==================== sobel_gradient_calc
===== src/rtl/sobel_gradient_calc.sv =====
// rtl/sobel_gradient_calc.sv - Sobel gradient stage: Gx, Gy, L1 magnitude and threshold over a 3x3 window
//
// Ports:
//   clk               system clock, rising edge
//   n_rst             asynchronous active-low reset
//   start_calculation one-cycle start pulse, accepted only while idle
//   window            pixels p0..p8 row-major, p0 in the low slice
//   threshold         edge threshold, latched with the window
//   busy              high while a calculation is in progress
//   calculation_done  one-cycle pulse when the outputs below are updated
//   magnitude         |Gx| + |Gy|
//   pixel_out         magnitude saturated to the pixel range
//   edge_out          all-ones when magnitude >= threshold, else zero
module sobel_gradient_calc #(
    parameter int PIXEL_W = 8,
    parameter int MAG_W   = PIXEL_W + 3
) (
    input  logic                 clk,
    input  logic                 n_rst,
    input  logic                 start_calculation,
    input  logic [9*PIXEL_W-1:0] window,
    input  logic [MAG_W-1:0]     threshold,
    output logic                 busy,
    output logic                 calculation_done,
    output logic [MAG_W-1:0]     magnitude,
    output logic [PIXEL_W-1:0]   pixel_out,
    output logic [PIXEL_W-1:0]   edge_out
);

    localparam logic [MAG_W-1:0] PIX_MAX = MAG_W'((1 << PIXEL_W) - 1);

    typedef enum logic [1:0] {
        IDLE   = 2'd0,
        CALC_X = 2'd1,
        CALC_Y = 2'd2,
        MAG    = 2'd3
    } state_t;

    state_t state_q;
    state_t state_d;

    logic ld_win;
    logic ld_gx;
    logic ld_gy;
    logic ld_mag;

    logic [9*PIXEL_W-1:0] win_q;
    logic [MAG_W-1:0]     thr_q;
    logic [MAG_W-1:0]     gx_q;
    logic [MAG_W-1:0]     gy_q;

    logic [MAG_W-1:0]     px [9];
    logic [MAG_W-1:0]     gx_d;
    logic [MAG_W-1:0]     gy_d;
    logic [MAG_W-1:0]     abs_gx;
    logic [MAG_W-1:0]     abs_gy;
    logic [MAG_W-1:0]     sum;
    logic [PIXEL_W-1:0]   pix_d;
    logic [PIXEL_W-1:0]   edge_d;

    always_comb begin
        state_d = state_q;
        ld_win  = 1'b0;
        ld_gx   = 1'b0;
        ld_gy   = 1'b0;
        ld_mag  = 1'b0;
        case (state_q)
            IDLE: begin
                if (start_calculation) begin
                    ld_win  = 1'b1;
                    state_d = CALC_X;
                end
            end
            CALC_X: begin
                ld_gx   = 1'b1;
                state_d = CALC_Y;
            end
            CALC_Y: begin
                ld_gy   = 1'b1;
                state_d = MAG;
            end
            MAG: begin
                ld_mag  = 1'b1;
                state_d = IDLE;
            end
            default: state_d = IDLE;
        endcase
    end

    // Pixels are zero-extended to MAG_W so the differences below wrap into
    // correct two's complement values without any sign handling.
    always_comb begin
        for (int i = 0; i < 9; i++) begin
            px[i] = MAG_W'(win_q[i*PIXEL_W +: PIXEL_W]);
        end
        gx_d   = (px[2] + (px[5] << 1) + px[8]) - (px[0] + (px[3] << 1) + px[6]);
        gy_d   = (px[6] + (px[7] << 1) + px[8]) - (px[0] + (px[1] << 1) + px[2]);
        abs_gx = gx_q[MAG_W-1] ? (MAG_W'(0) - gx_q) : gx_q;
        abs_gy = gy_q[MAG_W-1] ? (MAG_W'(0) - gy_q) : gy_q;
        sum    = abs_gx + abs_gy;
        pix_d  = (sum > PIX_MAX) ? {PIXEL_W{1'b1}} : sum[PIXEL_W-1:0];
        edge_d = (sum >= thr_q) ? {PIXEL_W{1'b1}} : {PIXEL_W{1'b0}};
    end

    always_ff @(posedge clk or negedge n_rst) begin
        if (!n_rst) begin
            state_q          <= IDLE;
            busy             <= 1'b0;
            calculation_done <= 1'b0;
            win_q            <= '0;
            thr_q            <= '0;
            gx_q             <= '0;
            gy_q             <= '0;
            magnitude        <= '0;
            pixel_out        <= '0;
            edge_out         <= '0;
        end else begin
            state_q          <= state_d;
            busy             <= (state_d != IDLE);
            calculation_done <= ld_mag;
            if (ld_win) begin
                win_q <= window;
                thr_q <= threshold;
            end
            if (ld_gx) begin
                gx_q <= gx_d;
            end
            if (ld_gy) begin
                gy_q <= gy_d;
            end
            if (ld_mag) begin
                magnitude <= sum;
                pixel_out <= pix_d;
                edge_out  <= edge_d;
            end
        end
    end

endmodule


===== config.mk =====
export PLATFORM = sky130hd
export DESIGN_NAME = sobel_gradient_calc
export DESIGN_NICKNAME = d
export VERILOG_FILES = /design/src/rtl/sobel_gradient_calc.sv
export SDC_FILE = /design/constraint.sdc
export NUM_CORES = 1
export LEC_CHECK = 0
export ABC_AREA = 1
export CAP_MARGIN = 30
export CORE_MARGIN = 1.5
export CORE_UTILIZATION = 45
export CTS_CLUSTER_SIZE = 8
export DETAILED_ROUTE_END_ITERATION = 12
export DONT_BUFFER_PORTS = 1
export GPL_ROUTABILITY_DRIVEN = 0
export MAX_ROUTING_LAYER = met4
export SKIP_CTS_REPAIR_TIMING = 1
export SLEW_MARGIN = 5
export SYNTH_ARGS = -nofsm -noshare
export SYNTH_HDL_FRONTEND = slang
export SYNTH_SLANG_ARGS = --single-unit

===== constraint.sdc =====
create_clock -name clk -period 3 [get_ports clk]
set_input_delay 0.6 -clock clk [delete_from_list [all_inputs] [get_ports clk]]
set_output_delay 0.6 -clock clk [all_outputs]
set_load 0.005 [all_outputs]

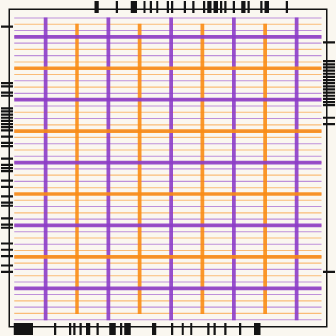
**Above:** sobel_gradient_calc (PDN straps and rails).
Pins as bars on the die edge.
| colour | net |
|---|---|
| purple | VSS |
| orange | VDD |
rows: 48
signal pins: 115
total core area: 17,400 um2
die span in y: 137 um
Die W: 137 um

==> run_results.csv <==
group,metric,value,unit
final_timing,fin_hold_ws,-121,ps
final_timing,hold_viol,121,
final_timing,setup_ws,-233,ps
status,run_status,"finished, violations left",
final_timing,setup_violations,13,
final_timing,slew_headroom,0.631,
final_layout,seq_share,0.299,
final_layout,antenna_cells,1,
placement,placed_cells,1159,
global_route,grt-ovfl-total,0,
logic_synthesis,synthAoiAreaFrac,0.0861,
cts,cts_made_buffers,17,
critical_path,end_kind,"flop",
final_timing,fin_crit,3230,ps
global_route,antenna_found_initial,1,
status,violations,"negative hold slack, negative setup slack",
-- critical path: stages, from the launching register on --
cell and delay, ps:
dfrtp_1 400, buf_6 120, fa_1 520, fa_1 440
fa_1 550, inv_2 60, fa_2 390, inv_2 80
nand3_2 60, nand2_2 90, nand4_1 80, nand3_1 110
xor2_1 140, o21ai_1 70
-- state kept, by name, indices dropped and copies added, names as in the netlist --
register and cells:
gx_q 11, magnitude 11, calculation_done 1, edge_out 1, busy 1, win_q 64
gy_q 11, state_q 2, thr_q 11, pixel_out 8

==================== bin_to_bcd_seq
<file path="config.mk">
export PLATFORM = sky130hd
export DESIGN_NAME = bin_to_bcd_seq
export DESIGN_NICKNAME = d
export VERILOG_FILES = /design/src/rtl/bin_to_bcd_seq.sv
export SDC_FILE = /design/constraint.sdc
export NUM_CORES = 1
export LEC_CHECK = 0
export CORE_ASPECT_RATIO = 0.6
export CORE_MARGIN = 2
export CORE_UTILIZATION = 59
export DETAILED_ROUTE_END_ITERATION = 7
export PLACE_DENSITY = 0.85
export SLEW_MARGIN = 30
export SYNTH_ARGS = -nofsm -noshare
export SYNTH_HDL_FRONTEND = slang
export SYNTH_SLANG_ARGS = --single-unit
export TNS_END_PERCENT = 1
</file>
<file path="constraint.sdc">
create_clock -name clock -period 3.4 [get_ports clock]
set_input_delay 0.34 -clock clock [delete_from_list [all_inputs] [get_ports clock]]
set_output_delay 0.34 -clock clock [all_outputs]
set_load 0.03 [all_outputs]
</file>
<file path="src/rtl/bin_to_bcd_seq.sv">
// Sequential 16-bit binary to 5-digit packed BCD converter (double dabble, one bit per clock).
// The result is held stable between conversions so a display multiplexer can read it at any time.
module bin_to_bcd_seq #(
  parameter int WIDTH  = 16,
  parameter int DIGITS = 5
) (
  input  logic                  clock,
  input  logic                  reset_n,
  input  logic [WIDTH-1:0]      bin,
  input  logic                  start,
  output logic [4*DIGITS-1:0]   bcd,
  output logic                  ovf,
  output logic                  busy,
  output logic                  done,
  output logic [1:0]            state_dbg
);

  // Handshake: start is level-sampled on every rising edge but only accepted in IDLE;
  // busy is high from the accepting edge until the block returns to IDLE, and done
  // pulses for exactly one cycle, coinciding with bcd/ovf taking their new value.

  localparam int BW = 4 * DIGITS;
  localparam int RW = BW + WIDTH;
  localparam int CW = $clog2(WIDTH + 1);
  localparam logic [CW-1:0] LAST = CW'(WIDTH - 1);

  typedef enum logic [1:0] {
    IDLE  = 2'd0,
    SHIFT = 2'd1,
    DONE  = 2'd2
  } state_t;

  state_t          state_q;
  logic [RW-1:0]   work_q;
  logic [RW-1:0]   work_d;
  logic [BW-1:0]   adj;
  logic [CW-1:0]   cnt_q;
  logic [BW-1:0]   bcd_q;
  logic            ovf_q;
  logic            busy_q;
  logic            done_q;

  // Add 3 to every nibble >= 5 independently, then shift the whole register left.
  always_comb begin
    adj = work_q[RW-1:WIDTH];
    for (int i = 0; i < DIGITS; i++) begin
      if (adj[4*i +: 4] >= 4'd5) begin
        adj[4*i +: 4] = adj[4*i +: 4] + 4'd3;
      end
    end
    work_d = {adj[BW-2:0], work_q[WIDTH-1:0], 1'b0};
  end

  always_ff @(posedge clock or negedge reset_n) begin
    if (!reset_n) begin
      state_q <= IDLE;
      work_q  <= '0;
      cnt_q   <= '0;
      bcd_q   <= '0;
      ovf_q   <= 1'b0;
      busy_q  <= 1'b0;
      done_q  <= 1'b0;
    end else begin
      case (state_q)
        IDLE: begin
          if (start) begin
            work_q  <= {{BW{1'b0}}, bin};
            cnt_q   <= '0;
            busy_q  <= 1'b1;
            state_q <= SHIFT;
          end
        end
        SHIFT: begin
          work_q <= work_d;
          cnt_q  <= cnt_q + CW'(1);
          // The last shift publishes its own result so done appears on entry to DONE.
          if (cnt_q == LAST) begin
            bcd_q   <= work_d[RW-1:WIDTH];
            ovf_q   <= |work_d[RW-1:RW-4];
            done_q  <= 1'b1;
            state_q <= DONE;
          end
        end
        DONE: begin
          done_q  <= 1'b0;
          busy_q  <= 1'b0;
          state_q <= IDLE;
        end
        default: begin
          state_q <= IDLE;
          busy_q  <= 1'b0;
          done_q  <= 1'b0;
        end
      endcase
    end
  end

  assign bcd       = bcd_q;
  assign ovf       = ovf_q;
  assign busy      = busy_q;
  assign done      = done_q;
  assign state_dbg = state_q;

endmodule

</file>
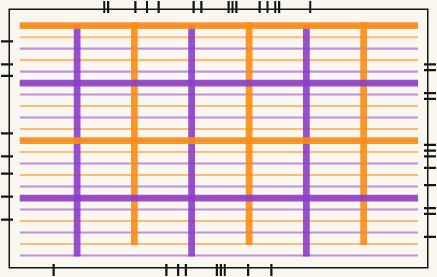
**Above:** bin_to_bcd_seq (PDN straps and rails).
Pins as bars on the die edge.
| colour | net |
|---|---|
| purple | VSS |
| orange | VDD |
rows: 20
met4 straps: 6
met1 rails: 21
met5 straps: 4
signal pins: 44
die span in y: 60.8 um
total core area: 5130 um2
Die W: 98.7 um
VDD IR max: 0.600 mV

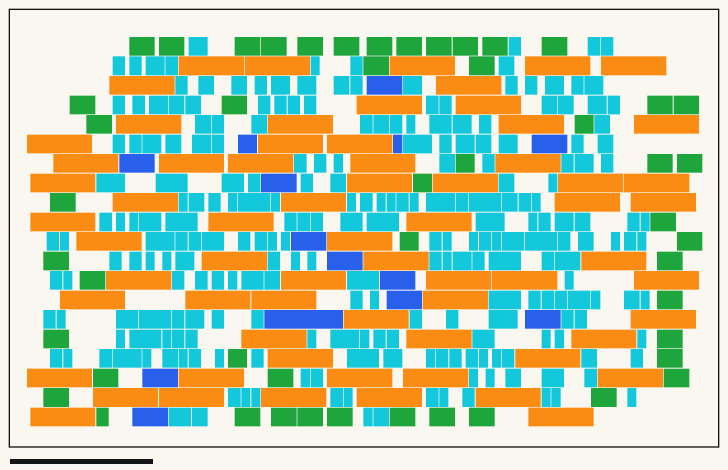
**Above:** bin_to_bcd_seq (placement by cell class).
The bar under the picture is 20 um long.
| colour | class | cells |
|---|---|---|
| cyan | remaining logic cells | 242 |
| green | remaining buffers and delay cells | 49 |
| blue | clock drivers and dummy loads | 14 |
| orange | sequential cells | 66 |
# rows: 20
Design Area, Final: 3810 um2
sequential portion of the cell area: 0.433
Util after Layout: 0.743

==> run_results.csv <==
group,metric,value,unit
critical_path,critPathKind,"reg -> out",
placement,dp_hpwl,4.51,mm
cts,hold_buffers,1,
final_timing,fin_crit,2320,ps
placement,gp_congestion,0.762,
final_layout,num-fill-cells,376,
logic_synthesis,yosysMostFrequentCell,"dfrtp_1",
final_layout,stdcell_count,437,
logic_synthesis,yosysUniqueCellTypes,31,
placement,io_buffers,43,
final_timing,setup_ws,1080,ps
final_layout,drive_above_1_share,0.0889,
final_layout,largest_register_ffs,36,
logic_synthesis,ys_sh_mux,0.0213,
final_layout,inv_count,13,
cts,clock.latency.late_pin,340,ps
critical_path,r2r_slack,1370,ps
pwr,seq_power,1.42,mW
pwr,p_leak,1.64,nW
global_route,grt_pass1_vias,2423,
critical_path,crit_buf_inv,2,
final_layout,seq_cells,66,
critical_path,r2r-start,"state_dbg[0]",
logic_synthesis,synth_cells,327,
floorplanning,die-area,6000,um2
route,ant_nets,0,
logic_synthesis,ys_area,3180,um2
critical_path,path_cells,"buf_4 > clkdlybuf4s50_1",
status,run_status,"finished clean",
route,wl_met1,3.25,mm
critical_path,cpPeakStageDelay,690,ps
critical_path,crit_fanout,17,
critical_path,regToRegEndpoint,"work_q[31]",
route,wl_met2,3.07,mm
pwr,powerClk,653,uW
logic_synthesis,synthAoiAreaFrac,0.201,
-- cell usage in the layout (no fill, tap or decap), types with 2 or more instances in the layout --
cell type        synthesis  final
a21oi_1                 30     30
a22o_1                   2      2
a22oi_1                 15     15
a31oi_1                  5      5
buf_4                    2      5
clkbuf_8                 0     11
clkdlybuf4s50_1          0     42
dfrtp_1                 66     66
ha_1                    12     12
inv_1                   12     12
mux2_2                   6      6
nand2_1                 40     40
nand2b_1                 6      6
nor2_1                   8      8
nor2b_1                 17     17
nor3_1                   5      5
nor3b_1                  5      5
o21ai_0                 60     60
o21ai_1                  3      3
or3b_2                   4      4
xnor2_1                  5      5

==================== axi_lite_regfile
**axi_lite_regfile: PDN straps and rails**

Pins as bars on the die edge.
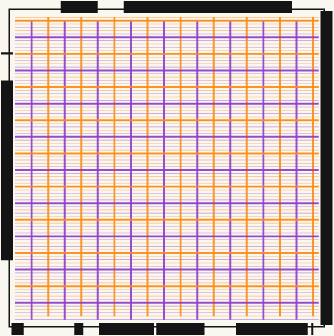
**axi_lite_regfile: placement by cell class**

The bar under the picture is 100 um long.
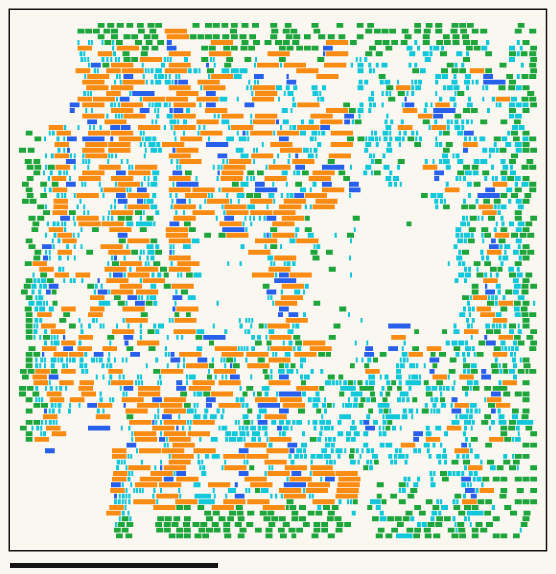
**axi_lite_regfile: clock wires, drivers and flops**

The bar under the picture is 100 um long.
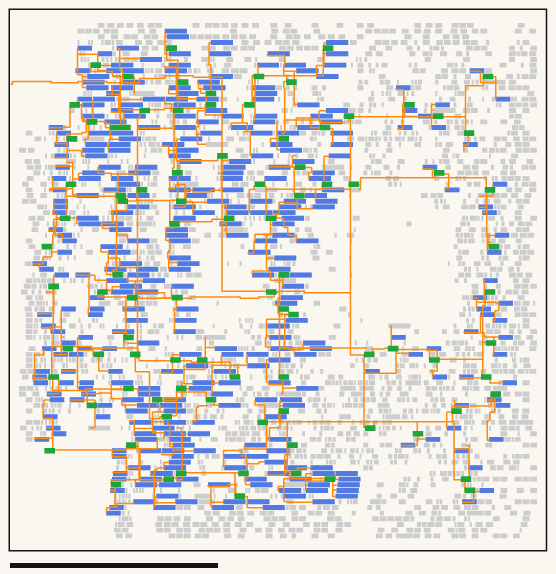
==> config.mk <==
export PLATFORM = sky130hd
export DESIGN_NAME = axi_lite_regfile
export DESIGN_NICKNAME = d
export VERILOG_FILES = /design/src/rtl/axi_lite_regfile.sv
export SDC_FILE = /design/constraint.sdc
export NUM_CORES = 1
export LEC_CHECK = 0
export CAP_MARGIN = 20
export CORE_AREA = 4 4 253 255
export CTS_BUF_LIST = sky130_fd_sc_hd__clkbuf_8
export CTS_CLUSTER_DIAMETER = 30
export DETAILED_ROUTE_END_ITERATION = 10
export DIE_AREA = 0 0 257 259
export SLEW_MARGIN = 20
export SYNTH_ARGS = -nofsm -noshare
export SYNTH_HDL_FRONTEND = slang
export SYNTH_SLANG_ARGS = --single-unit
==> constraint.sdc <==
create_clock -name axi_clk -period 4 [get_ports axi_clk]
set_input_delay 0.4 -clock axi_clk [delete_from_list [all_inputs] [get_ports axi_clk]]
set_output_delay 0.4 -clock axi_clk [all_outputs]
set_load 0.005 [all_outputs]
==> src/rtl/axi_lite_regfile.sv <==
// axi_lite_regfile: AXI4-Lite slave register file.
//   N_RW read/write control registers (byte-strobed, per-register write pulse)
//   and N_RO read-only status registers (per-register read pulse).
//   One outstanding transaction per direction; read and write paths are independent.
// Optional build macro: AXI_REGFILE_PROT_CHECK_EN
//   When defined, any access with a non-zero AxPROT completes with SLVERR and
//   has no register effect and no pulse. When undefined, AxPROT is ignored.
module axi_lite_regfile #(
   parameter int unsigned        DATA_W     = 32,
   parameter int unsigned        ADDR_W     = 16,
   parameter int unsigned        N_RW       = 8,
   parameter int unsigned        N_RO       = 8,
   parameter int unsigned        RO_BASE    = 64,
   parameter logic [DATA_W-1:0]  RW_RST_VAL = '0
) (
   input  logic                    axi_clk,
   input  logic                    axi_rst,
   input  logic [ADDR_W-1:0]       axi_awaddr,
   input  logic [2:0]              axi_awprot,
   input  logic                    axi_awvalid,
   output logic                    axi_awready,
   input  logic [DATA_W-1:0]       axi_wdata,
   input  logic [DATA_W/8-1:0]     axi_wstrb,
   input  logic                    axi_wvalid,
   output logic                    axi_wready,
   output logic [1:0]              axi_bresp,
   output logic                    axi_bvalid,
   input  logic                    axi_bready,
   input  logic [ADDR_W-1:0]       axi_araddr,
   input  logic [2:0]              axi_arprot,
   input  logic                    axi_arvalid,
   output logic                    axi_arready,
   output logic [DATA_W-1:0]       axi_rdata,
   output logic [1:0]              axi_rresp,
   output logic                    axi_rvalid,
   input  logic                    axi_rready,
   output logic [N_RW*DATA_W-1:0]  user_rw_data,
   output logic [N_RW-1:0]         user_wr_pulse,
   input  logic [N_RO*DATA_W-1:0]  user_ro_data,
   output logic [N_RO-1:0]         user_rd_pulse
);

   localparam int unsigned STRB_W = DATA_W / 8;
   localparam int unsigned LSB    = $clog2(STRB_W);
   localparam int unsigned IDX_W  = ADDR_W - LSB;
   localparam logic [1:0]  RESP_OKAY   = 2'b00;
   localparam logic [1:0]  RESP_SLVERR = 2'b10;

   typedef enum logic [2:0] {
      WR_INIT,   // leaving reset, no readies yet
      WR_IDLE,   // waiting for AW and W
      WR_ADDR,   // address held, waiting for data
      WR_DATA,   // data held, waiting for address
      WR_BOTH,   // both held, commit on next edge
      WR_RESP    // response pending
   } wr_state_t;

   typedef enum logic [1:0] {
      RD_INIT,
      RD_IDLE,
      RD_RESP
   } rd_state_t;

   wr_state_t wr_state, wr_next;
   rd_state_t rd_state, rd_next;

   logic                    aw_rdy, w_rdy, b_vld;
   logic                    ar_rdy, r_vld;
   logic                    aw_hs, w_hs, ar_hs;
   logic                    wr_commit;

   logic [IDX_W-1:0]        aw_idx_q;
   logic                    aw_prot_ok_q;
   logic [DATA_W-1:0]       w_data_q;
   logic [STRB_W-1:0]       w_strb_q;
   logic [1:0]              bresp_q;
   logic [N_RW-1:0]         wr_pulse_q;

   logic [DATA_W-1:0]       rw_regs [N_RW];

   logic [IDX_W-1:0]        ar_idx;
   logic [DATA_W-1:0]       rd_data_c;
   logic                    rd_ok_c;
   logic [N_RO-1:0]         rd_ro_sel_c;
   logic                    wr_hit_c;

   logic [DATA_W-1:0]       rdata_q;
   logic [1:0]              rresp_q;
   logic [N_RO-1:0]         rd_pulse_q;

   logic                    aw_prot_ok_c;
   logic                    ar_prot_ok_c;
   logic                    unused_bits;

`ifdef AXI_REGFILE_PROT_CHECK_EN
   assign aw_prot_ok_c = (axi_awprot == 3'b000);
   assign ar_prot_ok_c = (axi_arprot == 3'b000);
   assign unused_bits  = ^{axi_awaddr[LSB-1:0], axi_araddr[LSB-1:0]};
`else
   assign aw_prot_ok_c = 1'b1;
   assign ar_prot_ok_c = 1'b1;
   assign unused_bits  = ^{axi_awprot, axi_arprot,
                           axi_awaddr[LSB-1:0], axi_araddr[LSB-1:0]};
`endif

   assign aw_hs     = axi_awvalid && aw_rdy;
   assign w_hs      = axi_wvalid && w_rdy;
   assign ar_hs     = axi_arvalid && ar_rdy;
   assign wr_commit = (wr_state == WR_BOTH);
   assign ar_idx    = axi_araddr[ADDR_W-1:LSB];

   assign axi_awready   = aw_rdy;
   assign axi_wready    = w_rdy;
   assign axi_bvalid    = b_vld;
   assign axi_bresp     = bresp_q;
   assign axi_arready   = ar_rdy;
   assign axi_rvalid    = r_vld;
   assign axi_rdata     = rdata_q;
   assign axi_rresp     = rresp_q;
   assign user_wr_pulse = wr_pulse_q;
   assign user_rd_pulse = rd_pulse_q;

   // Write channel state register
   always_ff @(posedge axi_clk) begin
      if (axi_rst) wr_state <= WR_INIT;
      else         wr_state <= wr_next;
   end

   // Write channel next state and handshake outputs
   always_comb begin
      wr_next = wr_state;
      aw_rdy  = 1'b0;
      w_rdy   = 1'b0;
      b_vld   = 1'b0;
      case (wr_state)
         WR_INIT: wr_next = WR_IDLE;
         WR_IDLE: begin
            aw_rdy = 1'b1;
            w_rdy  = 1'b1;
            if (axi_awvalid && axi_wvalid) wr_next = WR_BOTH;
            else if (axi_awvalid)          wr_next = WR_ADDR;
            else if (axi_wvalid)           wr_next = WR_DATA;
         end
         WR_ADDR: begin
            w_rdy = 1'b1;
            if (axi_wvalid) wr_next = WR_BOTH;
         end
         WR_DATA: begin
            aw_rdy = 1'b1;
            if (axi_awvalid) wr_next = WR_BOTH;
         end
         WR_BOTH: wr_next = WR_RESP;
         WR_RESP: begin
            b_vld = 1'b1;
            if (axi_bready) wr_next = WR_IDLE;
         end
         default: wr_next = WR_INIT;
      endcase
   end

   // Hold the write address and data independently as each handshake completes
   always_ff @(posedge axi_clk) begin
      if (axi_rst) begin
         aw_idx_q     <= '0;
         aw_prot_ok_q <= 1'b0;
         w_data_q     <= '0;
         w_strb_q     <= '0;
      end else begin
         if (aw_hs) begin
            aw_idx_q     <= axi_awaddr[ADDR_W-1:LSB];
            aw_prot_ok_q <= aw_prot_ok_c;
         end
         if (w_hs) begin
            w_data_q <= axi_wdata;
            w_strb_q <= axi_wstrb;
         end
      end
   end

   // Write decode: only an RW hit with acceptable protection takes effect
   always_comb begin
      wr_hit_c = 1'b0;
      for (int unsigned i = 0; i < N_RW; i++) begin
         if (32'(aw_idx_q) == i) wr_hit_c = aw_prot_ok_q;
      end
   end

   // Write response code, latched at commit
   always_ff @(posedge axi_clk) begin
      if (axi_rst)        bresp_q <= '0;
      else if (wr_commit) bresp_q <= wr_hit_c ? RESP_OKAY : RESP_SLVERR;
   end

   // RW register bank: byte-strobed update and one-cycle write pulse at commit
   always_ff @(posedge axi_clk) begin
      if (axi_rst) begin
         for (int unsigned i = 0; i < N_RW; i++) rw_regs[i] <= RW_RST_VAL;
         wr_pulse_q <= '0;
      end else begin
         wr_pulse_q <= '0;
         if (wr_commit && wr_hit_c) begin
            for (int unsigned i = 0; i < N_RW; i++) begin
               if (32'(aw_idx_q) == i) begin
                  for (int unsigned b = 0; b < STRB_W; b++) begin
                     if (w_strb_q[b]) rw_regs[i][b*8 +: 8] <= w_data_q[b*8 +: 8];
                  end
                  wr_pulse_q[i] <= |w_strb_q;
               end
            end
         end
      end
   end

   // Flatten the RW bank onto the user-side bus
   always_comb begin
      user_rw_data = '0;
      for (int unsigned i = 0; i < N_RW; i++) begin
         user_rw_data[i*DATA_W +: DATA_W] = rw_regs[i];
      end
   end

   // Read channel state register
   always_ff @(posedge axi_clk) begin
      if (axi_rst) rd_state <= RD_INIT;
      else         rd_state <= rd_next;
   end

   // Read channel next state and handshake outputs
   always_comb begin
      rd_next = rd_state;
      ar_rdy  = 1'b0;
      r_vld   = 1'b0;
      case (rd_state)
         RD_INIT: rd_next = RD_IDLE;
         RD_IDLE: begin
            ar_rdy = 1'b1;
            if (axi_arvalid) rd_next = RD_RESP;
         end
         RD_RESP: begin
            r_vld = 1'b1;
            if (axi_rready) rd_next = RD_IDLE;
         end
         default: rd_next = RD_INIT;
      endcase
   end

   // Read decode and data mux; RW values are pre-commit when sampled on a commit edge
   always_comb begin
      rd_data_c   = '0;
      rd_ok_c     = 1'b0;
      rd_ro_sel_c = '0;
      if (ar_prot_ok_c) begin
         for (int unsigned i = 0; i < N_RW; i++) begin
            if (32'(ar_idx) == i) begin
               rd_data_c = rw_regs[i];
               rd_ok_c   = 1'b1;
            end
         end
         for (int unsigned j = 0; j < N_RO; j++) begin
            if (32'(ar_idx) == RO_BASE + j) begin
               rd_data_c      = user_ro_data[j*DATA_W +: DATA_W];
               rd_ok_c        = 1'b1;
               rd_ro_sel_c[j] = 1'b1;
            end
         end
      end
   end

   // Capture read data/response on the AR handshake and pulse the RO register read
   always_ff @(posedge axi_clk) begin
      if (axi_rst) begin
         rdata_q    <= '0;
         rresp_q    <= '0;
         rd_pulse_q <= '0;
      end else begin
         rd_pulse_q <= '0;
         if (ar_hs) begin
            rdata_q    <= rd_data_c;
            rresp_q    <= rd_ok_c ? RESP_OKAY : RESP_SLVERR;
            rd_pulse_q <= rd_ro_sel_c;
         end
      end
   end

endmodule

==> run_results.csv <==
group,metric,value,unit
status,run_status,"finished clean",
floorplanning,row_count,91,
route,wl_met2,47.9,mm
route,wl_per_cell,29.4,um
cts,path_clk_slew,60,ps
pwr,switching_share,0.259,
logic_synthesis,syn_area_per_cell,9.37,um2
final_layout,syn_to_final_growth,52.4,%
pwr,powerClk,5.45,mW
route,dr.max_layer_used,"met4",
logic_synthesis,synth_cells,1947,
route,drt_iter0_markers,2233,
final_timing,setup_violations,0,
critical_path,end_kind,"flop",
floorplanning,die-area,66600,um2
critical_path,crit_path_top_delay_cell,"nor3_1",
route,post_drt_via_cell_ratio,5.53,
critical_path,crit_buf_inv,0,
final_timing,fmax,309,MHz
placement,placed_cells,3332,
route,routed-wl-met3,11.5,mm
route,ant_nets,0,
final_timing,report.final.slew_viol_count,0,
pwr,comb_power_share,0.127,
critical_path,critPathKind,"reg -> reg",
logic_synthesis,synthTopLogicFamily,"AND-OR/OR-AND gates",
## Picture notes: 'PDN straps and rails' of axi_lite_regfile
| colour | net |
|---|---|
| purple | VSS |
| orange | VDD |
signal pins: 650
met4 straps: 18
met1 rails: 92
met5 straps: 18

## Picture notes: 'placement by cell class' of axi_lite_regfile
| colour | class | cells |
|---|---|---|
| blue | clock drivers and dummy loads | 172 |
| orange | sequential cells | 362 |
| green | remaining buffers and delay cells | 703 |
| cyan | remaining logic cells | 1,430 |

## Picture notes: 'clock wires, drivers and flops' of axi_lite_regfile
[orange] clock wires | length: 5,600 um
[blue] flip-flops | count: 362
[green] clock-net drivers | count: 92
flops lie: widely spread

final cells by class:
type	count	share of cell area
Sequential cell	362	0.353
Multi-Input combinational cell	1391	0.276
Timing Repair Buffer	703	0.248
Clock buffer	98	0.0485
Tap cell	837	0.0377
Clock inverter	74	0.0312
Inverter	39	0.00531
Antenna cell	4	0.000360
registers in the layout, indices dropped and copies added (netlist names):
signal,count
axi_rresp,1
w_data_q,32
aw_idx_q,14
axi_rdata,32
w_strb_q,4
wr_state,3
axi_bresp,1
user_rd_pulse,8
user_wr_pulse,8
aw_prot_ok_q,1
rd_state,2
rw_regs,256

==================== ultrasonic_scheduler
**ultrasonic_scheduler: PDN straps and rails**

Pins as bars on the die edge.
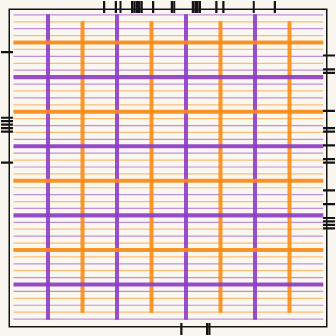
**ultrasonic_scheduler: placement by cell class**

The bar under the picture is 20 um long.
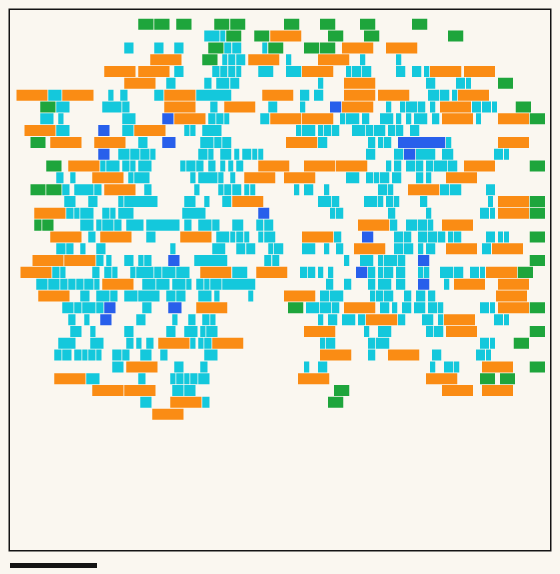
## config.mk

```make
export PLATFORM = sky130hd
export DESIGN_NAME = ultrasonic_scheduler
export DESIGN_NICKNAME = d
export VERILOG_FILES = /design/src/rtl/ultrasonic_pkg.sv /design/src/rtl/ultrasonic_scheduler_rr_sensor_pick.sv /design/src/rtl/ultrasonic_scheduler.sv
export SDC_FILE = /design/constraint.sdc
export NUM_CORES = 1
export LEC_CHECK = 0
export CORE_UTILIZATION = 30
export CTS_BUF_LIST = sky130_fd_sc_hd__clkbuf_4
export DETAILED_ROUTE_END_ITERATION = 8
export MAX_ROUTING_LAYER = met4
export SYNTH_ARGS = -nofsm -noshare
export SYNTH_HDL_FRONTEND = slang
export SYNTH_SLANG_ARGS = --single-unit
```

## constraint.sdc

```tcl
create_clock -name clk -period 6.75 [get_ports clk]
set_clock_uncertainty 0.05 [all_clocks]
set_input_delay 0.675 -clock clk [delete_from_list [all_inputs] [get_ports clk]]
set_output_delay 0.675 -clock clk [all_outputs]
set_load 0.02 [all_outputs]
```

## src/rtl/ultrasonic_pkg.sv

```systemverilog
// rtl/ultrasonic_pkg.sv - shared states, timing defaults and codes for the ultrasonic ranger scheduler
package ultrasonic_pkg;

    localparam int CLK_HZ = 100_000_000;

    // HC-SR04 timing: 10 us trigger, 30 ms echo window, 60 ms quiet time
    localparam int DEF_TRIG_CYCLES    = CLK_HZ / 100_000;
    localparam int DEF_TIMEOUT_CYCLES = (CLK_HZ / 1000) * 30;
    localparam int DEF_GUARD_CYCLES   = (CLK_HZ / 1000) * 60;

    localparam logic [2:0] ST_IDLE      = 3'd0;
    localparam logic [2:0] ST_TRIGGER   = 3'd1;
    localparam logic [2:0] ST_WAIT_ECHO = 3'd2;
    localparam logic [2:0] ST_MEASURE   = 3'd3;
    localparam logic [2:0] ST_PUBLISH   = 3'd4;
    localparam logic [2:0] ST_GUARD     = 3'd5;

    // Timeout results report an all-ones count; users slice to their count width
    localparam int              MAX_CNT_W    = 32;
    localparam logic [MAX_CNT_W-1:0] TIMEOUT_CODE = '1;

endpackage

```

## src/rtl/ultrasonic_scheduler_rr_sensor_pick.sv

```systemverilog
// rtl/ultrasonic_scheduler_rr_sensor_pick.sv - round-robin pick of the next enabled sensor after prev_sel
import ultrasonic_pkg::*;

module rr_sensor_pick #(
    parameter int NUM_SENSORS = 4,
    parameter int SEL_W       = $clog2(NUM_SENSORS)
) (
    input  logic [NUM_SENSORS-1:0] mask,       // 1 = candidate
    input  logic [SEL_W-1:0]       prev_sel,   // last selected index
    output logic [SEL_W-1:0]       next_sel,   // nearest set bit after prev_sel, wrapping
    output logic                   none_valid  // mask is empty
);

    logic [SEL_W-1:0] idx;

    always_comb begin
        next_sel   = prev_sel;
        none_valid = ~|mask;
        idx        = '0;
        // Scan farthest-first so the nearest candidate is the last one written;
        // k == NUM_SENSORS lands on prev_sel itself for a single-bit mask.
        for (int k = NUM_SENSORS; k >= 1; k--) begin
            idx = SEL_W'((int'(prev_sel) + k) % NUM_SENSORS);
            if (mask[idx]) begin
                next_sel = idx;
            end
        end
    end

endmodule

```

## src/rtl/ultrasonic_scheduler.sv

```systemverilog
// rtl/ultrasonic_scheduler.sv - time-multiplexed trigger/echo scheduler for HC-SR04-style rangers
import ultrasonic_pkg::*;

module ultrasonic_scheduler #(
    parameter int NUM_SENSORS    = 4,
    parameter int TRIG_CYCLES    = DEF_TRIG_CYCLES,
    parameter int TIMEOUT_CYCLES = DEF_TIMEOUT_CYCLES,
    parameter int GUARD_CYCLES   = DEF_GUARD_CYCLES,
    parameter int CNT_W          = 24
) (
    input  logic                           clk,          // system clock
    input  logic                           reset,        // synchronous, active-high
    input  logic                           enable,       // run the scan loop
    input  logic [NUM_SENSORS-1:0]         sensor_mask,  // 1 = sensor included in the scan
    input  logic [NUM_SENSORS-1:0]         echo,         // raw asynchronous echo lines
    output logic [NUM_SENSORS-1:0]         trigger,      // one-hot trigger outputs
    output logic                           dist_valid,   // one-cycle result strobe
    output logic [$clog2(NUM_SENSORS)-1:0] dist_sensor,  // index of the measured sensor
    output logic [CNT_W-1:0]               dist_count,   // echo-high width in clk cycles
    output logic                           dist_timeout, // no echo, or echo too long
    output logic                           busy          // not idle
);

    localparam int SEL_W = $clog2(NUM_SENSORS);

    localparam logic [CNT_W-1:0] TRIG_LAST    = CNT_W'(TRIG_CYCLES - 1);
    localparam logic [CNT_W-1:0] TIMEOUT_LAST = CNT_W'(TIMEOUT_CYCLES - 1);
    localparam logic [CNT_W-1:0] GUARD_LAST   = CNT_W'(GUARD_CYCLES - 1);
    localparam logic [CNT_W-1:0] CNT_MAX      = TIMEOUT_CODE[CNT_W-1:0];

    logic [2:0]             state;
    logic [CNT_W-1:0]       timer;
    logic [CNT_W-1:0]       count;
    logic [SEL_W-1:0]       sel;
    logic [SEL_W-1:0]       pick_sel;
    logic                   pick_none;
    logic                   start_ok;
    logic                   echo_hit;
    logic [NUM_SENSORS-1:0] echo_meta;
    logic [NUM_SENSORS-1:0] echo_s;

    function automatic logic [NUM_SENSORS-1:0] onehot(input logic [SEL_W-1:0] idx);
        onehot      = '0;
        onehot[idx] = 1'b1;
    endfunction

    // Two-flop synchronizer on every echo line; the 2-cycle delay is left uncompensated
    always_ff @(posedge clk) begin
        if (reset) begin
            echo_meta <= '0;
            echo_s    <= '0;
        end else begin
            echo_meta <= echo;
            echo_s    <= echo_meta;
        end
    end

    rr_sensor_pick #(
        .NUM_SENSORS (NUM_SENSORS),
        .SEL_W       (SEL_W)
    ) u_pick (
        .mask       (sensor_mask),
        .prev_sel   (sel),
        .next_sel   (pick_sel),
        .none_valid (pick_none)
    );

    assign start_ok = enable && !pick_none;
    assign echo_hit = echo_s[sel];
    assign busy     = (state != ST_IDLE);

    always_ff @(posedge clk) begin
        if (reset) begin
            state        <= ST_IDLE;
            timer        <= '0;
            count        <= '0;
            // Parking on the top index makes the first pick the lowest enabled one
            sel          <= SEL_W'(NUM_SENSORS - 1);
            trigger      <= '0;
            dist_valid   <= 1'b0;
            dist_sensor  <= '0;
            dist_count   <= '0;
            dist_timeout <= 1'b0;
        end else begin
            dist_valid <= 1'b0;
            case (state)
                ST_IDLE: begin
                    if (start_ok) begin
                        sel     <= pick_sel;
                        trigger <= onehot(pick_sel);
                        timer   <= '0;
                        state   <= ST_TRIGGER;
                    end
                end
                ST_TRIGGER: begin
                    if (timer == TRIG_LAST) begin
                        trigger <= '0;
                        timer   <= '0;
                        state   <= ST_WAIT_ECHO;
                    end else begin
                        timer <= timer + 1'b1;
                    end
                end
                ST_WAIT_ECHO: begin
                    timer <= timer + 1'b1;
                    // Timeout is tested first so it wins over a coincident echo edge
                    if (timer == TIMEOUT_LAST) begin
                        dist_valid   <= 1'b1;
                        dist_sensor  <= sel;
                        dist_count   <= CNT_MAX;
                        dist_timeout <= 1'b1;
                        state        <= ST_PUBLISH;
                    end else if (echo_hit) begin
                        count <= CNT_W'(1);
                        state <= ST_MEASURE;
                    end
                end
                ST_MEASURE: begin
                    // timer keeps running from WAIT_ECHO, bounding the whole window
                    timer <= timer + 1'b1;
                    if (timer == TIMEOUT_LAST) begin
                        dist_valid   <= 1'b1;
                        dist_sensor  <= sel;
                        dist_count   <= CNT_MAX;
                        dist_timeout <= 1'b1;
                        state        <= ST_PUBLISH;
                    end else if (echo_hit) begin
                        if (count != CNT_MAX) begin
                            count <= count + 1'b1;
                        end
                    end else begin
                        dist_valid   <= 1'b1;
                        dist_sensor  <= sel;
                        dist_count   <= count;
                        dist_timeout <= 1'b0;
                        state        <= ST_PUBLISH;
                    end
                end
                ST_PUBLISH: begin
                    timer <= '0;
                    state <= ST_GUARD;
                end
                ST_GUARD: begin
                    if (timer == GUARD_LAST) begin
                        timer <= '0;
                        if (start_ok) begin
                            sel     <= pick_sel;
                            trigger <= onehot(pick_sel);
                            state   <= ST_TRIGGER;
                        end else begin
                            state <= ST_IDLE;
                        end
                    end else begin
                        timer <= timer + 1'b1;
                    end
                end
                default: begin
                    trigger <= '0;
                    state   <= ST_IDLE;
                end
            endcase
        end
    end

endmodule

```

==> run_results.csv <==
group,metric,value,unit
status,run_status,"finished clean",
logic_synthesis,async_reset_ff_frac,0,
final_timing,fin_crit,3180,ps
route,finalWirelength,11.1,mm
final_timing,max_slew.worst_pin.slew,1060,ps
logic_synthesis,ys_seq_share,0.415,
final_layout,layout_top_cell,"dfxtp_1",
route,drt_iter0_markers,376,
final_timing,fmax,314,MHz
global_route,grt-ovfl-total,0,
logic_synthesis,synth_cells,540,
floorplanning,initCoreUtil,0.308,
final_layout,drive_above_1_share,0.0665,
cts,path_clk_slew,150,ps
cts,cts_tree,"yes",
pwr,seqPwrFrac,0.519,
route,dr_total_vias,4099,
critical_path,crit_buf_inv,0,
job,warnings,26,
route,routed-wl-met3,463,um
logic_synthesis,yosysUniqueCellTypes,61,
floorplanning,ios,44,
placement,gp_congestion,0.877,
route,wl_per_cell,14.7,um
logic_synthesis,simple_gate_share,0.304,
final_timing,setup_tns,0,ps
pwr,switchingPower,391,uW
critical_path,critical_path.top_delay_family,"simple AND/OR/NAND/NOR gates",
route,post_drt_via_cell_ratio,5.43,
pwr,power,1.18,mW
## Picture notes: 'PDN straps and rails' of ultrasonic_scheduler
| colour | net |
|---|---|
| purple | VSS |
| orange | VDD |
signal pins: 44
met1 rails: 45
met5 straps: 8
die span in y: 124 um
Die W: 124 um
VDD IR max: 0.120 mV
total core area: 14,600 um2

## Picture notes: 'placement by cell class' of ultrasonic_scheduler
| colour | class | cells |
|---|---|---|
| orange | sequential cells | 93 |
| blue | clock drivers and dummy loads | 16 |
| green | remaining buffers and delay cells | 44 |
| cyan | remaining logic cells | 418 |

==> layout make-up <==
cell class                      instances  area [um2]
Multi-Input combinational cell        399        2420
Fill cell                            1480        9430
Inverter                               19        71.3
Clock inverter                          6        70.1
Timing Repair Buffer                   44         433
Sequential cell                        93        1860
Tap cell                              184         230
Clock buffer                           10        75.1
==> per-layer routing <==
metal,vias to the layer above,track usage
li1,2060,-
met1,1917,0.183
met3,26,0.0339
met5,-,-
met4,0,0.0588
met2,96,0.238
==> stage by stage <==
step                      cells  area [um2]
after floorplan             540        4490
final                       755        5160
after CTS                   755        5160
after global placement      739        5010
after global routing        755        5160
after detailed placement    739        5010

==================== axi_req_arbiter
**axi_req_arbiter: PDN straps and rails**

Pins as bars on the die edge.
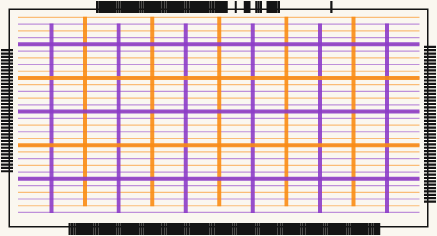
**axi_req_arbiter: placement by cell class**

The bar under the picture is 50 um long.
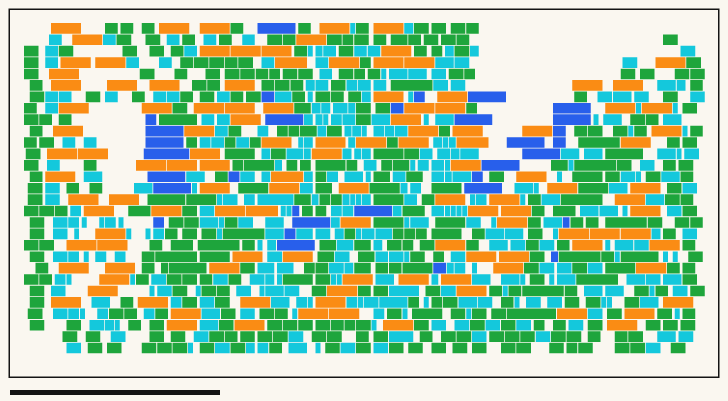
File: src/rtl/axi_arb_pkg.sv
// Shared types and constants for the two-requester AXI-Lite command arbiter.
package axi_arb_pkg;

   localparam int NUM_REQ = 2;

   localparam logic [1:0] RESP_OKAY   = 2'b00;
   localparam logic [1:0] RESP_SLVERR = 2'b10;

   typedef enum logic [2:0] {
      ST_IDLE   = 3'd0,
      ST_ISSUE  = 3'd1,
      ST_WAIT_B = 3'd2,
      ST_WAIT_R = 3'd3,
      ST_RESP   = 3'd4
   } arb_state_e;

endpackage

File: src/rtl/rr_arbiter2.sv
// Two-way round-robin selector: combinational one-hot grant plus a registered
// pointer holding the index of the requester that owned the bus last.
module rr_arbiter2
   import axi_arb_pkg::*;
(
   input  logic               i_clk,
   input  logic               i_rst,
   input  logic [NUM_REQ-1:0] i_req,
   input  logic               i_upd,
   input  logic               i_upd_idx,
   output logic [NUM_REQ-1:0] o_gnt
);

   logic last_q;

   // A lone request wins outright; on contention the one not served last wins
   always_comb begin
      o_gnt = i_req;
      if (i_req == 2'b11) begin
         o_gnt = last_q ? 2'b01 : 2'b10;
      end
   end

   // Last-owner pointer; resetting it to 1 hands first priority to requester 0
   always_ff @(posedge i_clk) begin
      if (i_rst) begin
         last_q <= 1'b1;
      end else if (i_upd) begin
         last_q <= i_upd_idx;
      end
   end

endmodule

File: src/rtl/axi_req_arbiter.sv
// Shares one AXI-Lite command port between two requesters. One transaction is
// in flight at a time: accept, pulse start, wait for B or R, return the
// response to the owner. A watchdog turns a hung transaction into SLVERR.
module axi_req_arbiter
   import axi_arb_pkg::*;
#(
   parameter int ADDR_W  = 32,
   parameter int DATA_W  = 32,
   parameter int TIMEOUT = 1023   // must be >= 1
) (
   input  logic                  i_clk,
   input  logic                  i_rst,
   input  logic [NUM_REQ-1:0]    i_req_valid,
   input  logic [NUM_REQ-1:0]    i_req_write,
   input  logic [2*ADDR_W-1:0]   i_req_addr,
   input  logic [2*DATA_W-1:0]   i_req_wdata,
   input  logic [7:0]            i_req_strb,
   output logic [NUM_REQ-1:0]    o_req_ready,
   output logic [NUM_REQ-1:0]    o_rsp_valid,
   output logic [DATA_W-1:0]     o_rsp_rdata,
   output logic [1:0]            o_rsp_resp,
   output logic                  o_rsp_timeout,
   output logic                  o_start_write,
   output logic                  o_start_read,
   output logic [ADDR_W-1:0]     o_axi_addr,
   output logic [DATA_W-1:0]     o_axi_data,
   output logic [3:0]            o_axi_strobe,
   input  logic                  i_b_valid,
   input  logic                  i_b_ready,
   input  logic [1:0]            i_b_resp,
   input  logic                  i_r_valid,
   input  logic                  i_r_ready,
   input  logic [DATA_W-1:0]     i_r_data,
   input  logic [1:0]            i_r_resp,
   output logic                  o_busy,
   output logic                  o_grant
);

   // Counter wide enough to hold TIMEOUT; it saturates instead of wrapping.
   localparam int               CNT_W    = $clog2(TIMEOUT + 1);
   // The counter starts at 0 in the first wait cycle, so the watchdog fires in
   // the wait cycle where it holds TIMEOUT-1 (i.e. it would step to TIMEOUT).
   localparam logic [CNT_W-1:0] CNT_LAST = CNT_W'(TIMEOUT - 1);
   localparam logic [CNT_W-1:0] CNT_MAX  = {CNT_W{1'b1}};

   function automatic logic [CNT_W-1:0] sat_inc(input logic [CNT_W-1:0] v);
      if (v == CNT_MAX) begin
         return v;
      end
      return v + CNT_W'(1);
   endfunction

   arb_state_e           state_q;
   arb_state_e           state_d;
   logic [NUM_REQ-1:0]   gnt_oh;
   logic                 win_idx;
   logic                 wr_p0;
   logic [CNT_W-1:0]     cnt_p0;
   logic                 b_hs;
   logic                 r_hs;
   logic                 cnt_hit;
   logic                 rr_upd;

   assign b_hs    = i_b_valid & i_b_ready;
   assign r_hs    = i_r_valid & i_r_ready;
   assign cnt_hit = (cnt_p0 == CNT_LAST);
   assign win_idx = gnt_oh[1];
   assign o_busy  = (state_q != ST_IDLE);

   rr_arbiter2 u_rr (
      .i_clk     (i_clk),
      .i_rst     (i_rst),
      .i_req     (i_req_valid),
      .i_upd     (rr_upd),
      .i_upd_idx (o_grant),
      .o_gnt     (gnt_oh)
   );

   // State register
   always_ff @(posedge i_clk) begin
      if (i_rst) begin
         state_q <= ST_IDLE;
      end else begin
         state_q <= state_d;
      end
   end

   // Next state and per-state strobes; a real handshake takes priority over the watchdog
   always_comb begin
      state_d       = state_q;
      o_req_ready   = '0;
      o_start_write = 1'b0;
      o_start_read  = 1'b0;
      o_rsp_valid   = '0;
      rr_upd        = 1'b0;
      case (state_q)
         ST_IDLE: begin
            if (|i_req_valid) begin
               // Ready is suppressed while reset is applied since nothing is accepted
               o_req_ready = i_rst ? '0 : gnt_oh;
               state_d     = ST_ISSUE;
            end
         end
         ST_ISSUE: begin
            o_start_write = wr_p0;
            o_start_read  = !wr_p0;
            state_d       = wr_p0 ? ST_WAIT_B : ST_WAIT_R;
         end
         ST_WAIT_B: begin
            if (b_hs || cnt_hit) begin
               state_d = ST_RESP;
            end
         end
         ST_WAIT_R: begin
            if (r_hs || cnt_hit) begin
               state_d = ST_RESP;
            end
         end
         ST_RESP: begin
            o_rsp_valid[o_grant] = 1'b1;
            rr_upd               = 1'b1;
            state_d              = ST_IDLE;
         end
         default: begin
            state_d = ST_IDLE;
         end
      endcase
   end

   // Watchdog: cleared in ISSUE, counts every wait cycle without a handshake
   always_ff @(posedge i_clk) begin
      if (i_rst) begin
         cnt_p0 <= '0;
      end else if (state_q == ST_ISSUE) begin
         cnt_p0 <= '0;
      end else if (state_q == ST_WAIT_B || state_q == ST_WAIT_R) begin
         cnt_p0 <= sat_inc(cnt_p0);
      end
   end

   // Payload latch on accept (held through IDLE afterwards) and response capture on completion
   always_ff @(posedge i_clk) begin
      if (i_rst) begin
         wr_p0         <= 1'b0;
         o_axi_addr    <= '0;
         o_axi_data    <= '0;
         o_axi_strobe  <= '0;
         o_grant       <= 1'b0;
         o_rsp_rdata   <= '0;
         o_rsp_resp    <= RESP_OKAY;
         o_rsp_timeout <= 1'b0;
      end else begin
         case (state_q)
            ST_IDLE: begin
               if (|i_req_valid) begin
                  wr_p0        <= i_req_write[win_idx];
                  o_axi_addr   <= win_idx ? i_req_addr[2*ADDR_W-1:ADDR_W]
                                          : i_req_addr[ADDR_W-1:0];
                  o_axi_data   <= win_idx ? i_req_wdata[2*DATA_W-1:DATA_W]
                                          : i_req_wdata[DATA_W-1:0];
                  o_axi_strobe <= win_idx ? i_req_strb[7:4] : i_req_strb[3:0];
                  o_grant      <= win_idx;
               end
            end
            ST_WAIT_B: begin
               if (b_hs) begin
                  o_rsp_rdata   <= '0;
                  o_rsp_resp    <= i_b_resp;
                  o_rsp_timeout <= 1'b0;
               end else if (cnt_hit) begin
                  o_rsp_rdata   <= '0;
                  o_rsp_resp    <= RESP_SLVERR;
                  o_rsp_timeout <= 1'b1;
               end
            end
            ST_WAIT_R: begin
               if (r_hs) begin
                  o_rsp_rdata   <= i_r_data;
                  o_rsp_resp    <= i_r_resp;
                  o_rsp_timeout <= 1'b0;
               end else if (cnt_hit) begin
                  o_rsp_rdata   <= '0;
                  o_rsp_resp    <= RESP_SLVERR;
                  o_rsp_timeout <= 1'b1;
               end
            end
            default: begin
            end
         endcase
      end
   end

endmodule
File: config.mk
export PLATFORM = sky130hd
export DESIGN_NAME = axi_req_arbiter
export DESIGN_NICKNAME = d
export VERILOG_FILES = /design/src/rtl/axi_arb_pkg.sv /design/src/rtl/rr_arbiter2.sv /design/src/rtl/axi_req_arbiter.sv
export SDC_FILE = /design/constraint.sdc
export NUM_CORES = 1
export LEC_CHECK = 0
export CORE_ASPECT_RATIO = 0.5
export CORE_MARGIN = 3
export CORE_UTILIZATION = 39
export CTS_BUF_LIST = sky130_fd_sc_hd__clkbuf_4 sky130_fd_sc_hd__clkbuf_8 sky130_fd_sc_hd__clkbuf_16
export CTS_CLUSTER_SIZE = 16
export DETAILED_ROUTE_END_ITERATION = 8
export MAX_ROUTING_LAYER = met4
export PLACE_DENSITY = 0.86
export SLEW_MARGIN = 20
export SYNTH_ARGS = -nofsm -noshare
export SYNTH_HDL_FRONTEND = slang
export SYNTH_SLANG_ARGS = --single-unit
File: constraint.sdc
create_clock -name i_clk -period 1.63 [get_ports i_clk]
set_input_delay 0.326 -clock i_clk [delete_from_list [all_inputs] [get_ports i_clk]]
set_output_delay 0.326 -clock i_clk [all_outputs]
set_load 0.03 [all_outputs]
==> run_results.csv <==
group,metric,value,unit
status,run_status,"finished, violations left",
status,violations,"negative setup slack",
placement,placed_area,8440,um2
logic_synthesis,async_reset_ff_frac,0,
final_timing,setup_violations,116,
final_layout,post-route-util,0.776,
critical_path,cp.arrival,2340,ps
global_route,antenna_found_initial,0,
route,finalWirelength,23.2,mm
final_layout,seq_cells,119,
final_layout,design_area,9940,um2
critical_path,worstPathRequired,1930,ps
floorplanning,die-area,14700,um2
global_route,grt_use_met3,0.0467,
route,routed-wl-met3,1.27,mm
final_timing,period_used_share,1.26,
logic_synthesis,ys_sh_xor,0.00849,
logic_synthesis,synth_cells,502,
critical_path,path_cells,"or3_4 > buf_6 > buf_4 > nor2_8 > buf_12 > buf_12 > buf_12 > buf_16 > nor2_1 > o22ai_1",
final_layout,logic_gates,337,
critical_path,crit_path_top_delay_cell,"or3_4",
final_timing,setup_ws,-418,ps
logic_synthesis,yosysWarnings,0,
placement,place_ws,-290,ps
critical_path,end_kind,"flop",
floorplanning,initCoreUtil,0.403,
## Picture notes: 'PDN straps and rails' of axi_req_arbiter
| colour | net |
|---|---|
| orange | VDD |
| purple | VSS |
signal pins: 293
met5 straps: 5
die span in y: 87.3 um
total core area: 12,800 um2
VDD IR max: 0.787 mV
Die W: 169 um

## Picture notes: 'placement by cell class' of axi_req_arbiter
| colour | class | cells |
|---|---|---|
| orange | sequential cells | 119 |
| green | remaining buffers and delay cells | 375 |
| cyan | remaining logic cells | 340 |
| blue | clock drivers and dummy loads | 32 |

-- final timing paths --
| path | cells past startpoint | endpoint | slack [ps] | start |
|---|---|---|---|---|
| max | 10 | state_q[0] | -420 | state_q[2] |
| min | 2 | o_axi_addr[3] | 300 | i_rst |
| max reg2reg | 10 | state_q[0] | -420 | state_q[2] |
| min reg2reg | 1 | o_rsp_timeout | 480 | o_rsp_timeout |
-- power by group --
group / internal [mW] / switching [mW] / total [mW]
sequential: 3.50 / 0.368 / 3.87
combinational: 3.58 / 3.82 / 7.40
clock: 2.12 / 1.44 / 3.56
total: 9.20 / 5.63 / 14.8

==================== scene_anim_sequencer
**scene_anim_sequencer: PDN straps and rails**

Pins as bars on the die edge.
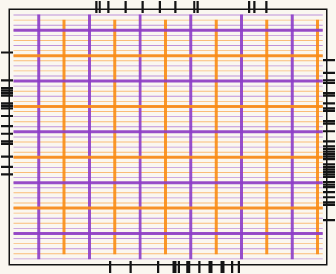
**scene_anim_sequencer: placement by cell class**

The bar under the picture is 50 um long.
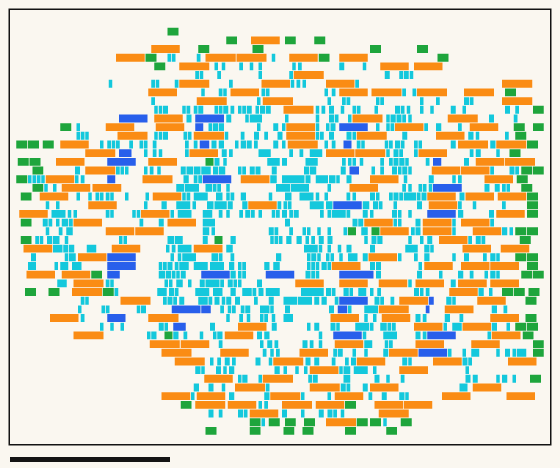
$ cat config.mk
export PLATFORM = sky130hd
export DESIGN_NAME = scene_anim_sequencer
export DESIGN_NICKNAME = d
export VERILOG_FILES = /design/src/rtl/scene_anim_sequencer.sv
export SDC_FILE = /design/constraint.sdc
export NUM_CORES = 1
export LEC_CHECK = 0
export ABC_AREA = 1
export ABC_CLOCK_PERIOD_IN_PS = 7300
export CAP_MARGIN = 20
export CORE_ASPECT_RATIO = 0.8
export CORE_MARGIN = 1.5
export CORE_UTILIZATION = 35
export CTS_CLUSTER_SIZE = 40
export DETAILED_ROUTE_END_ITERATION = 7
export SYNTH_ARGS = -nofsm -noshare
export SYNTH_HDL_FRONTEND = slang
export SYNTH_SLANG_ARGS = --single-unit
export TNS_END_PERCENT = 20
$ cat constraint.sdc
create_clock -name CLK -period 7.3 [get_ports CLK]
set_input_delay 1.46 -clock CLK [delete_from_list [all_inputs] [get_ports CLK]]
set_output_delay 1.46 -clock CLK [all_outputs]
set_load 0.03 [all_outputs]
$ cat src/rtl/scene_anim_sequencer.sv
// -----------------------------------------------------------------------------
// scene_anim_sequencer
//
// Frame-synchronous animation controller for the VGA Christmas scene.
// Counts frames from the timing generator and, on each animation step, walks a
// small FSM that updates every moving object (4 snowflakes, 2 oscillating
// stars, star colour, ornament blink) one object per cycle through a single
// shared 11-bit add/subtract unit. Results live in working registers and are
// copied to the outputs on one edge (COMMIT), so the pixel painter never sees
// a half-updated scene.
//
// Ports:
//   CLK         system clock
//   rst         asynchronous, active-high reset
//   frame_tick  1-cycle pulse at start of vertical blanking
//   run         1 = automatic stepping every FRAMES_PER_STEP frames, 0 = paused
//   step_req    1-cycle manual step request (honoured only while paused & idle)
//   busy        high while the update FSM is not IDLE
//   step_done   1-cycle pulse in the first cycle the new values are visible
//   snow_a..d   flake centre rows
//   star0_row   vertically oscillating star centre row
//   star1_col   horizontally oscillating star centre column
//   star_r/g/b  oscillating-star colour
//   blink       ornament blink phase
// -----------------------------------------------------------------------------
module scene_anim_sequencer #(
  parameter int FRAMES_PER_STEP = 36,
  parameter int STEP            = 5,
  parameter int SNOW_LIMIT      = 630
) (
  input  logic        CLK,
  input  logic        rst,
  input  logic        frame_tick,
  input  logic        run,
  input  logic        step_req,
  output logic        busy,
  output logic        step_done,
  output logic [10:0] snow_a,
  output logic [10:0] snow_b,
  output logic [10:0] snow_c,
  output logic [10:0] snow_d,
  output logic [10:0] star0_row,
  output logic [10:0] star1_col,
  output logic        star_r,
  output logic        star_g,
  output logic        star_b,
  output logic        blink
);

  localparam logic [10:0] SNOW_A_START = 11'd300;
  localparam logic [10:0] SNOW_B_START = 11'd100;
  localparam logic [10:0] SNOW_C_START = 11'd400;
  localparam logic [10:0] SNOW_D_START = 11'd200;
  localparam logic [10:0] STAR0_START  = 11'd150;
  localparam logic [10:0] STAR1_START  = 11'd740;
  localparam logic [10:0] STEP_W       = 11'(STEP);
  localparam logic [10:0] LIMIT_W      = 11'(SNOW_LIMIT);
  localparam logic [7:0]  FRAME_LAST   = 8'(FRAMES_PER_STEP - 1);

  typedef enum logic [2:0] {
    S_IDLE, S_SNOW0, S_SNOW1, S_SNOW2, S_SNOW3, S_STAR, S_COLOR, S_COMMIT
  } state_t;

  state_t      state;
  logic [7:0]  frame_cnt;
  logic        trig;
  logic [2:0]  move_phase;
  logic [1:0]  color_phase;

  // Working copy of the scene, updated one object per cycle.
  logic [10:0] snow_w [4];
  logic [10:0] star0_w;
  logic [10:0] star1_w;
  logic [2:0]  rgb_w;
  logic        blink_w;

  // Star direction chosen in STAR, reused for the column in COLOR so both
  // stars move in lockstep while still sharing one adder.
  logic        dir_sub;
  logic        dir_hold;

  function automatic logic [10:0] snow_start(input logic [1:0] idx);
    case (idx)
      2'd0:    return SNOW_A_START;
      2'd1:    return SNOW_B_START;
      2'd2:    return SNOW_C_START;
      default: return SNOW_D_START;
    endcase
  endfunction

  // ---------------------------------------------------------------------------
  // Shared add/subtract unit
  // ---------------------------------------------------------------------------
  logic [10:0] add_a;
  logic        add_sub;
  logic        add_hold;
  logic [10:0] add_b;
  logic [10:0] add_y;
  logic [1:0]  snow_idx;
  logic        is_snow;

  // NOTE: every signal assigned in always_comb gets a default first so no
  // path leaves it unassigned, which would infer a latch.
  always_comb begin
    add_a    = '0;
    add_sub  = 1'b0;
    add_hold = 1'b1;
    snow_idx = 2'd0;
    is_snow  = 1'b0;
    case (state)
      S_SNOW0: begin snow_idx = 2'd0; is_snow = 1'b1; end
      S_SNOW1: begin snow_idx = 2'd1; is_snow = 1'b1; end
      S_SNOW2: begin snow_idx = 2'd2; is_snow = 1'b1; end
      S_SNOW3: begin snow_idx = 2'd3; is_snow = 1'b1; end
      default: ;
    endcase
    if (is_snow) begin
      add_a    = snow_w[snow_idx];
      add_hold = 1'b0;
    end else if (state == S_STAR) begin
      add_a    = star0_w;
      add_sub  = (move_phase == 3'd2) || (move_phase == 3'd3);
      add_hold = (move_phase == 3'd4);
    end else if (state == S_COLOR) begin
      add_a    = star1_w;
      add_sub  = dir_sub;
      add_hold = dir_hold;
    end
  end

  assign add_b = add_hold ? 11'd0 : STEP_W;
  assign add_y = add_sub ? (add_a - add_b) : (add_a + add_b);

  // ---------------------------------------------------------------------------
  // Frame counter and trigger
  // ---------------------------------------------------------------------------
  logic auto_fire;
  assign auto_fire = frame_tick && run && (frame_cnt == FRAME_LAST);

  // NOTE: sequential state uses non-blocking assignments so every register
  // samples pre-edge values regardless of statement order.
  always_ff @(posedge CLK or posedge rst) begin
    if (rst) begin
      frame_cnt <= '0;
      trig      <= 1'b0;
    end else begin
      if (frame_tick && run)
        frame_cnt <= auto_fire ? 8'd0 : frame_cnt + 8'd1;
      // Requests arriving while the FSM is busy are dropped, not queued.
      trig <= auto_fire || (step_req && !run && (state == S_IDLE));
    end
  end

  // ---------------------------------------------------------------------------
  // Update FSM with registered outputs
  // ---------------------------------------------------------------------------
  // NOTE: the four working snow rows are a small register array, not RAM, so
  // they are reset alongside everything else.
  always_ff @(posedge CLK or posedge rst) begin
    if (rst) begin
      state       <= S_IDLE;
      move_phase  <= '0;
      color_phase <= '0;
      snow_w[0]   <= SNOW_A_START;
      snow_w[1]   <= SNOW_B_START;
      snow_w[2]   <= SNOW_C_START;
      snow_w[3]   <= SNOW_D_START;
      star0_w     <= STAR0_START;
      star1_w     <= STAR1_START;
      rgb_w       <= '0;
      blink_w     <= 1'b0;
      dir_sub     <= 1'b0;
      dir_hold    <= 1'b0;
      busy        <= 1'b0;
      step_done   <= 1'b0;
      snow_a      <= SNOW_A_START;
      snow_b      <= SNOW_B_START;
      snow_c      <= SNOW_C_START;
      snow_d      <= SNOW_D_START;
      star0_row   <= STAR0_START;
      star1_col   <= STAR1_START;
      star_r      <= 1'b0;
      star_g      <= 1'b0;
      star_b      <= 1'b0;
      blink       <= 1'b0;
    end else begin
      step_done <= 1'b0;
      case (state)
        S_IDLE: begin
          if (trig) begin
            state <= S_SNOW0;
            busy  <= 1'b1;
          end
        end
        S_SNOW0, S_SNOW1, S_SNOW2, S_SNOW3: begin
          snow_w[snow_idx] <= (snow_w[snow_idx] < LIMIT_W) ? add_y
                                                           : snow_start(snow_idx);
          case (state)
            S_SNOW0: state <= S_SNOW1;
            S_SNOW1: state <= S_SNOW2;
            S_SNOW2: state <= S_SNOW3;
            default: state <= S_STAR;
          endcase
        end
        S_STAR: begin
          star0_w    <= add_y;
          dir_sub    <= add_sub;
          dir_hold   <= add_hold;
          move_phase <= (move_phase == 3'd4) ? 3'd0 : move_phase + 3'd1;
          state      <= S_COLOR;
        end
        S_COLOR: begin
          star1_w <= add_y;
          case (color_phase)
            2'd0:    rgb_w <= 3'b000;
            2'd1:    rgb_w <= 3'b100;
            default: rgb_w <= 3'b111;
          endcase
          color_phase <= (color_phase == 2'd2) ? 2'd0 : color_phase + 2'd1;
          blink_w     <= ~blink_w;
          state       <= S_COMMIT;
        end
        S_COMMIT: begin
          snow_a    <= snow_w[0];
          snow_b    <= snow_w[1];
          snow_c    <= snow_w[2];
          snow_d    <= snow_w[3];
          star0_row <= star0_w;
          star1_col <= star1_w;
          star_r    <= rgb_w[2];
          star_g    <= rgb_w[1];
          star_b    <= rgb_w[0];
          blink     <= blink_w;
          busy      <= 1'b0;
          step_done <= 1'b1;
          state     <= S_IDLE;
        end
        default: state <= S_IDLE;
      endcase
    end
  end

endmodule

==> run_results.csv <==
group,metric,value,unit
status,run_status,"finished clean",
global_route,antenna_found_initial,0,
global_route,grt_first_pass_wirelength,31.9,mm
critical_path,critPathKind,"reg -> reg",
cts,ctsResizeCount,0,
critical_path,crit_path_top_delay_cell,"fa_1",
logic_synthesis,async_reset_ff_frac,1.00,
floorplanning,die-area,23000,um2
critical_path,worstPathRequired,7610,ps
route,ant_nets,0,
final_layout,regMostFlops,"snow_w",
logic_synthesis,ys_top_cells_by_count,"nand2_1 (335), dfrtp_1 (115), o21ai_0 (108)",
Notes on 'PDN straps and rails' of scene_anim_sequencer above:
| colour | net |
|---|---|
| orange | VDD |
| purple | VSS |
rows: 48
met1 rails: 49
met4 straps: 12
met5 straps: 9

Notes on 'placement by cell class' of scene_anim_sequencer above:
| colour | class | cells |
|---|---|---|
| cyan | remaining logic cells | 737 |
| orange | sequential cells | 159 |
| blue | clock drivers and dummy loads | 32 |
| green | remaining buffers and delay cells | 81 |
Util after Layout: 0.429
sequential portion of the cell area: 0.435
# rows: 48
total core area: 21,600 um2
Design Area, Final: 9280 um2

-- cell type report --
type,count,area share
Clock buffer,18,0.0463
Sequential cell,159,0.435
Inverter,92,0.0383
Timing Repair Buffer,81,0.0861
Tap cell,275,0.0371
Multi-Input combinational cell,645,0.341
Clock inverter,14,0.0162
-- worst paths after layout --
kind	from	endpoint	slack, ps	depth (start not counted)
max	state[0]	snow_w[26]	2810	19
min	snow_c[7]	snow_c[7]	470	2
max reg2reg	state[0]	snow_w[26]	2810	19
min reg2reg	snow_c[7]	snow_c[7]	470	2
max in group asynchronous	rst	snow_w[31]	4320	3
min in group asynchronous	rst	star_g	1590	2

==================== swap_pair_display
[src/rtl/swap_pair_display.sv]
// swap_pair_display
//   Holds two BCD digits A and B and exchanges them on every level change of
//   the upstream `swap` toggle. Both digits drive active-high 7-segment
//   outputs, so the two-digit display alternates at the toggle rate.
//
// Ports
//   clk       system clock, rising edge
//   rst       asynchronous, active-low reset
//   swap      toggle from the swap-rate counter; each level change requests one exchange
//   load      single-cycle strobe capturing din_a / din_b
//   din_a     BCD digit loaded into A
//   din_b     BCD digit loaded into B
//   freeze    level; while high, exchange requests are discarded
//   seg_a     segments {g,f,e,d,c,b,a} for digit A
//   seg_b     segments {g,f,e,d,c,b,a} for digit B
//   swap_cnt  number of exchanges performed, wrapping
//   state     0=EMPTY, 1=RUN, 2=FROZEN
module swap_pair_display #(
    parameter int         CNT_W     = 8,
    parameter logic [6:0] BLANK_SEG = 7'b0000000
) (
    input  logic             clk,
    input  logic             rst,
    input  logic             swap,
    input  logic             load,
    input  logic [3:0]       din_a,
    input  logic [3:0]       din_b,
    input  logic             freeze,
    output logic [6:0]       seg_a,
    output logic [6:0]       seg_b,
    output logic [CNT_W-1:0] swap_cnt,
    output logic [1:0]       state
);

    typedef enum logic [1:0] {
        ST_EMPTY  = 2'd0,
        ST_RUN    = 2'd1,
        ST_FROZEN = 2'd2
    } state_t;

    state_t           state_q, state_d;
    logic [3:0]       a_q, a_d;
    logic [3:0]       b_q, b_d;
    logic [CNT_W-1:0] cnt_q, cnt_d;
    logic             swap_q;
    logic             primed;
    logic             swap_evt;

    // The upstream toggle may be X or arbitrary while in reset, so the very
    // first post-reset comparison against swap_q is masked by `primed`.
    assign swap_evt = primed & (swap ^ swap_q);

    // NOTE: sequential state uses non-blocking assignments so every register
    // samples pre-edge values regardless of process evaluation order.
    always_ff @(posedge clk or negedge rst) begin
        if (!rst) begin
            swap_q <= 1'b0;
            primed <= 1'b0;
        end else begin
            swap_q <= swap;
            primed <= 1'b1;
        end
    end

    always_ff @(posedge clk or negedge rst) begin
        if (!rst) begin
            state_q <= ST_EMPTY;
            a_q     <= 4'd0;
            b_q     <= 4'd0;
            cnt_q   <= '0;
        end else begin
            state_q <= state_d;
            a_q     <= a_d;
            b_q     <= b_d;
            cnt_q   <= cnt_d;
        end
    end

    // Priority within a cycle: load > freeze > exchange request.
    always_comb begin
        // NOTE: every output of this block is given a hold value first, so no
        // path through the case statement can infer a latch.
        state_d = state_q;
        a_d     = a_q;
        b_d     = b_q;
        cnt_d   = cnt_q;

        if (load) begin
            a_d     = din_a;
            b_d     = din_b;
            state_d = freeze ? ST_FROZEN : ST_RUN;
        end else begin
            unique case (state_q)
                ST_EMPTY: begin
                    // Nothing to exchange until data is loaded.
                end
                ST_RUN: begin
                    if (freeze) begin
                        state_d = ST_FROZEN;
                    end else if (swap_evt) begin
                        a_d   = b_q;
                        b_d   = a_q;
                        cnt_d = cnt_q + CNT_W'(1);
                    end
                end
                ST_FROZEN: begin
                    // Requests seen while frozen are dropped, not queued.
                    if (!freeze) begin
                        state_d = ST_RUN;
                    end
                end
                default: begin
                    state_d = ST_EMPTY;
                end
            endcase
        end
    end

    // Digits 0-9 use the standard patterns; 10-15 show a dash.
    function automatic logic [6:0] seg_decode(input logic [3:0] v);
        logic [6:0] s;
        case (v)
            4'd0:    s = 7'b0111111;
            4'd1:    s = 7'b0000110;
            4'd2:    s = 7'b1011011;
            4'd3:    s = 7'b1001111;
            4'd4:    s = 7'b1100110;
            4'd5:    s = 7'b1101101;
            4'd6:    s = 7'b1111101;
            4'd7:    s = 7'b0000111;
            4'd8:    s = 7'b1111111;
            4'd9:    s = 7'b1101111;
            default: s = 7'b1000000;
        endcase
        return s;
    endfunction

    // Outputs are decoded straight from the registers, so an asynchronous
    // reset blanks the display without waiting for a clock edge.
    assign seg_a    = (state_q == ST_EMPTY) ? BLANK_SEG : seg_decode(a_q);
    assign seg_b    = (state_q == ST_EMPTY) ? BLANK_SEG : seg_decode(b_q);
    assign swap_cnt = cnt_q;
    assign state    = state_q;

endmodule

[config.mk]
export PLATFORM = sky130hd
export DESIGN_NAME = swap_pair_display
export DESIGN_NICKNAME = d
export VERILOG_FILES = /design/src/rtl/swap_pair_display.sv
export SDC_FILE = /design/constraint.sdc
export NUM_CORES = 1
export LEC_CHECK = 0
export CAP_MARGIN = 20
export CORE_UTILIZATION = 35
export CTS_CLUSTER_DIAMETER = 100
export DETAILED_ROUTE_END_ITERATION = 16
export GPL_TIMING_DRIVEN = 0
export PLACE_DENSITY = 0.64
export REMOVE_ABC_BUFFERS = 1
export SLEW_MARGIN = 20
export SYNTH_ARGS = -nofsm -noshare
export SYNTH_HDL_FRONTEND = slang
export SYNTH_SLANG_ARGS = --single-unit
[constraint.sdc]
create_clock -name clk -period 1.9 [get_ports clk]
set_input_delay 0.19 -clock clk [delete_from_list [all_inputs] [get_ports clk]]
set_output_delay 0.19 -clock clk [all_outputs]
set_load 0.01 [all_outputs]
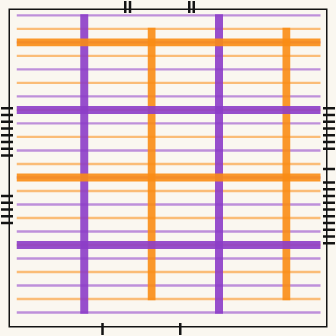
**Above:** swap_pair_display (PDN straps and rails).
Pins as bars on the die edge.
| colour | net |
|---|---|
| orange | VDD |
| purple | VSS |
met1 rails: 23
met5 straps: 4
rows: 22
signal pins: 37

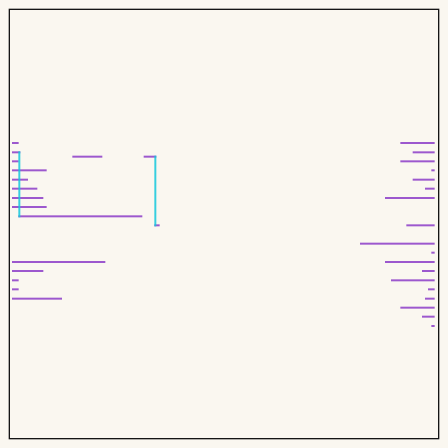
**Above:** swap_pair_display (signal wires by layer).
Two of the layers only.
| colour | layer | wire length |
|---|---|---|
| cyan | M4 | 19.7 um |
| purple | M3 | 135 um |
global-route usage over all layers: 0.161
vias: 1,191
Routed WL: 3.07 mm
wire per inst: 13.0 um

==> run_results.csv <==
group,metric,value,unit
logic_synthesis,synth.top_cell.area_share,0.376,
final_timing,fmax,557,MHz
route,drc,0,
placement,gp_congestion,0.746,
final_layout,mostFrequentLayoutCells,"clkdlybuf4s50_1 (22), a21oi_1 (21), dfrtp_1 (16)",
cts,cts_tree,"yes",
logic_synthesis,synth_cells,147,
final_layout,stdcell_count,237,
final_timing,setup_violations,0,
critical_path,rr_worst_depth,3,
global_route,grtUsageMet1,0.179,
logic_synthesis,yosysUniqueCellTypes,27,
final_timing,period_used_share,0.945,
status,run_status,"finished clean",
placement,placed_cells,224,
logic_synthesis,ys_seq_share,0.376,
critical_path,cpPeakStageDelay,450,ps
[logic make-up (layout without fill, tap and decap cells)]
kind of cell | count (synthesis) | count (layout) | share of synthesized area
simple gates | 45 | 45 | 0.220
compound gates | 44 | 44 | 0.173
flops | 20 | 20 | 0.376
buf+inv | 15 | 57 | 0.0499
fa+ha+maj | 11 | 11 | 0.103
xor+xnor | 10 | 10 | 0.0659
other cells | 1 | 1 | 0.00282
mux | 1 | 1 | 0.00847
[report_power, final]
group	total [mW]	internal, mW	switching [mW]
combinational	0.418	0.217	0.201
sequential	0.544	0.472	0.0717
clock	0.414	0.281	0.133

==================== alu_sequencer
==> src/rtl/alu_sequencer.sv <==
// alu_sequencer
//   Command-side driver for the 8-bit accumulator ALU. Commands are queued in
//   a DEPTH-entry FIFO, then each one is walked through a fixed
//   IDLE -> ISSUE -> CAPTURE -> RESP sequence that drives the ALU operand and
//   select lines, samples the ALU result/overflow and returns it on a
//   valid/ready response channel. Keeps op and overflow statistics.
//
// Ports
//   clk, rst                 clock, async active-high reset
//   cmd_valid/ready          command handshake (ready = FIFO not full)
//   cmd_op/acc/a/b           opcode, persist flag, operands
//   alu_num1/num2            operands to ALU
//   alu_in_sel               one-hot {reset, load, persist}
//   alu_out_sel              one-hot operation select (AND..MULT)
//   alu_result/overflow      ALU outputs
//   rsp_valid/ready          response handshake
//   rsp_data/ovf             captured result and overflow
//   state                    current FSM state
//   op_count                 completed ops (wraps)
//   ovf_count                overflowing responses (saturates at 255)
module alu_sequencer #(
  parameter int DEPTH = 4,
  parameter int OPW   = 3
) (
  input  logic           clk,
  input  logic           rst,
  input  logic           cmd_valid,
  output logic           cmd_ready,
  input  logic [OPW-1:0] cmd_op,
  input  logic           cmd_acc,
  input  logic [7:0]     cmd_a,
  input  logic [7:0]     cmd_b,
  output logic [7:0]     alu_num1,
  output logic [7:0]     alu_num2,
  output logic [2:0]     alu_in_sel,
  output logic [6:0]     alu_out_sel,
  input  logic [7:0]     alu_result,
  input  logic           alu_overflow,
  output logic           rsp_valid,
  input  logic           rsp_ready,
  output logic [7:0]     rsp_data,
  output logic           rsp_ovf,
  output logic [1:0]     state,
  output logic [15:0]    op_count,
  output logic [7:0]     ovf_count
);

  localparam int AW = $clog2(DEPTH);
  localparam logic [AW:0]    FULL    = (AW+1)'(DEPTH);
  localparam logic [OPW-1:0] OP_CLR  = OPW'(7);
  localparam logic [2:0]     SEL_PER = 3'b001;
  localparam logic [2:0]     SEL_LD  = 3'b010;
  localparam logic [2:0]     SEL_RST = 3'b100;

  typedef enum logic [1:0] {
    S_IDLE    = 2'b00,
    S_ISSUE   = 2'b01,
    S_CAPTURE = 2'b10,
    S_RESP    = 2'b11
  } stateT;

  typedef struct packed {
    logic [OPW-1:0] op;
    logic           acc;
    logic [7:0]     a;
    logic [7:0]     b;
  } cmdT;

  cmdT            fifoMem [DEPTH];
  cmdT            head;
  logic [AW-1:0]  wrPtr, rdPtr;
  logic [AW:0]    count;
  logic           push, pop;
  stateT          curState;
  logic [OPW-1:0] opReg;
  logic           capOvf;

  assign cmd_ready = (count != FULL);
  assign push      = cmd_valid && cmd_ready;
  assign pop       = (curState == S_IDLE) && (count != '0);
  assign head      = fifoMem[rdPtr];
  assign state     = curState;
  // CLR routes through the AND select; its overflow is meaningless.
  assign capOvf    = (opReg != OP_CLR) && alu_overflow;

  function automatic logic [6:0] outSelFor(input logic [OPW-1:0] op);
    if (op == OP_CLR) return 7'b0000001;
    return 7'b0000001 << op;
  endfunction

  function automatic logic [2:0] inSelFor(input cmdT c);
    if (c.op == OP_CLR) return SEL_RST;
    if (c.acc)          return SEL_PER;
    return SEL_LD;
  endfunction

  // Storage has no reset; occupancy is tracked by count/pointers only.
  always_ff @(posedge clk) begin
    if (push) fifoMem[wrPtr] <= '{op: cmd_op, acc: cmd_acc, a: cmd_a, b: cmd_b};
  end

  // Pointers wrap naturally because DEPTH is a power of two.
  always_ff @(posedge clk or posedge rst) begin
    if (rst) begin
      wrPtr <= '0;
      rdPtr <= '0;
      count <= '0;
    end else begin
      if (push) wrPtr <= wrPtr + 1'b1;
      if (pop)  rdPtr <= rdPtr + 1'b1;
      case ({push, pop})
        2'b10:   count <= count + 1'b1;
        2'b01:   count <= count - 1'b1;
        default: count <= count;
      endcase
    end
  end

  always_ff @(posedge clk or posedge rst) begin
    if (rst) begin
      curState    <= S_IDLE;
      opReg       <= '0;
      alu_num1    <= 8'h00;
      alu_num2    <= 8'h00;
      alu_in_sel  <= SEL_PER;
      alu_out_sel <= 7'b0000000;
      rsp_valid   <= 1'b0;
      rsp_data    <= 8'h00;
      rsp_ovf     <= 1'b0;
      op_count    <= 16'h0000;
      ovf_count   <= 8'h00;
    end else begin
      case (curState)
        S_IDLE: begin
          if (pop) begin
            opReg      <= head.op;
            alu_num1   <= head.a;
            alu_num2   <= head.b;
            alu_in_sel <= inSelFor(head);
            curState   <= S_ISSUE;
          end
        end
        S_ISSUE: begin
          // Out select switches only now, so during ISSUE the ALU still
          // presents the previous op's result for persist feedback.
          alu_out_sel <= outSelFor(opReg);
          alu_in_sel  <= SEL_PER;
          curState    <= S_CAPTURE;
        end
        S_CAPTURE: begin
          rsp_data  <= alu_result;
          rsp_ovf   <= capOvf;
          rsp_valid <= 1'b1;
          op_count  <= op_count + 16'd1;
          if (capOvf && ovf_count != 8'hFF) ovf_count <= ovf_count + 8'd1;
          curState  <= S_RESP;
        end
        S_RESP: begin
          if (rsp_ready) begin
            rsp_valid <= 1'b0;
            curState  <= S_IDLE;
          end
        end
        default: curState <= S_IDLE;
      endcase
    end
  end

endmodule
==> config.mk <==
export PLATFORM = sky130hd
export DESIGN_NAME = alu_sequencer
export DESIGN_NICKNAME = d
export VERILOG_FILES = /design/src/rtl/alu_sequencer.sv
export SDC_FILE = /design/constraint.sdc
export NUM_CORES = 1
export LEC_CHECK = 0
export CAP_MARGIN = 20
export CORE_ASPECT_RATIO = 1.2
export CORE_MARGIN = 2
export CORE_UTILIZATION = 53
export CTS_CLUSTER_SIZE = 10
export DETAILED_ROUTE_END_ITERATION = 8
export GPL_TIMING_DRIVEN = 0
export HOLD_SLACK_MARGIN = 0.03
export MAX_ROUTING_LAYER = met4
export PLACE_DENSITY = 0.79
export SYNTH_ARGS = -nofsm -noshare
export SYNTH_HDL_FRONTEND = slang
export SYNTH_SLANG_ARGS = --single-unit
export TNS_END_PERCENT = 100
==> constraint.sdc <==
create_clock -name clk -period 2.68 [get_ports clk]
set_input_delay 0.536 -clock clk [delete_from_list [all_inputs] [get_ports clk]]
set_output_delay 0.536 -clock clk [all_outputs]
set_load 0.02 [all_outputs]
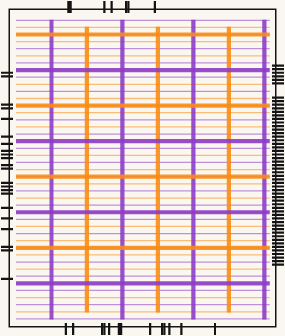
**Above:** alu_sequencer (PDN straps and rails).
Pins as bars on the die edge.
| colour | net |
|---|---|
| orange | VDD |
| purple | VSS |
met5 straps: 8
met4 straps: 7

==> run_results.csv <==
group,metric,value,unit
final_layout,post-route-util,0.708,
route,wl_per_cell,17.1,um
critical_path,crit_fanout,10,
final_timing,hold_viol,0,
global_route,grt_use_met3,0.0536,
logic_synthesis,ys_area,6040,um2
logic_synthesis,flop_cell,"edfxtp_1",
logic_synthesis,synth.top_cell.area_share,0.398,
critical_path,crit_buf_inv,3,
pwr,power,9.20,mW
final_layout,design_area,7850,um2
worst_hold_path,hold_path_class,"in -> async",
pwr,internal_power,6.24,mW
final_layout,largest_class,"sequential cells",
status,run_status,"finished clean",
final_layout,largest_register_ffs,80,
critical_path,cp-endpoint,"count[2]",
floorplanning,core-area,11100,um2
global_route,track_usage,0.202,
route,finalWirelength,11.0,mm
critical_path,cp.depth,10,
critical_path,cp.arrival,2750,ps
## power by group through the flow
stage	registers [mW]	logic, mW	clock network (mW)
floorplan	4.00	1.67	0
global placement	3.61	3.22	0
detailed placement	3.66	3.32	0
CTS	3.62	3.33	2.29
global route	3.70	3.65	2.38
finish	3.61	3.35	2.25
## cells by family (layout without fill, tap and decap cells)
group	after synthesis	in the layout
simple gates	67	67
xor+xnor	24	24
buf+inv	28	159
flops	152	152
compound gates	19	19
fa+ha+maj	12	12
mux	54	54

==================== wb_port_arbiter
## src/rtl/arm_wb_pkg.sv

```systemverilog
// Shared types and default widths for the register-file write-port arbiter.
// The pending-result hazard comparators are built only when WB_ARB_HAZARD_EN is defined.
package arm_wb_pkg;

    localparam int WB_DATA_W     = 32;
    localparam int WB_ADDR_W     = 4;
    localparam int WB_FIFO_DEPTH = 4;
    localparam int WB_MAX_WAIT   = 3;

    typedef enum logic {
        PIPE_PRI = 1'b0,
        FORCE    = 1'b1
    } arb_state_t;

    typedef struct packed {
        logic [WB_ADDR_W-1:0] dest;
        logic [WB_DATA_W-1:0] value;
    } wb_req_t;

    // Occupancy counter must represent 0..depth inclusive.
    function automatic int cnt_w(input int depth);
        return $clog2(depth) + 1;
    endfunction

endpackage

```

## src/rtl/wb_pend_fifo.sv

```systemverilog
// Circular buffer of pending multi-cycle results; exposes the head entry and every
// slot's destination with a per-slot valid flag so the owner can run hazard checks.
module wb_pend_fifo
    import arm_wb_pkg::*;
#(
    parameter int DATA_W = WB_DATA_W,
    parameter int ADDR_W = WB_ADDR_W,
    parameter int DEPTH  = WB_FIFO_DEPTH,
    localparam int PTR_W = $clog2(DEPTH),
    localparam int CNT_W = cnt_w(DEPTH)
)(
    input  logic                     clk,
    input  logic                     rst_n,
    input  logic                     i_push,
    input  logic [ADDR_W-1:0]        i_push_dest,
    input  logic [DATA_W-1:0]        i_push_value,
    input  logic                     i_pop,
    output logic [ADDR_W-1:0]        o_head_dest,
    output logic [DATA_W-1:0]        o_head_value,
    output logic [CNT_W-1:0]         o_count,
    output logic [DEPTH-1:0]         o_entry_valid,
    output logic [DEPTH*ADDR_W-1:0]  o_entry_dest
);

    logic [ADDR_W-1:0] r_dest_mem  [DEPTH];
    logic [DATA_W-1:0] r_value_mem [DEPTH];
    logic [PTR_W-1:0]  r_wr_ptr;
    logic [PTR_W-1:0]  r_rd_ptr;
    logic [CNT_W-1:0]  r_count;

    // Storage carries no reset: only pointers and count define which slots are live.
    always_ff @(posedge clk) begin
        if (i_push) begin
            r_dest_mem[r_wr_ptr]  <= i_push_dest;
            r_value_mem[r_wr_ptr] <= i_push_value;
        end
    end

    always_ff @(posedge clk or negedge rst_n) begin
        if (!rst_n) begin
            r_wr_ptr <= '0;
            r_rd_ptr <= '0;
            r_count  <= '0;
        end else begin
            if (i_push) begin
                r_wr_ptr <= r_wr_ptr + 1'b1;
            end
            if (i_pop) begin
                r_rd_ptr <= r_rd_ptr + 1'b1;
            end
            case ({i_push, i_pop})
                2'b10:   r_count <= r_count + 1'b1;
                2'b01:   r_count <= r_count - 1'b1;
                default: r_count <= r_count;
            endcase
        end
    end

    assign o_head_dest  = r_dest_mem[r_rd_ptr];
    assign o_head_value = r_value_mem[r_rd_ptr];
    assign o_count      = r_count;

    // A slot is live when its distance from the read pointer is below the occupancy.
    for (genvar gi = 0; gi < DEPTH; gi++) begin : g_slot
        localparam logic [PTR_W-1:0] SLOT_IDX = PTR_W'(gi);
        logic [PTR_W-1:0] w_offset;
        assign w_offset          = SLOT_IDX - r_rd_ptr;
        assign o_entry_valid[gi] = ({1'b0, w_offset} < r_count);
        assign o_entry_dest[gi*ADDR_W +: ADDR_W] = r_dest_mem[gi];
    end

endmodule

```

## src/rtl/wb_port_arbiter.sv

```systemverilog
// Shares the register-file write port between the pipeline WB stage and buffered multi-cycle
// results; WB_ARB_HAZARD_EN enables the decode-source vs pending-destination hazard output.
module wb_port_arbiter
    import arm_wb_pkg::*;
#(
    parameter int DATA_W     = WB_DATA_W,
    parameter int ADDR_W     = WB_ADDR_W,
    parameter int FIFO_DEPTH = WB_FIFO_DEPTH,
    parameter int MAX_WAIT   = WB_MAX_WAIT,
    localparam int CNT_W     = cnt_w(FIFO_DEPTH),
    localparam int WAIT_W    = $clog2(MAX_WAIT + 1)
)(
    input  logic              clk,
    input  logic              rst_n,
    input  logic              i_pipe_wb_en,
    input  logic [ADDR_W-1:0] i_pipe_wb_dest,
    input  logic [DATA_W-1:0] i_pipe_wb_value,
    input  logic              i_mc_valid,
    output logic              o_mc_ready,
    input  logic [ADDR_W-1:0] i_mc_dest,
    input  logic [DATA_W-1:0] i_mc_value,
    input  logic [ADDR_W-1:0] i_src1,
    input  logic [ADDR_W-1:0] i_src2,
    output logic              o_hazard,
    output logic              o_pipe_stall,
    output logic              o_rf_we,
    output logic [ADDR_W-1:0] o_rf_dest,
    output logic [DATA_W-1:0] o_rf_value,
    output logic [CNT_W-1:0]  o_fifo_count
);

    arb_state_t                r_state;
    arb_state_t                w_state_next;
    logic [WAIT_W-1:0]         r_wait_cnt;
    logic                      r_rf_we;
    logic [ADDR_W-1:0]         r_rf_dest;
    logic [DATA_W-1:0]         r_rf_value;

    logic                      w_force;
    logic                      w_fifo_ne;
    logic                      w_push;
    logic                      w_pop;
    logic                      w_grant_pipe;
    logic [CNT_W-1:0]          w_count;
    logic [ADDR_W-1:0]         w_head_dest;
    logic [DATA_W-1:0]         w_head_value;
    logic [FIFO_DEPTH-1:0]     w_entry_valid;
    logic [FIFO_DEPTH*ADDR_W-1:0] w_entry_dest;

    wb_pend_fifo #(
        .DATA_W (DATA_W),
        .ADDR_W (ADDR_W),
        .DEPTH  (FIFO_DEPTH)
    ) u_fifo (
        .clk           (clk),
        .rst_n         (rst_n),
        .i_push        (w_push),
        .i_push_dest   (i_mc_dest),
        .i_push_value  (i_mc_value),
        .i_pop         (w_pop),
        .o_head_dest   (w_head_dest),
        .o_head_value  (w_head_value),
        .o_count       (w_count),
        .o_entry_valid (w_entry_valid),
        .o_entry_dest  (w_entry_dest)
    );

    // Readiness looks only at the current count, so a full FIFO refuses even on a pop cycle.
    assign o_mc_ready   = (w_count < CNT_W'(FIFO_DEPTH));
    assign w_push       = i_mc_valid && o_mc_ready;
    assign w_fifo_ne    = (w_count != '0);
    assign o_fifo_count = w_count;

    always_ff @(posedge clk or negedge rst_n) begin
        if (!rst_n) begin
            r_state <= PIPE_PRI;
        end else begin
            r_state <= w_state_next;
        end
    end

    always_comb begin
        w_state_next = PIPE_PRI;
        if (r_state == PIPE_PRI && i_pipe_wb_en && w_fifo_ne &&
            r_wait_cnt == WAIT_W'(MAX_WAIT - 1)) begin
            w_state_next = FORCE;
        end
    end

    always_comb begin
        w_force      = (r_state == FORCE);
        o_pipe_stall = w_force;
    end

    // In FORCE the pipeline request is ignored; it is re-presented on the following cycle.
    always_comb begin
        w_grant_pipe = !w_force && i_pipe_wb_en;
        w_pop        = w_fifo_ne && (w_force || !i_pipe_wb_en);
    end

    always_ff @(posedge clk or negedge rst_n) begin
        if (!rst_n) begin
            r_wait_cnt <= '0;
        end else if (w_pop) begin
            r_wait_cnt <= '0;
        end else if (w_fifo_ne && r_wait_cnt != WAIT_W'(MAX_WAIT)) begin
            r_wait_cnt <= r_wait_cnt + 1'b1;
        end
    end

    always_ff @(posedge clk or negedge rst_n) begin
        if (!rst_n) begin
            r_rf_we    <= 1'b0;
            r_rf_dest  <= '0;
            r_rf_value <= '0;
        end else begin
            r_rf_we <= w_grant_pipe || w_pop;
            if (w_grant_pipe) begin
                r_rf_dest  <= i_pipe_wb_dest;
                r_rf_value <= i_pipe_wb_value;
            end else if (w_pop) begin
                r_rf_dest  <= w_head_dest;
                r_rf_value <= w_head_value;
            end
        end
    end

    assign o_rf_we    = r_rf_we;
    assign o_rf_dest  = r_rf_dest;
    assign o_rf_value = r_rf_value;

`ifdef WB_ARB_HAZARD_EN
    logic [FIFO_DEPTH-1:0] w_match;
    for (genvar gi = 0; gi < FIFO_DEPTH; gi++) begin : g_hazard
        logic [ADDR_W-1:0] w_slot_dest;
        assign w_slot_dest = w_entry_dest[gi*ADDR_W +: ADDR_W];
        assign w_match[gi] = w_entry_valid[gi] &&
                             ((w_slot_dest == i_src1) || (w_slot_dest == i_src2));
    end
    assign o_hazard = |w_match;
`else
    logic w_unused_hazard;
    assign w_unused_hazard = ^{i_src1, i_src2, w_entry_valid, w_entry_dest};
    assign o_hazard        = 1'b0;
`endif

endmodule

```

## config.mk

```make
export PLATFORM = sky130hd
export DESIGN_NAME = wb_port_arbiter
export DESIGN_NICKNAME = d
export VERILOG_FILES = /design/src/rtl/arm_wb_pkg.sv /design/src/rtl/wb_pend_fifo.sv /design/src/rtl/wb_port_arbiter.sv
export SDC_FILE = /design/constraint.sdc
export NUM_CORES = 1
export LEC_CHECK = 0
export ABC_AREA = 1
export CORE_ASPECT_RATIO = 1.4
export CORE_MARGIN = 5
export CORE_UTILIZATION = 50
export CTS_BUF_LIST = sky130_fd_sc_hd__clkbuf_2
export DETAILED_ROUTE_END_ITERATION = 10
export GPL_TIMING_DRIVEN = 0
export PLACE_DENSITY = 0.78
export SLEW_MARGIN = 20
export SYNTH_ARGS = -nofsm -noshare
export SYNTH_HDL_FRONTEND = slang
export SYNTH_SLANG_ARGS = --single-unit
```

## constraint.sdc

```tcl
create_clock -name clk -period 2.5 [get_ports clk]
set_input_delay 0.375 -clock clk [delete_from_list [all_inputs] [get_ports clk]]
set_output_delay 0.375 -clock clk [all_outputs]
set_load 0.005 [all_outputs]
```

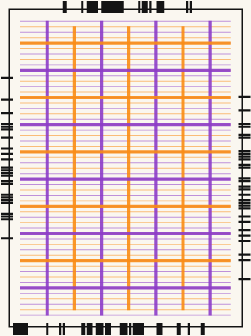
**Above:** wb_port_arbiter (PDN straps and rails).
Pins as bars on the die edge.
| colour | net |
|---|---|
| orange | VDD |
| purple | VSS |
rows: 54
met5 straps: 10
signal pins: 127
met4 straps: 7

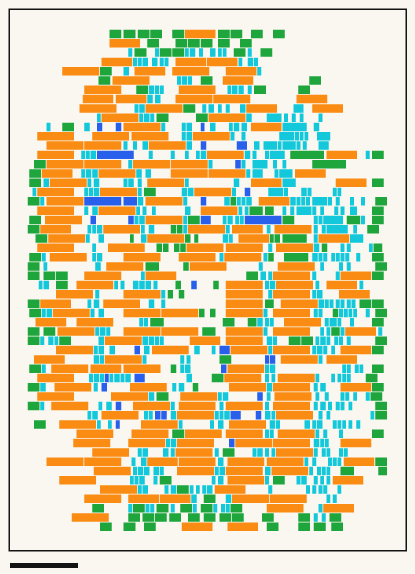
**Above:** wb_port_arbiter (placement by cell class).
The bar under the picture is 20 um long.
| colour | class | cells |
|---|---|---|
| cyan | remaining logic cells | 480 |
| green | remaining buffers and delay cells | 157 |
| orange | sequential cells | 191 |
| blue | clock drivers and dummy loads | 32 |

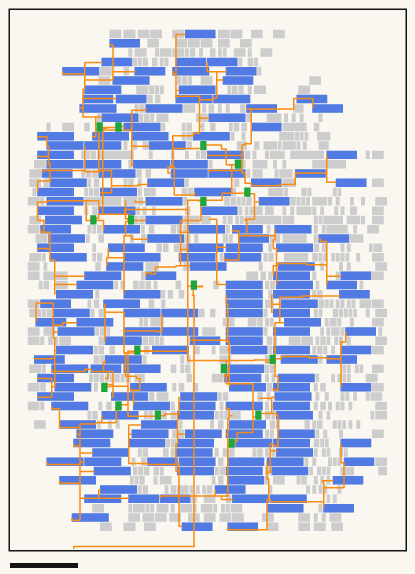
**Above:** wb_port_arbiter (clock wires, drivers and flops).
The bar under the picture is 20 um long.
[green] clock-net drivers | count: 17
[blue] flip-flops | count: 191
[orange] clock wires | length: 1,850 um
routed clock nets: 18
Post-Route Skew: 39.5 ps
clock network power share: 0.160
clock latency (worst-skew pair): 690 ps
Clock net power: 1.57 mW

==> run_results.csv <==
group,metric,value,unit
status,run_status,"finished clean",
final_layout,largest_class,"sequential cells",
logic_synthesis,async_reset_ff_frac,0.246,
global_route,grt_max_degree,48,
route,finalWirelength,18.0,mm
logic_synthesis,yosysWarnings,0,
logic_synthesis,syn_area_per_cell,11.1,um2
logic_synthesis,floorplan.nets,798,
pwr,peakVddDrop,0.517,mV
cts,path_clk_slew,270,ps
critical_path,r2r-start,"u_fifo.o_count[0]",
logic_synthesis,yosysUniqueCellTypes,24,
global_route,antenna_found_initial,1,
final_layout,mostFrequentLayoutCells,"nand2_1 (286), edfxtp_1 (144), nand3_1 (122)",
global_route,grt_first_pass_wirelength,27.7,mm
final_layout,antenna_cells,2,
final_timing,fmax,452,MHz
cts,cts_made_buffers,17,
final_layout,layout_top_cell,"nand2_1",
final_layout,layout.nonclk_buf_frac,0.155,
route,drt_iter0_markers,447,
final_layout,final_nets,939,
critical_path,r2r_slack,290,ps
floorplanning,core-area,15500,um2
cts,clockBufferDepth,2,
per-stage QoR:
step	hold WS (ps)	util	std cells	setup TNS [ps]
detailed placement	460	0.605	1023	-93.3
global placement	462	0.597	1019	-271740
finish	187	0.622	1058	0
floorplan	79.4	-	706	-28960
CTS	134	0.622	1056	0
global route	107	0.622	1057	0
kinds of logic (layout without fill, tap and decap cells):
kind of cell	Yosys count	count (layout)	share of synthesized area
other	1	3	0.000479
DFF	191	191	0.703
xor gates and xnor gates	3	3	0.00336
buffers and inverters	74	228	0.0474
and+or+nand+nor	423	423	0.227
AOI/OAI and AO/OA	6	6	0.00528
adders and majority gates	8	8	0.0138

==================== mem_access_stage
**mem_access_stage: placement by cell class**

The bar under the picture is 50 um long.
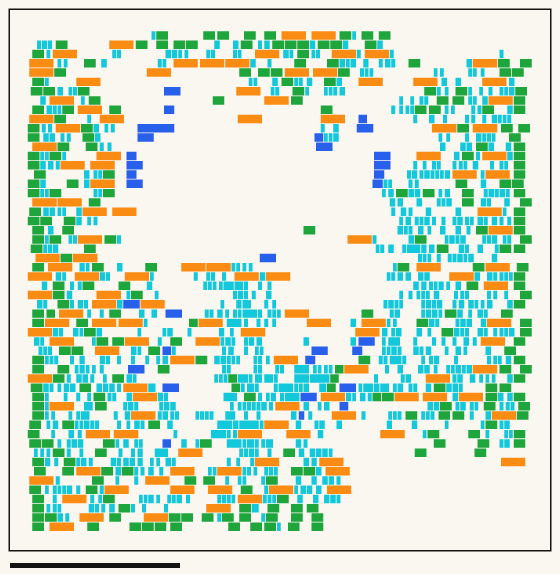
**mem_access_stage: PDN straps and rails**

Pins as bars on the die edge.
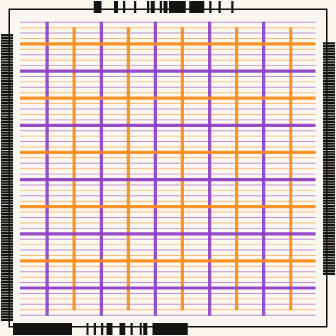
File: config.mk
export PLATFORM = sky130hd
export DESIGN_NAME = mem_access_stage
export DESIGN_NICKNAME = d
export VERILOG_FILES = /design/src/rtl/rv32_pkg.sv /design/src/rtl/mem_access_stage_load_align_extend.sv /design/src/rtl/mem_access_stage.sv
export SDC_FILE = /design/constraint.sdc
export NUM_CORES = 1
export LEC_CHECK = 0
export ABC_AREA = 1
export ABC_CLOCK_PERIOD_IN_PS = 6600
export CAP_MARGIN = 10
export CORE_MARGIN = 5
export CORE_UTILIZATION = 30
export CTS_BUF_LIST = sky130_fd_sc_hd__clkbuf_4 sky130_fd_sc_hd__clkbuf_8
export DETAILED_ROUTE_END_ITERATION = 7
export PLACE_DENSITY = 0.71
export SYNTH_ARGS = -nofsm -noshare
export SYNTH_HDL_FRONTEND = slang
export SYNTH_SLANG_ARGS = --single-unit
File: constraint.sdc
create_clock -name clk -period 6.6 [get_ports clk]
set_input_delay 1.32 -clock clk [delete_from_list [all_inputs] [get_ports clk]]
set_output_delay 1.32 -clock clk [all_outputs]
set_load 0.05 [all_outputs]
File: src/rtl/rv32_pkg.sv
// Shared RV32 pipeline packet types, memory-access encodings and the memory-stage FSM states.
// Also provides helpers that classify an access by width and alignment.
package rv32_pkg;

    typedef struct packed {
        logic        read_enable;
        logic        write_enable;
        logic [31:0] addr;
        logic [31:0] data;
    } rv32_mem_packet_t;

    typedef struct packed {
        logic [2:0] load_type;
        logic [1:0] store_type;
    } rv32_ex_control_packet_t;

    typedef struct packed {
        logic [4:0]  wb_addr;
        logic [31:0] wb_data;
        logic        wb_enable;
        logic [31:0] wb_pc;
    } rv32_ex2mem_wb_packet_t;

    typedef struct packed {
        logic        wb_valid;
        logic        wb_enable;
        logic [4:0]  wb_addr;
        logic [31:0] wb_data;
    } rv32_mem2wb_packet_t;

    localparam logic [2:0] LOAD_LB  = 3'b000;
    localparam logic [2:0] LOAD_LH  = 3'b001;
    localparam logic [2:0] LOAD_LW  = 3'b010;
    localparam logic [2:0] LOAD_LBU = 3'b011;
    localparam logic [2:0] LOAD_LHU = 3'b100;

    localparam logic [1:0] STORE_SB = 2'b00;
    localparam logic [1:0] STORE_SH = 2'b01;
    localparam logic [1:0] STORE_SW = 2'b10;

    typedef enum logic [1:0] {
        IDLE = 2'd0,
        REQ  = 2'd1,
        WAIT = 2'd2
    } mem_fsm_state_t;

    // log2 of the access width in bytes; unknown encodings are treated as word accesses
    function automatic logic [1:0] access_size_log2(input logic       is_store,
                                                    input logic [2:0] load_type,
                                                    input logic [1:0] store_type);
        logic [1:0] size_log2;
        size_log2 = 2'd2;
        if (is_store) begin
            case (store_type)
                STORE_SB: size_log2 = 2'd0;
                STORE_SH: size_log2 = 2'd1;
                default:  size_log2 = 2'd2;
            endcase
        end else begin
            case (load_type)
                LOAD_LB, LOAD_LBU: size_log2 = 2'd0;
                LOAD_LH, LOAD_LHU: size_log2 = 2'd1;
                default:           size_log2 = 2'd2;
            endcase
        end
        return size_log2;
    endfunction

    function automatic logic is_misaligned(input logic [1:0] size_log2, input logic [1:0] offset);
        logic bad;
        case (size_log2)
            2'd1:    bad = offset[0];
            2'd2:    bad = |offset;
            default: bad = 1'b0;
        endcase
        return bad;
    endfunction

endpackage

File: src/rtl/mem_access_stage_load_align_extend.sv
// Load formatter: shifts the addressed byte/halfword down to bit 0 of the returned
// word and sign- or zero-extends it according to the load type.
module load_align_extend
    import rv32_pkg::*;
(
    input  logic [31:0] rdata,
    input  logic [1:0]  offset,
    input  logic [2:0]  load_type,
    output logic [31:0] result
);

    logic [31:0] shifted;

    assign shifted = rdata >> {offset, 3'b000};

    always_comb begin
        case (load_type)
            LOAD_LB:  result = {{24{shifted[7]}}, shifted[7:0]};
            LOAD_LH:  result = {{16{shifted[15]}}, shifted[15:0]};
            LOAD_LBU: result = {24'b0, shifted[7:0]};
            LOAD_LHU: result = {16'b0, shifted[15:0]};
            default:  result = rdata;
        endcase
    end

endmodule

File: src/rtl/mem_access_stage.sv
// RV32 memory stage: issues loads/stores on a ready/valid data port, formats load
// results, stalls EX while an access is outstanding and forwards non-memory results.
module mem_access_stage
    import rv32_pkg::*;
#(
    parameter int TIMEOUT_CYCLES = 255
)
(
    input  logic                    clk,
    input  logic                    rst,
    input  logic                    in_valid,
    input  rv32_mem_packet_t        mem_packet,
    input  rv32_ex_control_packet_t ex_control_packet,
    input  rv32_ex2mem_wb_packet_t  ex_wb_packet,
    output logic                    stall,
    output logic                    dmem_req_valid,
    input  logic                    dmem_req_ready,
    output logic                    dmem_req_we,
    output logic [31:0]             dmem_req_addr,
    output logic [31:0]             dmem_req_wdata,
    output logic [3:0]              dmem_req_wstrb,
    input  logic                    dmem_rsp_valid,
    input  logic [31:0]             dmem_rsp_rdata,
    output logic                    wb_valid,
    output logic                    wb_enable,
    output logic [4:0]              wb_addr,
    output logic [31:0]             wb_data,
    output logic                    misalign_err,
    output logic                    bus_err
);

    localparam int CNT_W = $clog2(TIMEOUT_CYCLES + 1);
    localparam logic [CNT_W-1:0] LAST_CNT = CNT_W'(TIMEOUT_CYCLES - 1);

    mem_fsm_state_t      state_reg, state_next;
    logic [CNT_W-1:0]    wait_cnt_reg, wait_cnt_next;
    rv32_mem2wb_packet_t wb_reg, wb_next;
    logic                misalign_err_reg, misalign_err_next;
    logic                bus_err_reg, bus_err_next;
    logic                latch_en;

    logic [31:0] req_addr_reg;
    logic        req_we_reg;
    logic [31:0] req_wdata_reg;
    logic [3:0]  req_wstrb_reg;
    logic [1:0]  offset_reg;
    logic [2:0]  load_type_reg;
    logic [4:0]  dest_reg;

    logic        is_memop;
    logic        is_store_in;
    logic [1:0]  size_log2_in;
    logic [1:0]  offset_in;
    logic        misaligned_in;
    logic [3:0]  store_wstrb;
    logic [31:0] store_wdata;
    logic [31:0] load_result;
    logic        timeout;

    assign is_memop      = mem_packet.read_enable | mem_packet.write_enable;
    assign is_store_in   = mem_packet.write_enable;
    assign offset_in     = mem_packet.addr[1:0];
    assign size_log2_in  = access_size_log2(is_store_in, ex_control_packet.load_type,
                                            ex_control_packet.store_type);
    assign misaligned_in = is_misaligned(size_log2_in, offset_in);

    always_comb begin
        case (size_log2_in)
            2'd0:    store_wstrb = 4'b0001 << offset_in;
            2'd1:    store_wstrb = 4'b0011 << offset_in;
            default: store_wstrb = 4'b1111;
        endcase
    end

    // Replicate the store datum across every lane so the strobes alone pick the target bytes
    generate
        for (genvar gi = 0; gi < 4; gi++) begin : g_store_lane
            assign store_wdata[8*gi +: 8] =
                (size_log2_in == 2'd0) ? mem_packet.data[7:0] :
                (size_log2_in == 2'd1) ? mem_packet.data[8*(gi % 2) +: 8] :
                                         mem_packet.data[8*gi +: 8];
        end
    endgenerate

    load_align_extend u_load_align_extend (
        .rdata     (dmem_rsp_rdata),
        .offset    (offset_reg),
        .load_type (load_type_reg),
        .result    (load_result)
    );

    assign timeout = (state_reg == WAIT) && (wait_cnt_reg == LAST_CNT);

    always_comb begin
        state_next        = state_reg;
        wait_cnt_next     = wait_cnt_reg;
        stall             = 1'b0;
        latch_en          = 1'b0;
        misalign_err_next = 1'b0;
        bus_err_next      = 1'b0;
        wb_next           = '{wb_valid: 1'b0, wb_enable: 1'b0,
                              wb_addr: wb_reg.wb_addr, wb_data: wb_reg.wb_data};
        case (state_reg)
            IDLE: begin
                wait_cnt_next = '0;
                if (in_valid) begin
                    if (is_memop) begin
                        if (misaligned_in) begin
                            misalign_err_next = 1'b1;
                        end else begin
                            latch_en   = 1'b1;
                            stall      = 1'b1;
                            state_next = REQ;
                        end
                    end else begin
                        wb_next.wb_valid  = 1'b1;
                        wb_next.wb_enable = ex_wb_packet.wb_enable;
                        wb_next.wb_addr   = ex_wb_packet.wb_addr;
                        wb_next.wb_data   = ex_wb_packet.wb_data;
                    end
                end
            end
            REQ: begin
                stall = ~(req_we_reg & dmem_req_ready);
                if (dmem_req_ready) begin
                    if (req_we_reg) begin
                        state_next       = IDLE;
                        wb_next.wb_valid = 1'b1;
                        wb_next.wb_addr  = dest_reg;
                    end else begin
                        state_next    = WAIT;
                        wait_cnt_next = '0;
                    end
                end
            end
            WAIT: begin
                stall = ~dmem_rsp_valid & ~timeout;
                if (dmem_rsp_valid) begin
                    state_next        = IDLE;
                    wait_cnt_next     = '0;
                    wb_next.wb_valid  = 1'b1;
                    wb_next.wb_enable = 1'b1;
                    wb_next.wb_addr   = dest_reg;
                    wb_next.wb_data   = load_result;
                end else if (timeout) begin
                    state_next    = IDLE;
                    wait_cnt_next = '0;
                    bus_err_next  = 1'b1;
                end else begin
                    wait_cnt_next = wait_cnt_reg + CNT_W'(1);
                end
            end
            default: begin
                state_next = IDLE;
            end
        endcase
    end

    always_ff @(posedge clk) begin
        if (rst) begin
            state_reg        <= IDLE;
            wait_cnt_reg     <= '0;
            wb_reg           <= '0;
            misalign_err_reg <= 1'b0;
            bus_err_reg      <= 1'b0;
            req_addr_reg     <= '0;
            req_we_reg       <= 1'b0;
            req_wdata_reg    <= '0;
            req_wstrb_reg    <= '0;
            offset_reg       <= '0;
            load_type_reg    <= '0;
            dest_reg         <= '0;
        end else begin
            state_reg        <= state_next;
            wait_cnt_reg     <= wait_cnt_next;
            wb_reg           <= wb_next;
            misalign_err_reg <= misalign_err_next;
            bus_err_reg      <= bus_err_next;
            if (latch_en) begin
                req_addr_reg  <= {mem_packet.addr[31:2], 2'b00};
                req_we_reg    <= is_store_in;
                req_wdata_reg <= is_store_in ? store_wdata : 32'd0;
                req_wstrb_reg <= is_store_in ? store_wstrb : 4'b0000;
                offset_reg    <= offset_in;
                load_type_reg <= ex_control_packet.load_type;
                dest_reg      <= ex_wb_packet.wb_addr;
            end
        end
    end

    // The PC travels with the writeback packet but is not needed past this stage
    logic unused_wb_pc;
    assign unused_wb_pc = ^ex_wb_packet.wb_pc;

    assign dmem_req_valid = (state_reg == REQ);
    assign dmem_req_we    = req_we_reg;
    assign dmem_req_addr  = req_addr_reg;
    assign dmem_req_wdata = req_wdata_reg;
    assign dmem_req_wstrb = req_wstrb_reg;
    assign wb_valid       = wb_reg.wb_valid;
    assign wb_enable      = wb_reg.wb_enable;
    assign wb_addr        = wb_reg.wb_addr;
    assign wb_data        = wb_reg.wb_data;
    assign misalign_err   = misalign_err_reg;
    assign bus_err        = bus_err_reg;

endmodule

==> run_results.csv <==
group,metric,value,unit
final_layout,num-clock-buffers,17,
logic_synthesis,synthAoiAreaFrac,0.189,
floorplanning,die_h,158,um
critical_path,path_cells,"clkdlybuf4s50_1 > inv_1 > nor2_1 > a31oi_1 > inv_1 > ha_1 > nand2_1 > inv_1 > o21ai_2 > nand2_4 > nand3_1 > nand2_1 > inv_1 > buf_4",
logic_synthesis,flop_cell,"dfxtp_1",
logic_synthesis,async_reset_ff_frac,0,
route,drc,0,
status,run_status,"finished clean",
route,wl_met1,10.1,mm
logic_synthesis,edf_count,0,
cts,clockBufferDepth,2,
logic_synthesis,ys_cells,1044,
final_layout,logic_gates,752,
floorplanning,ios,290,
final_layout,layout_top_cell,"nand2_1",
final_timing,setup_violations,0,
final_layout,layout.nonclk_buf_frac,0.270,
cts,ctsResizeCount,0,
logic_synthesis,yosysWarnings,0,
logic_synthesis,synthTopLogicFamily,"simple AND/OR/NAND/NOR gates",
route,dr_total_vias,7341,
final_timing,finClkSkew,18.4,ps
placement,dp_hpwl,16.8,mm
critical_path,r2r_slack,3870,ps
final_timing,setup_tns,0,ps
critical_path,crit_fanout,11,
Notes on 'placement by cell class' of mem_access_stage above:
| colour | class | cells |
|---|---|---|
| blue | clock drivers and dummy loads | 31 |
| orange | sequential cells | 128 |
| cyan | remaining logic cells | 855 |
| green | remaining buffers and delay cells | 262 |

Notes on 'PDN straps and rails' of mem_access_stage above:
| colour | net |
|---|---|
| purple | VSS |
| orange | VDD |
signal pins: 290
met1 rails: 55

[through the flow]
step	power, mW	setup WS [ps]	utilization	std cells
floorplan	2.72	1930	-	1045
global placement	3.37	1510	0.426	1525
detailed placement	3.40	1520	0.426	1525
CTS	4.08	1530	0.443	1556
global route	4.35	1230	0.443	1556
finish	4.04	1510	0.443	1556
[power breakdown]
part           internal, mW  total [mW]  switching, mW
Clock                 0.301       0.660          0.359
Combinational         0.736        2.28           1.54
Sequential            0.983        1.10          0.119

==================== entry_alloc_tracker
===== src/rtl/entry_alloc_tracker_pkg.sv =====
// Shared defaults for the entry allocation tracker. Instantiators normally
// override these with RS/ROB/PRF sizes and the dispatch width.
package entry_alloc_tracker_pkg;
  localparam int unsigned DEF_WIDTH = 16;
  localparam int unsigned DEF_REQS  = 3;
endpackage


===== src/rtl/psel_gen.sv =====
// Multi-port priority selector: port i gets a one-hot of the i-th lowest set
// bit of req, or zero when fewer than i+1 bits are set.
module psel_gen #(
  parameter int unsigned REQS  = 3,
  parameter int unsigned WIDTH = 16
) (
  input  logic [WIDTH-1:0]      req,
  output logic [REQS*WIDTH-1:0] gnt_bus
);
  // rem[i] holds the candidates left after ports 0..i-1 took theirs.
  logic [REQS-1:0][WIDTH-1:0] rem;

  assign rem[0] = req;

  for (genvar i = 0; i < REQS; i++) begin : g_port
    assign gnt_bus[i*WIDTH +: WIDTH] = rem[i] & (~rem[i] + WIDTH'(1));
    if (i < REQS - 1) begin : g_chain
      assign rem[i+1] = rem[i] & ~gnt_bus[i*WIDTH +: WIDTH];
    end
  end
endmodule


===== src/rtl/entry_alloc_tracker.sv =====
// Tracks the free/busy state of WIDTH entries, grants up to REQS entries per
// cycle all-or-nothing, and folds release masks back into the free vector.
module entry_alloc_tracker
  import entry_alloc_tracker_pkg::*;
#(
  parameter int unsigned WIDTH = DEF_WIDTH,
  parameter int unsigned REQS  = DEF_REQS,
  localparam int unsigned IDX_W = $clog2(WIDTH)
) (
  input  logic                  clock,
  input  logic                  reset,
  input  logic [REQS-1:0]       alloc_req,
  output logic [REQS-1:0]       alloc_gnt,
  output logic [REQS*IDX_W-1:0] alloc_idx,
  output logic                  alloc_stall,
  input  logic [WIDTH-1:0]      release_mask,
  input  logic                  flush,
  output logic [WIDTH-1:0]      free_vec,
  output logic [IDX_W:0]        free_cnt,
  output logic                  empty
);
  localparam int unsigned CNT_W = IDX_W + 1;

  logic [WIDTH-1:0]      free_q, free_d;
  logic [CNT_W-1:0]      free_cnt_q, free_cnt_d;
  logic [REQS*WIDTH-1:0] gnt_bus;
  logic [WIDTH-1:0]      gnt_mask;
  logic [CNT_W-1:0]      req_cnt;

  function automatic logic [CNT_W-1:0] popcnt_w(input logic [WIDTH-1:0] v);
    logic [CNT_W-1:0] c;
    c = '0;
    for (int i = 0; i < int'(WIDTH); i++) c = c + CNT_W'(v[i]);
    return c;
  endfunction

  function automatic logic [CNT_W-1:0] popcnt_r(input logic [REQS-1:0] v);
    logic [CNT_W-1:0] c;
    c = '0;
    for (int i = 0; i < int'(REQS); i++) c = c + CNT_W'(v[i]);
    return c;
  endfunction

  function automatic logic [IDX_W-1:0] oh2bin(input logic [WIDTH-1:0] oh);
    logic [IDX_W-1:0] b;
    b = '0;
    for (int i = 0; i < int'(WIDTH); i++) if (oh[i]) b = b | IDX_W'(i);
    return b;
  endfunction

  psel_gen #(.REQS(REQS), .WIDTH(WIDTH)) u_psel (
    .req     (free_q),
    .gnt_bus (gnt_bus)
  );

  always_comb begin
    req_cnt     = popcnt_r(alloc_req);
    alloc_stall = 1'b0;
    alloc_gnt   = '0;
    alloc_idx   = '0;
    gnt_mask    = '0;
    // Reset and flush suppress both grant and stall for the cycle.
    if (!reset && !flush) begin
      if (req_cnt > free_cnt_q) alloc_stall = 1'b1;
      else                      alloc_gnt   = alloc_req;
    end
    for (int i = 0; i < int'(REQS); i++) begin
      if (alloc_gnt[i]) begin
        gnt_mask                     = gnt_mask | gnt_bus[i*WIDTH +: WIDTH];
        alloc_idx[i*IDX_W +: IDX_W]  = oh2bin(gnt_bus[i*WIDTH +: WIDTH]);
      end
    end
    // Released entries join only next cycle; a same-cycle grant keeps them busy.
    if (flush) free_d = '1;
    else       free_d = (free_q | release_mask) & ~gnt_mask;
    free_cnt_d = popcnt_w(free_d);
  end

  always_ff @(posedge clock) begin
    if (reset) begin
      free_q     <= '1;
      free_cnt_q <= CNT_W'(WIDTH);
    end else begin
      free_q     <= free_d;
      free_cnt_q <= free_cnt_d;
    end
  end

  assign free_vec = free_q;
  assign free_cnt = free_cnt_q;
  assign empty    = (free_cnt_q == '0);
endmodule


===== config.mk =====
export PLATFORM = sky130hd
export DESIGN_NAME = entry_alloc_tracker
export DESIGN_NICKNAME = d
export VERILOG_FILES = /design/src/rtl/entry_alloc_tracker_pkg.sv /design/src/rtl/psel_gen.sv /design/src/rtl/entry_alloc_tracker.sv
export SDC_FILE = /design/constraint.sdc
export NUM_CORES = 1
export LEC_CHECK = 0
export CAP_MARGIN = 20
export CELL_PAD_IN_SITES_DETAIL_PLACEMENT = 2
export CELL_PAD_IN_SITES_GLOBAL_PLACEMENT = 2
export CORE_MARGIN = 4
export CORE_UTILIZATION = 27
export CTS_BUF_LIST = sky130_fd_sc_hd__clkbuf_4
export DETAILED_ROUTE_END_ITERATION = 8
export PLACE_DENSITY = 0.8
export SETUP_SLACK_MARGIN = 0.4
export SKIP_LAST_GASP = 1
export SYNTH_ARGS = -nofsm -noshare
export SYNTH_HDL_FRONTEND = slang
export SYNTH_SLANG_ARGS = --single-unit

===== constraint.sdc =====
create_clock -name clock -period 7.25 [get_ports clock]
set_clock_uncertainty 0.1 [all_clocks]
set_input_delay 1.8125 -clock clock [delete_from_list [all_inputs] [get_ports clock]]
set_output_delay 1.8125 -clock clock [all_outputs]
set_load 0.01 [all_outputs]

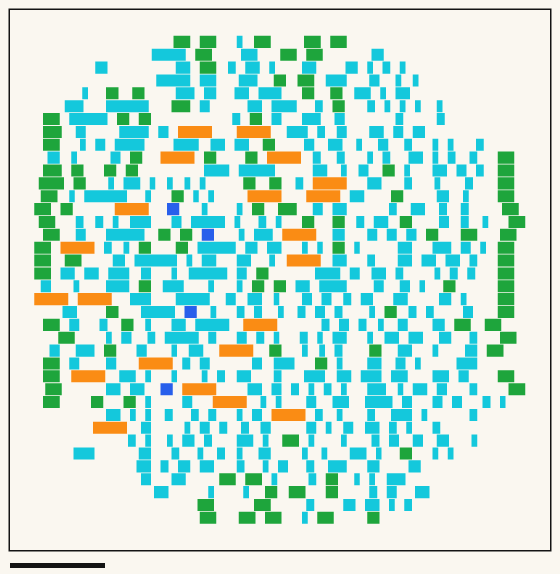
**Above:** entry_alloc_tracker (placement by cell class).
The bar under the picture is 20 um long.
| colour | class | cells |
|---|---|---|
| cyan | remaining logic cells | 384 |
| blue | clock drivers and dummy loads | 4 |
| orange | sequential cells | 21 |
| green | remaining buffers and delay cells | 113 |

routing by layer:
layer,vias up,GRT usage,share of wire
met5,-,0,0
met4,0,0.0404,0.015
met3,17,0.0190,0.025
met2,83,0.382,0.51
met1,1891,0.291,0.45
li1,1755,-,-
area by class of cell:
class / instances / share of cell area
Sequential cell: 21 / 0.0973
Clock buffer: 4 / 0.00695
Timing Repair Buffer: 113 / 0.234
Inverter: 31 / 0.0315
Tap cell: 140 / 0.0405
Multi-Input combinational cell: 353 / 0.590
registers in the layout, indices dropped and copies added (netlist names):
signal    cells
free_vec     16
free_cnt      5
==> run_results.csv <==
group,metric,value,unit
final_layout,design_area,4320,um2
final_timing,fmax,142,MHz
status,run_status,"finished clean",
pwr,seqPwrFrac,0.429,
cts,path_clk_slew,140,ps
worst_hold_path,hold_path_class,"reg -> reg",
critical_path,crit_buf_inv,8,
route,ant_nets,0,
pwr,peakVddDrop,0.0521,mV
critical_path,crit_fanout,3,
pwr,p_comb,92.7,uW
pwr,power-top-group,"registers",
final_timing,period_used_share,0.974,
critical_path,r2r-start,"free_vec[1]",
logic_synthesis,ys_sh_xor,0.0432,

==================== syn_c_ctrl
**syn_c_ctrl: PDN straps and rails**

Pins as bars on the die edge.
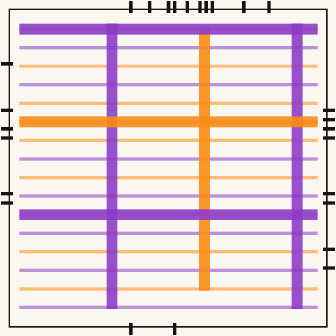
**syn_c_ctrl: placement by cell class**

The bar under the picture is 10 um long.
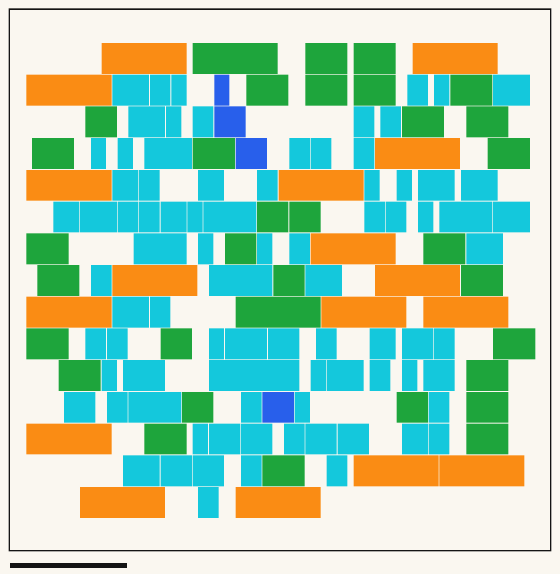
**syn_c_ctrl: clock wires, drivers and flops**

The bar under the picture is 10 um long.
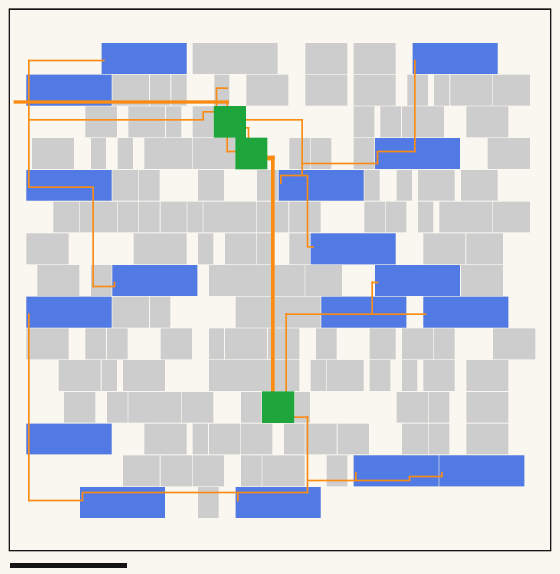
<file path="config.mk">
export PLATFORM = sky130hd
export DESIGN_NAME = syn_c_ctrl
export DESIGN_NICKNAME = d
export VERILOG_FILES = /design/src/rtl/syn_c_ctrl.sv
export SDC_FILE = /design/constraint.sdc
export NUM_CORES = 1
export LEC_CHECK = 0
export CAP_MARGIN = 0
export CORE_UTILIZATION = 46
export CTS_CLUSTER_SIZE = 24
export DETAILED_ROUTE_END_ITERATION = 12
export PLACE_DENSITY = 0.75
export REMOVE_ABC_BUFFERS = 1
export SYNTH_ARGS = -nofsm -noshare
export SYNTH_HDL_FRONTEND = slang
export SYNTH_SLANG_ARGS = --single-unit
</file>
<file path="constraint.sdc">
create_clock -name clk -period 2.2 [get_ports clk]
set_input_delay 0.44 -clock clk [delete_from_list [all_inputs] [get_ports clk]]
set_output_delay 0.44 -clock clk [all_outputs]
set_load 0.05 [all_outputs]
</file>
<file path="src/rtl/syn_c_ctrl.sv">
`default_nettype none
// ============================================================================
// Module   : syn_c_ctrl
// Purpose  : Run-control stage for an external synchronous up-counter: arms,
//            runs to a latched limit, and supports one-shot/auto-reload modes.
// Revision : 1.0  initial release
// ============================================================================
module syn_c_ctrl #(
    parameter int REG_SIZE = 4,
    parameter int WRAP_W   = 8
) (
    input  logic                clk,
    input  logic                clr,
    input  logic                start,
    input  logic                stop,
    input  logic                pause,
    input  logic                reload,
    input  logic [REG_SIZE-1:0] limit,
    input  logic [REG_SIZE-1:0] q,
    output logic                en,
    output logic                cnt_clr,
    output logic                busy,
    output logic                done,
    output logic [WRAP_W-1:0]   wraps
);

    typedef enum logic [1:0] {
        S_IDLE = 2'd0,
        S_ARM  = 2'd1,
        S_RUN  = 2'd2,
        S_DONE = 2'd3
    } state_t;

    localparam logic [WRAP_W-1:0] c_wrap_max = '1;

    state_t              state_q,   state_d;
    logic                cnt_clr_q, cnt_clr_d;
    logic                done_q,    done_d;
    logic [WRAP_W-1:0]   wraps_q,   wraps_d;
    logic [REG_SIZE-1:0] limit_q,   limit_d;
    logic                mode_q,    mode_d;
    logic                at_limit;

    always_ff @(posedge clk) begin
        if (!clr) begin
            state_q   <= S_IDLE;
            cnt_clr_q <= 1'b0;
            done_q    <= 1'b0;
            wraps_q   <= '0;
            limit_q   <= '0;
            mode_q    <= 1'b0;
        end else begin
            state_q   <= state_d;
            cnt_clr_q <= cnt_clr_d;
            done_q    <= done_d;
            wraps_q   <= wraps_d;
            limit_q   <= limit_d;
            mode_q    <= mode_d;
        end
    end

    always_comb begin
        state_d  = state_q;
        limit_d  = limit_q;
        mode_d   = mode_q;
        wraps_d  = wraps_q;
        done_d   = 1'b0;
        en       = 1'b0;
        at_limit = (q == limit_q);

        case (state_q)
            S_IDLE, S_DONE: begin
                if (start) begin
                    state_d = S_ARM;
                    limit_d = limit;
                    mode_d  = reload;
                    wraps_d = '0;
                end
            end
            S_ARM: begin
                state_d = stop ? S_IDLE : S_RUN;
            end
            S_RUN: begin
                en = !pause && !stop && !at_limit;
                // stop outranks reaching the limit: an aborted run never pulses done
                if (stop) begin
                    state_d = S_IDLE;
                end else if (at_limit) begin
                    done_d  = 1'b1;
                    if (wraps_q != c_wrap_max) begin
                        wraps_d = wraps_q + WRAP_W'(1);
                    end
                    state_d = mode_q ? S_ARM : S_DONE;
                end
            end
            default: begin
                state_d = S_IDLE;
            end
        endcase

        // Counter is held cleared for exactly the ARM cycle.
        cnt_clr_d = (state_d != S_ARM);
    end

    assign cnt_clr = cnt_clr_q;
    assign done    = done_q;
    assign wraps   = wraps_q;
    assign busy    = (state_q == S_ARM) || (state_q == S_RUN);

endmodule
`default_nettype wire

</file>
==> run_results.csv <==
group,metric,value,unit
status,run_status,"finished clean",
critical_path,crit_fanout,2,
floorplanning,row_count,15,
final_layout,design_area,1280,um2
logic_synthesis,ys_top_cells_by_count,"dfxtp_1 (17), a21oi_1 (13), nand2_1 (10)",
logic_synthesis,yosysMostFrequentCell,"dfxtp_1",
critical_path,cp.depth,6,
final_layout,flop_area,340,um2
global_route,grtUsageMet1,0.297,
final_layout,layout_top_cell,"clkdlybuf4s50_1",
critical_path,startpoint,"q[1]",
global_route,track_usage,0.226,
pwr,peakVddDrop,0.364,mV
logic_synthesis,synth.top_cell.area_share,0.377,
global_route,top_usage_layer,"met2",
worst_hold_path,min_from,"mode_q",
About 'PDN straps and rails' of syn_c_ctrl:
| colour | net |
|---|---|
| purple | VSS |
| orange | VDD |
rows: 15
met4 straps: 3

About 'placement by cell class' of syn_c_ctrl:
| colour | class | cells |
|---|---|---|
| blue | clock drivers and dummy loads | 4 |
| green | remaining buffers and delay cells | 33 |
| orange | sequential cells | 17 |
| cyan | remaining logic cells | 84 |

About 'clock wires, drivers and flops' of syn_c_ctrl:
[orange] clock wires | length: 229 um
[blue] flip-flops | count: 17
[green] clock-net drivers | count: 3
routed clock nets: 4
flops lie: widely spread

-- where the power goes --
part,switching (mW),leakage (nW),internal (mW)
Combinational,0.0882,0.301,0.0811
Sequential,0.00773,0.138,0.320
Clock,0.102,0.0150,0.0706
Total,0.198,0.454,0.472
-- registers in the layout, indices dropped and copies added, names as in the netlist --
name,flops
limit_q,4
wraps,8
cnt_clr,1
done,1
mode_q,1
state_q,2
-- layout make-up --
cell class | count | share of cell area
Tap cell | 25 | 0.0245
Inverter | 6 | 0.0176
Timing Repair Buffer | 33 | 0.259
Sequential cell | 17 | 0.266
Clock buffer | 4 | 0.0206
Multi-Input combinational cell | 78 | 0.412


==> screenshots <==
Signal wires by layer.
Two of the layers only.
Plate I
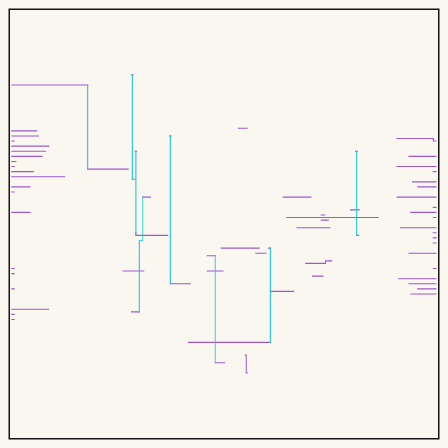
Plate II
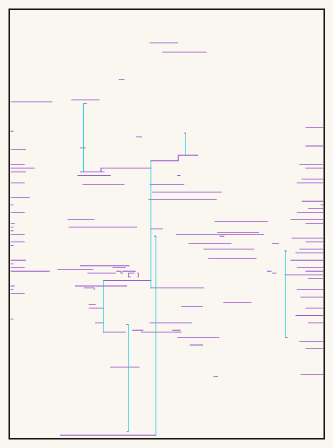
Plate III
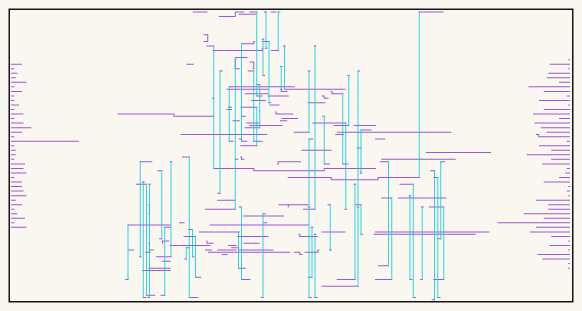
Plate IV
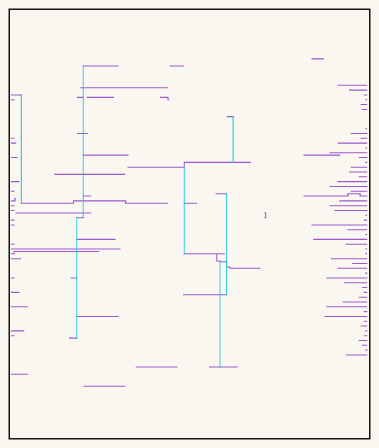
Plate V
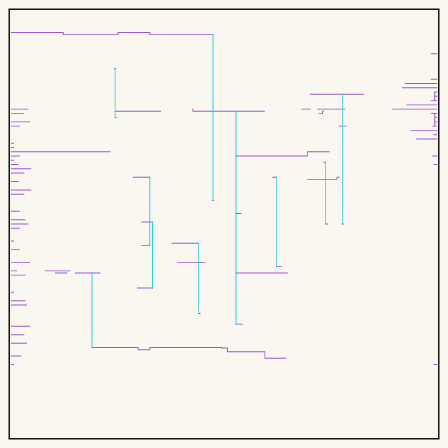
Plate VI
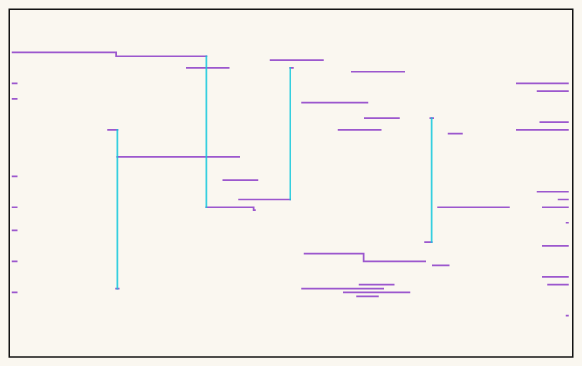
- sobel_gradient_calc = Plate V
- axi_req_arbiter = Plate III
- entry_alloc_tracker = Plate I
- wb_port_arbiter = Plate II
- bin_to_bcd_seq = Plate VI
- alu_sequencer = Plate IV

Key to Plate III:
| colour | layer | wire length |
|---|---|---|
| cyan | M4 | 1,300 um |
| purple | M3 | 1,270 um |


==> screenshots <==
Signal wires by layer.
Two of the layers only.
image #1
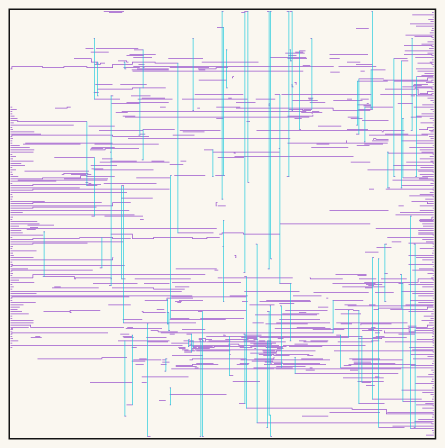
image #2
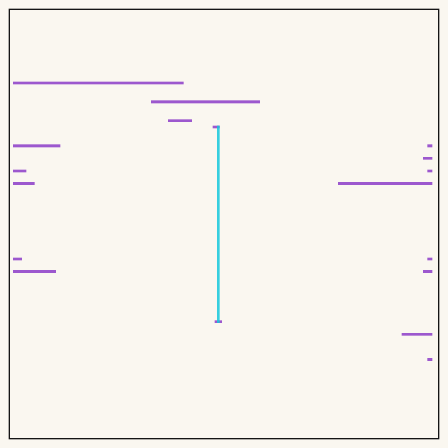
image #3
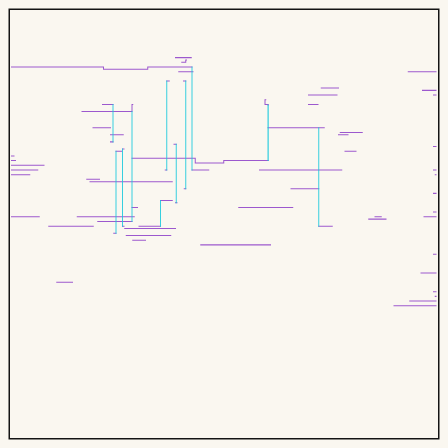
image #4
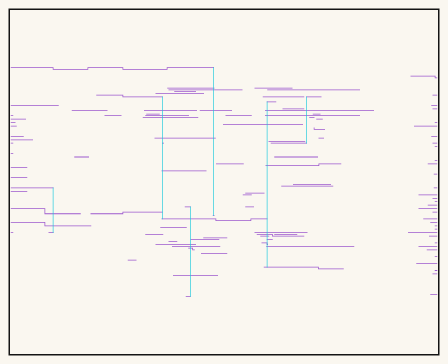
ultrasonic_scheduler: image #3
syn_c_ctrl: image #2
scene_anim_sequencer: image #4
axi_lite_regfile: image #1
The one with the most wire is image #1.
The one with the least wire is image #2.

Key to image #1:
| colour | layer | wire length |
|---|---|---|
| purple | M3 | 11,500 um |
| cyan | M4 | 4,000 um |

Power and IR drop assume default switching activity.
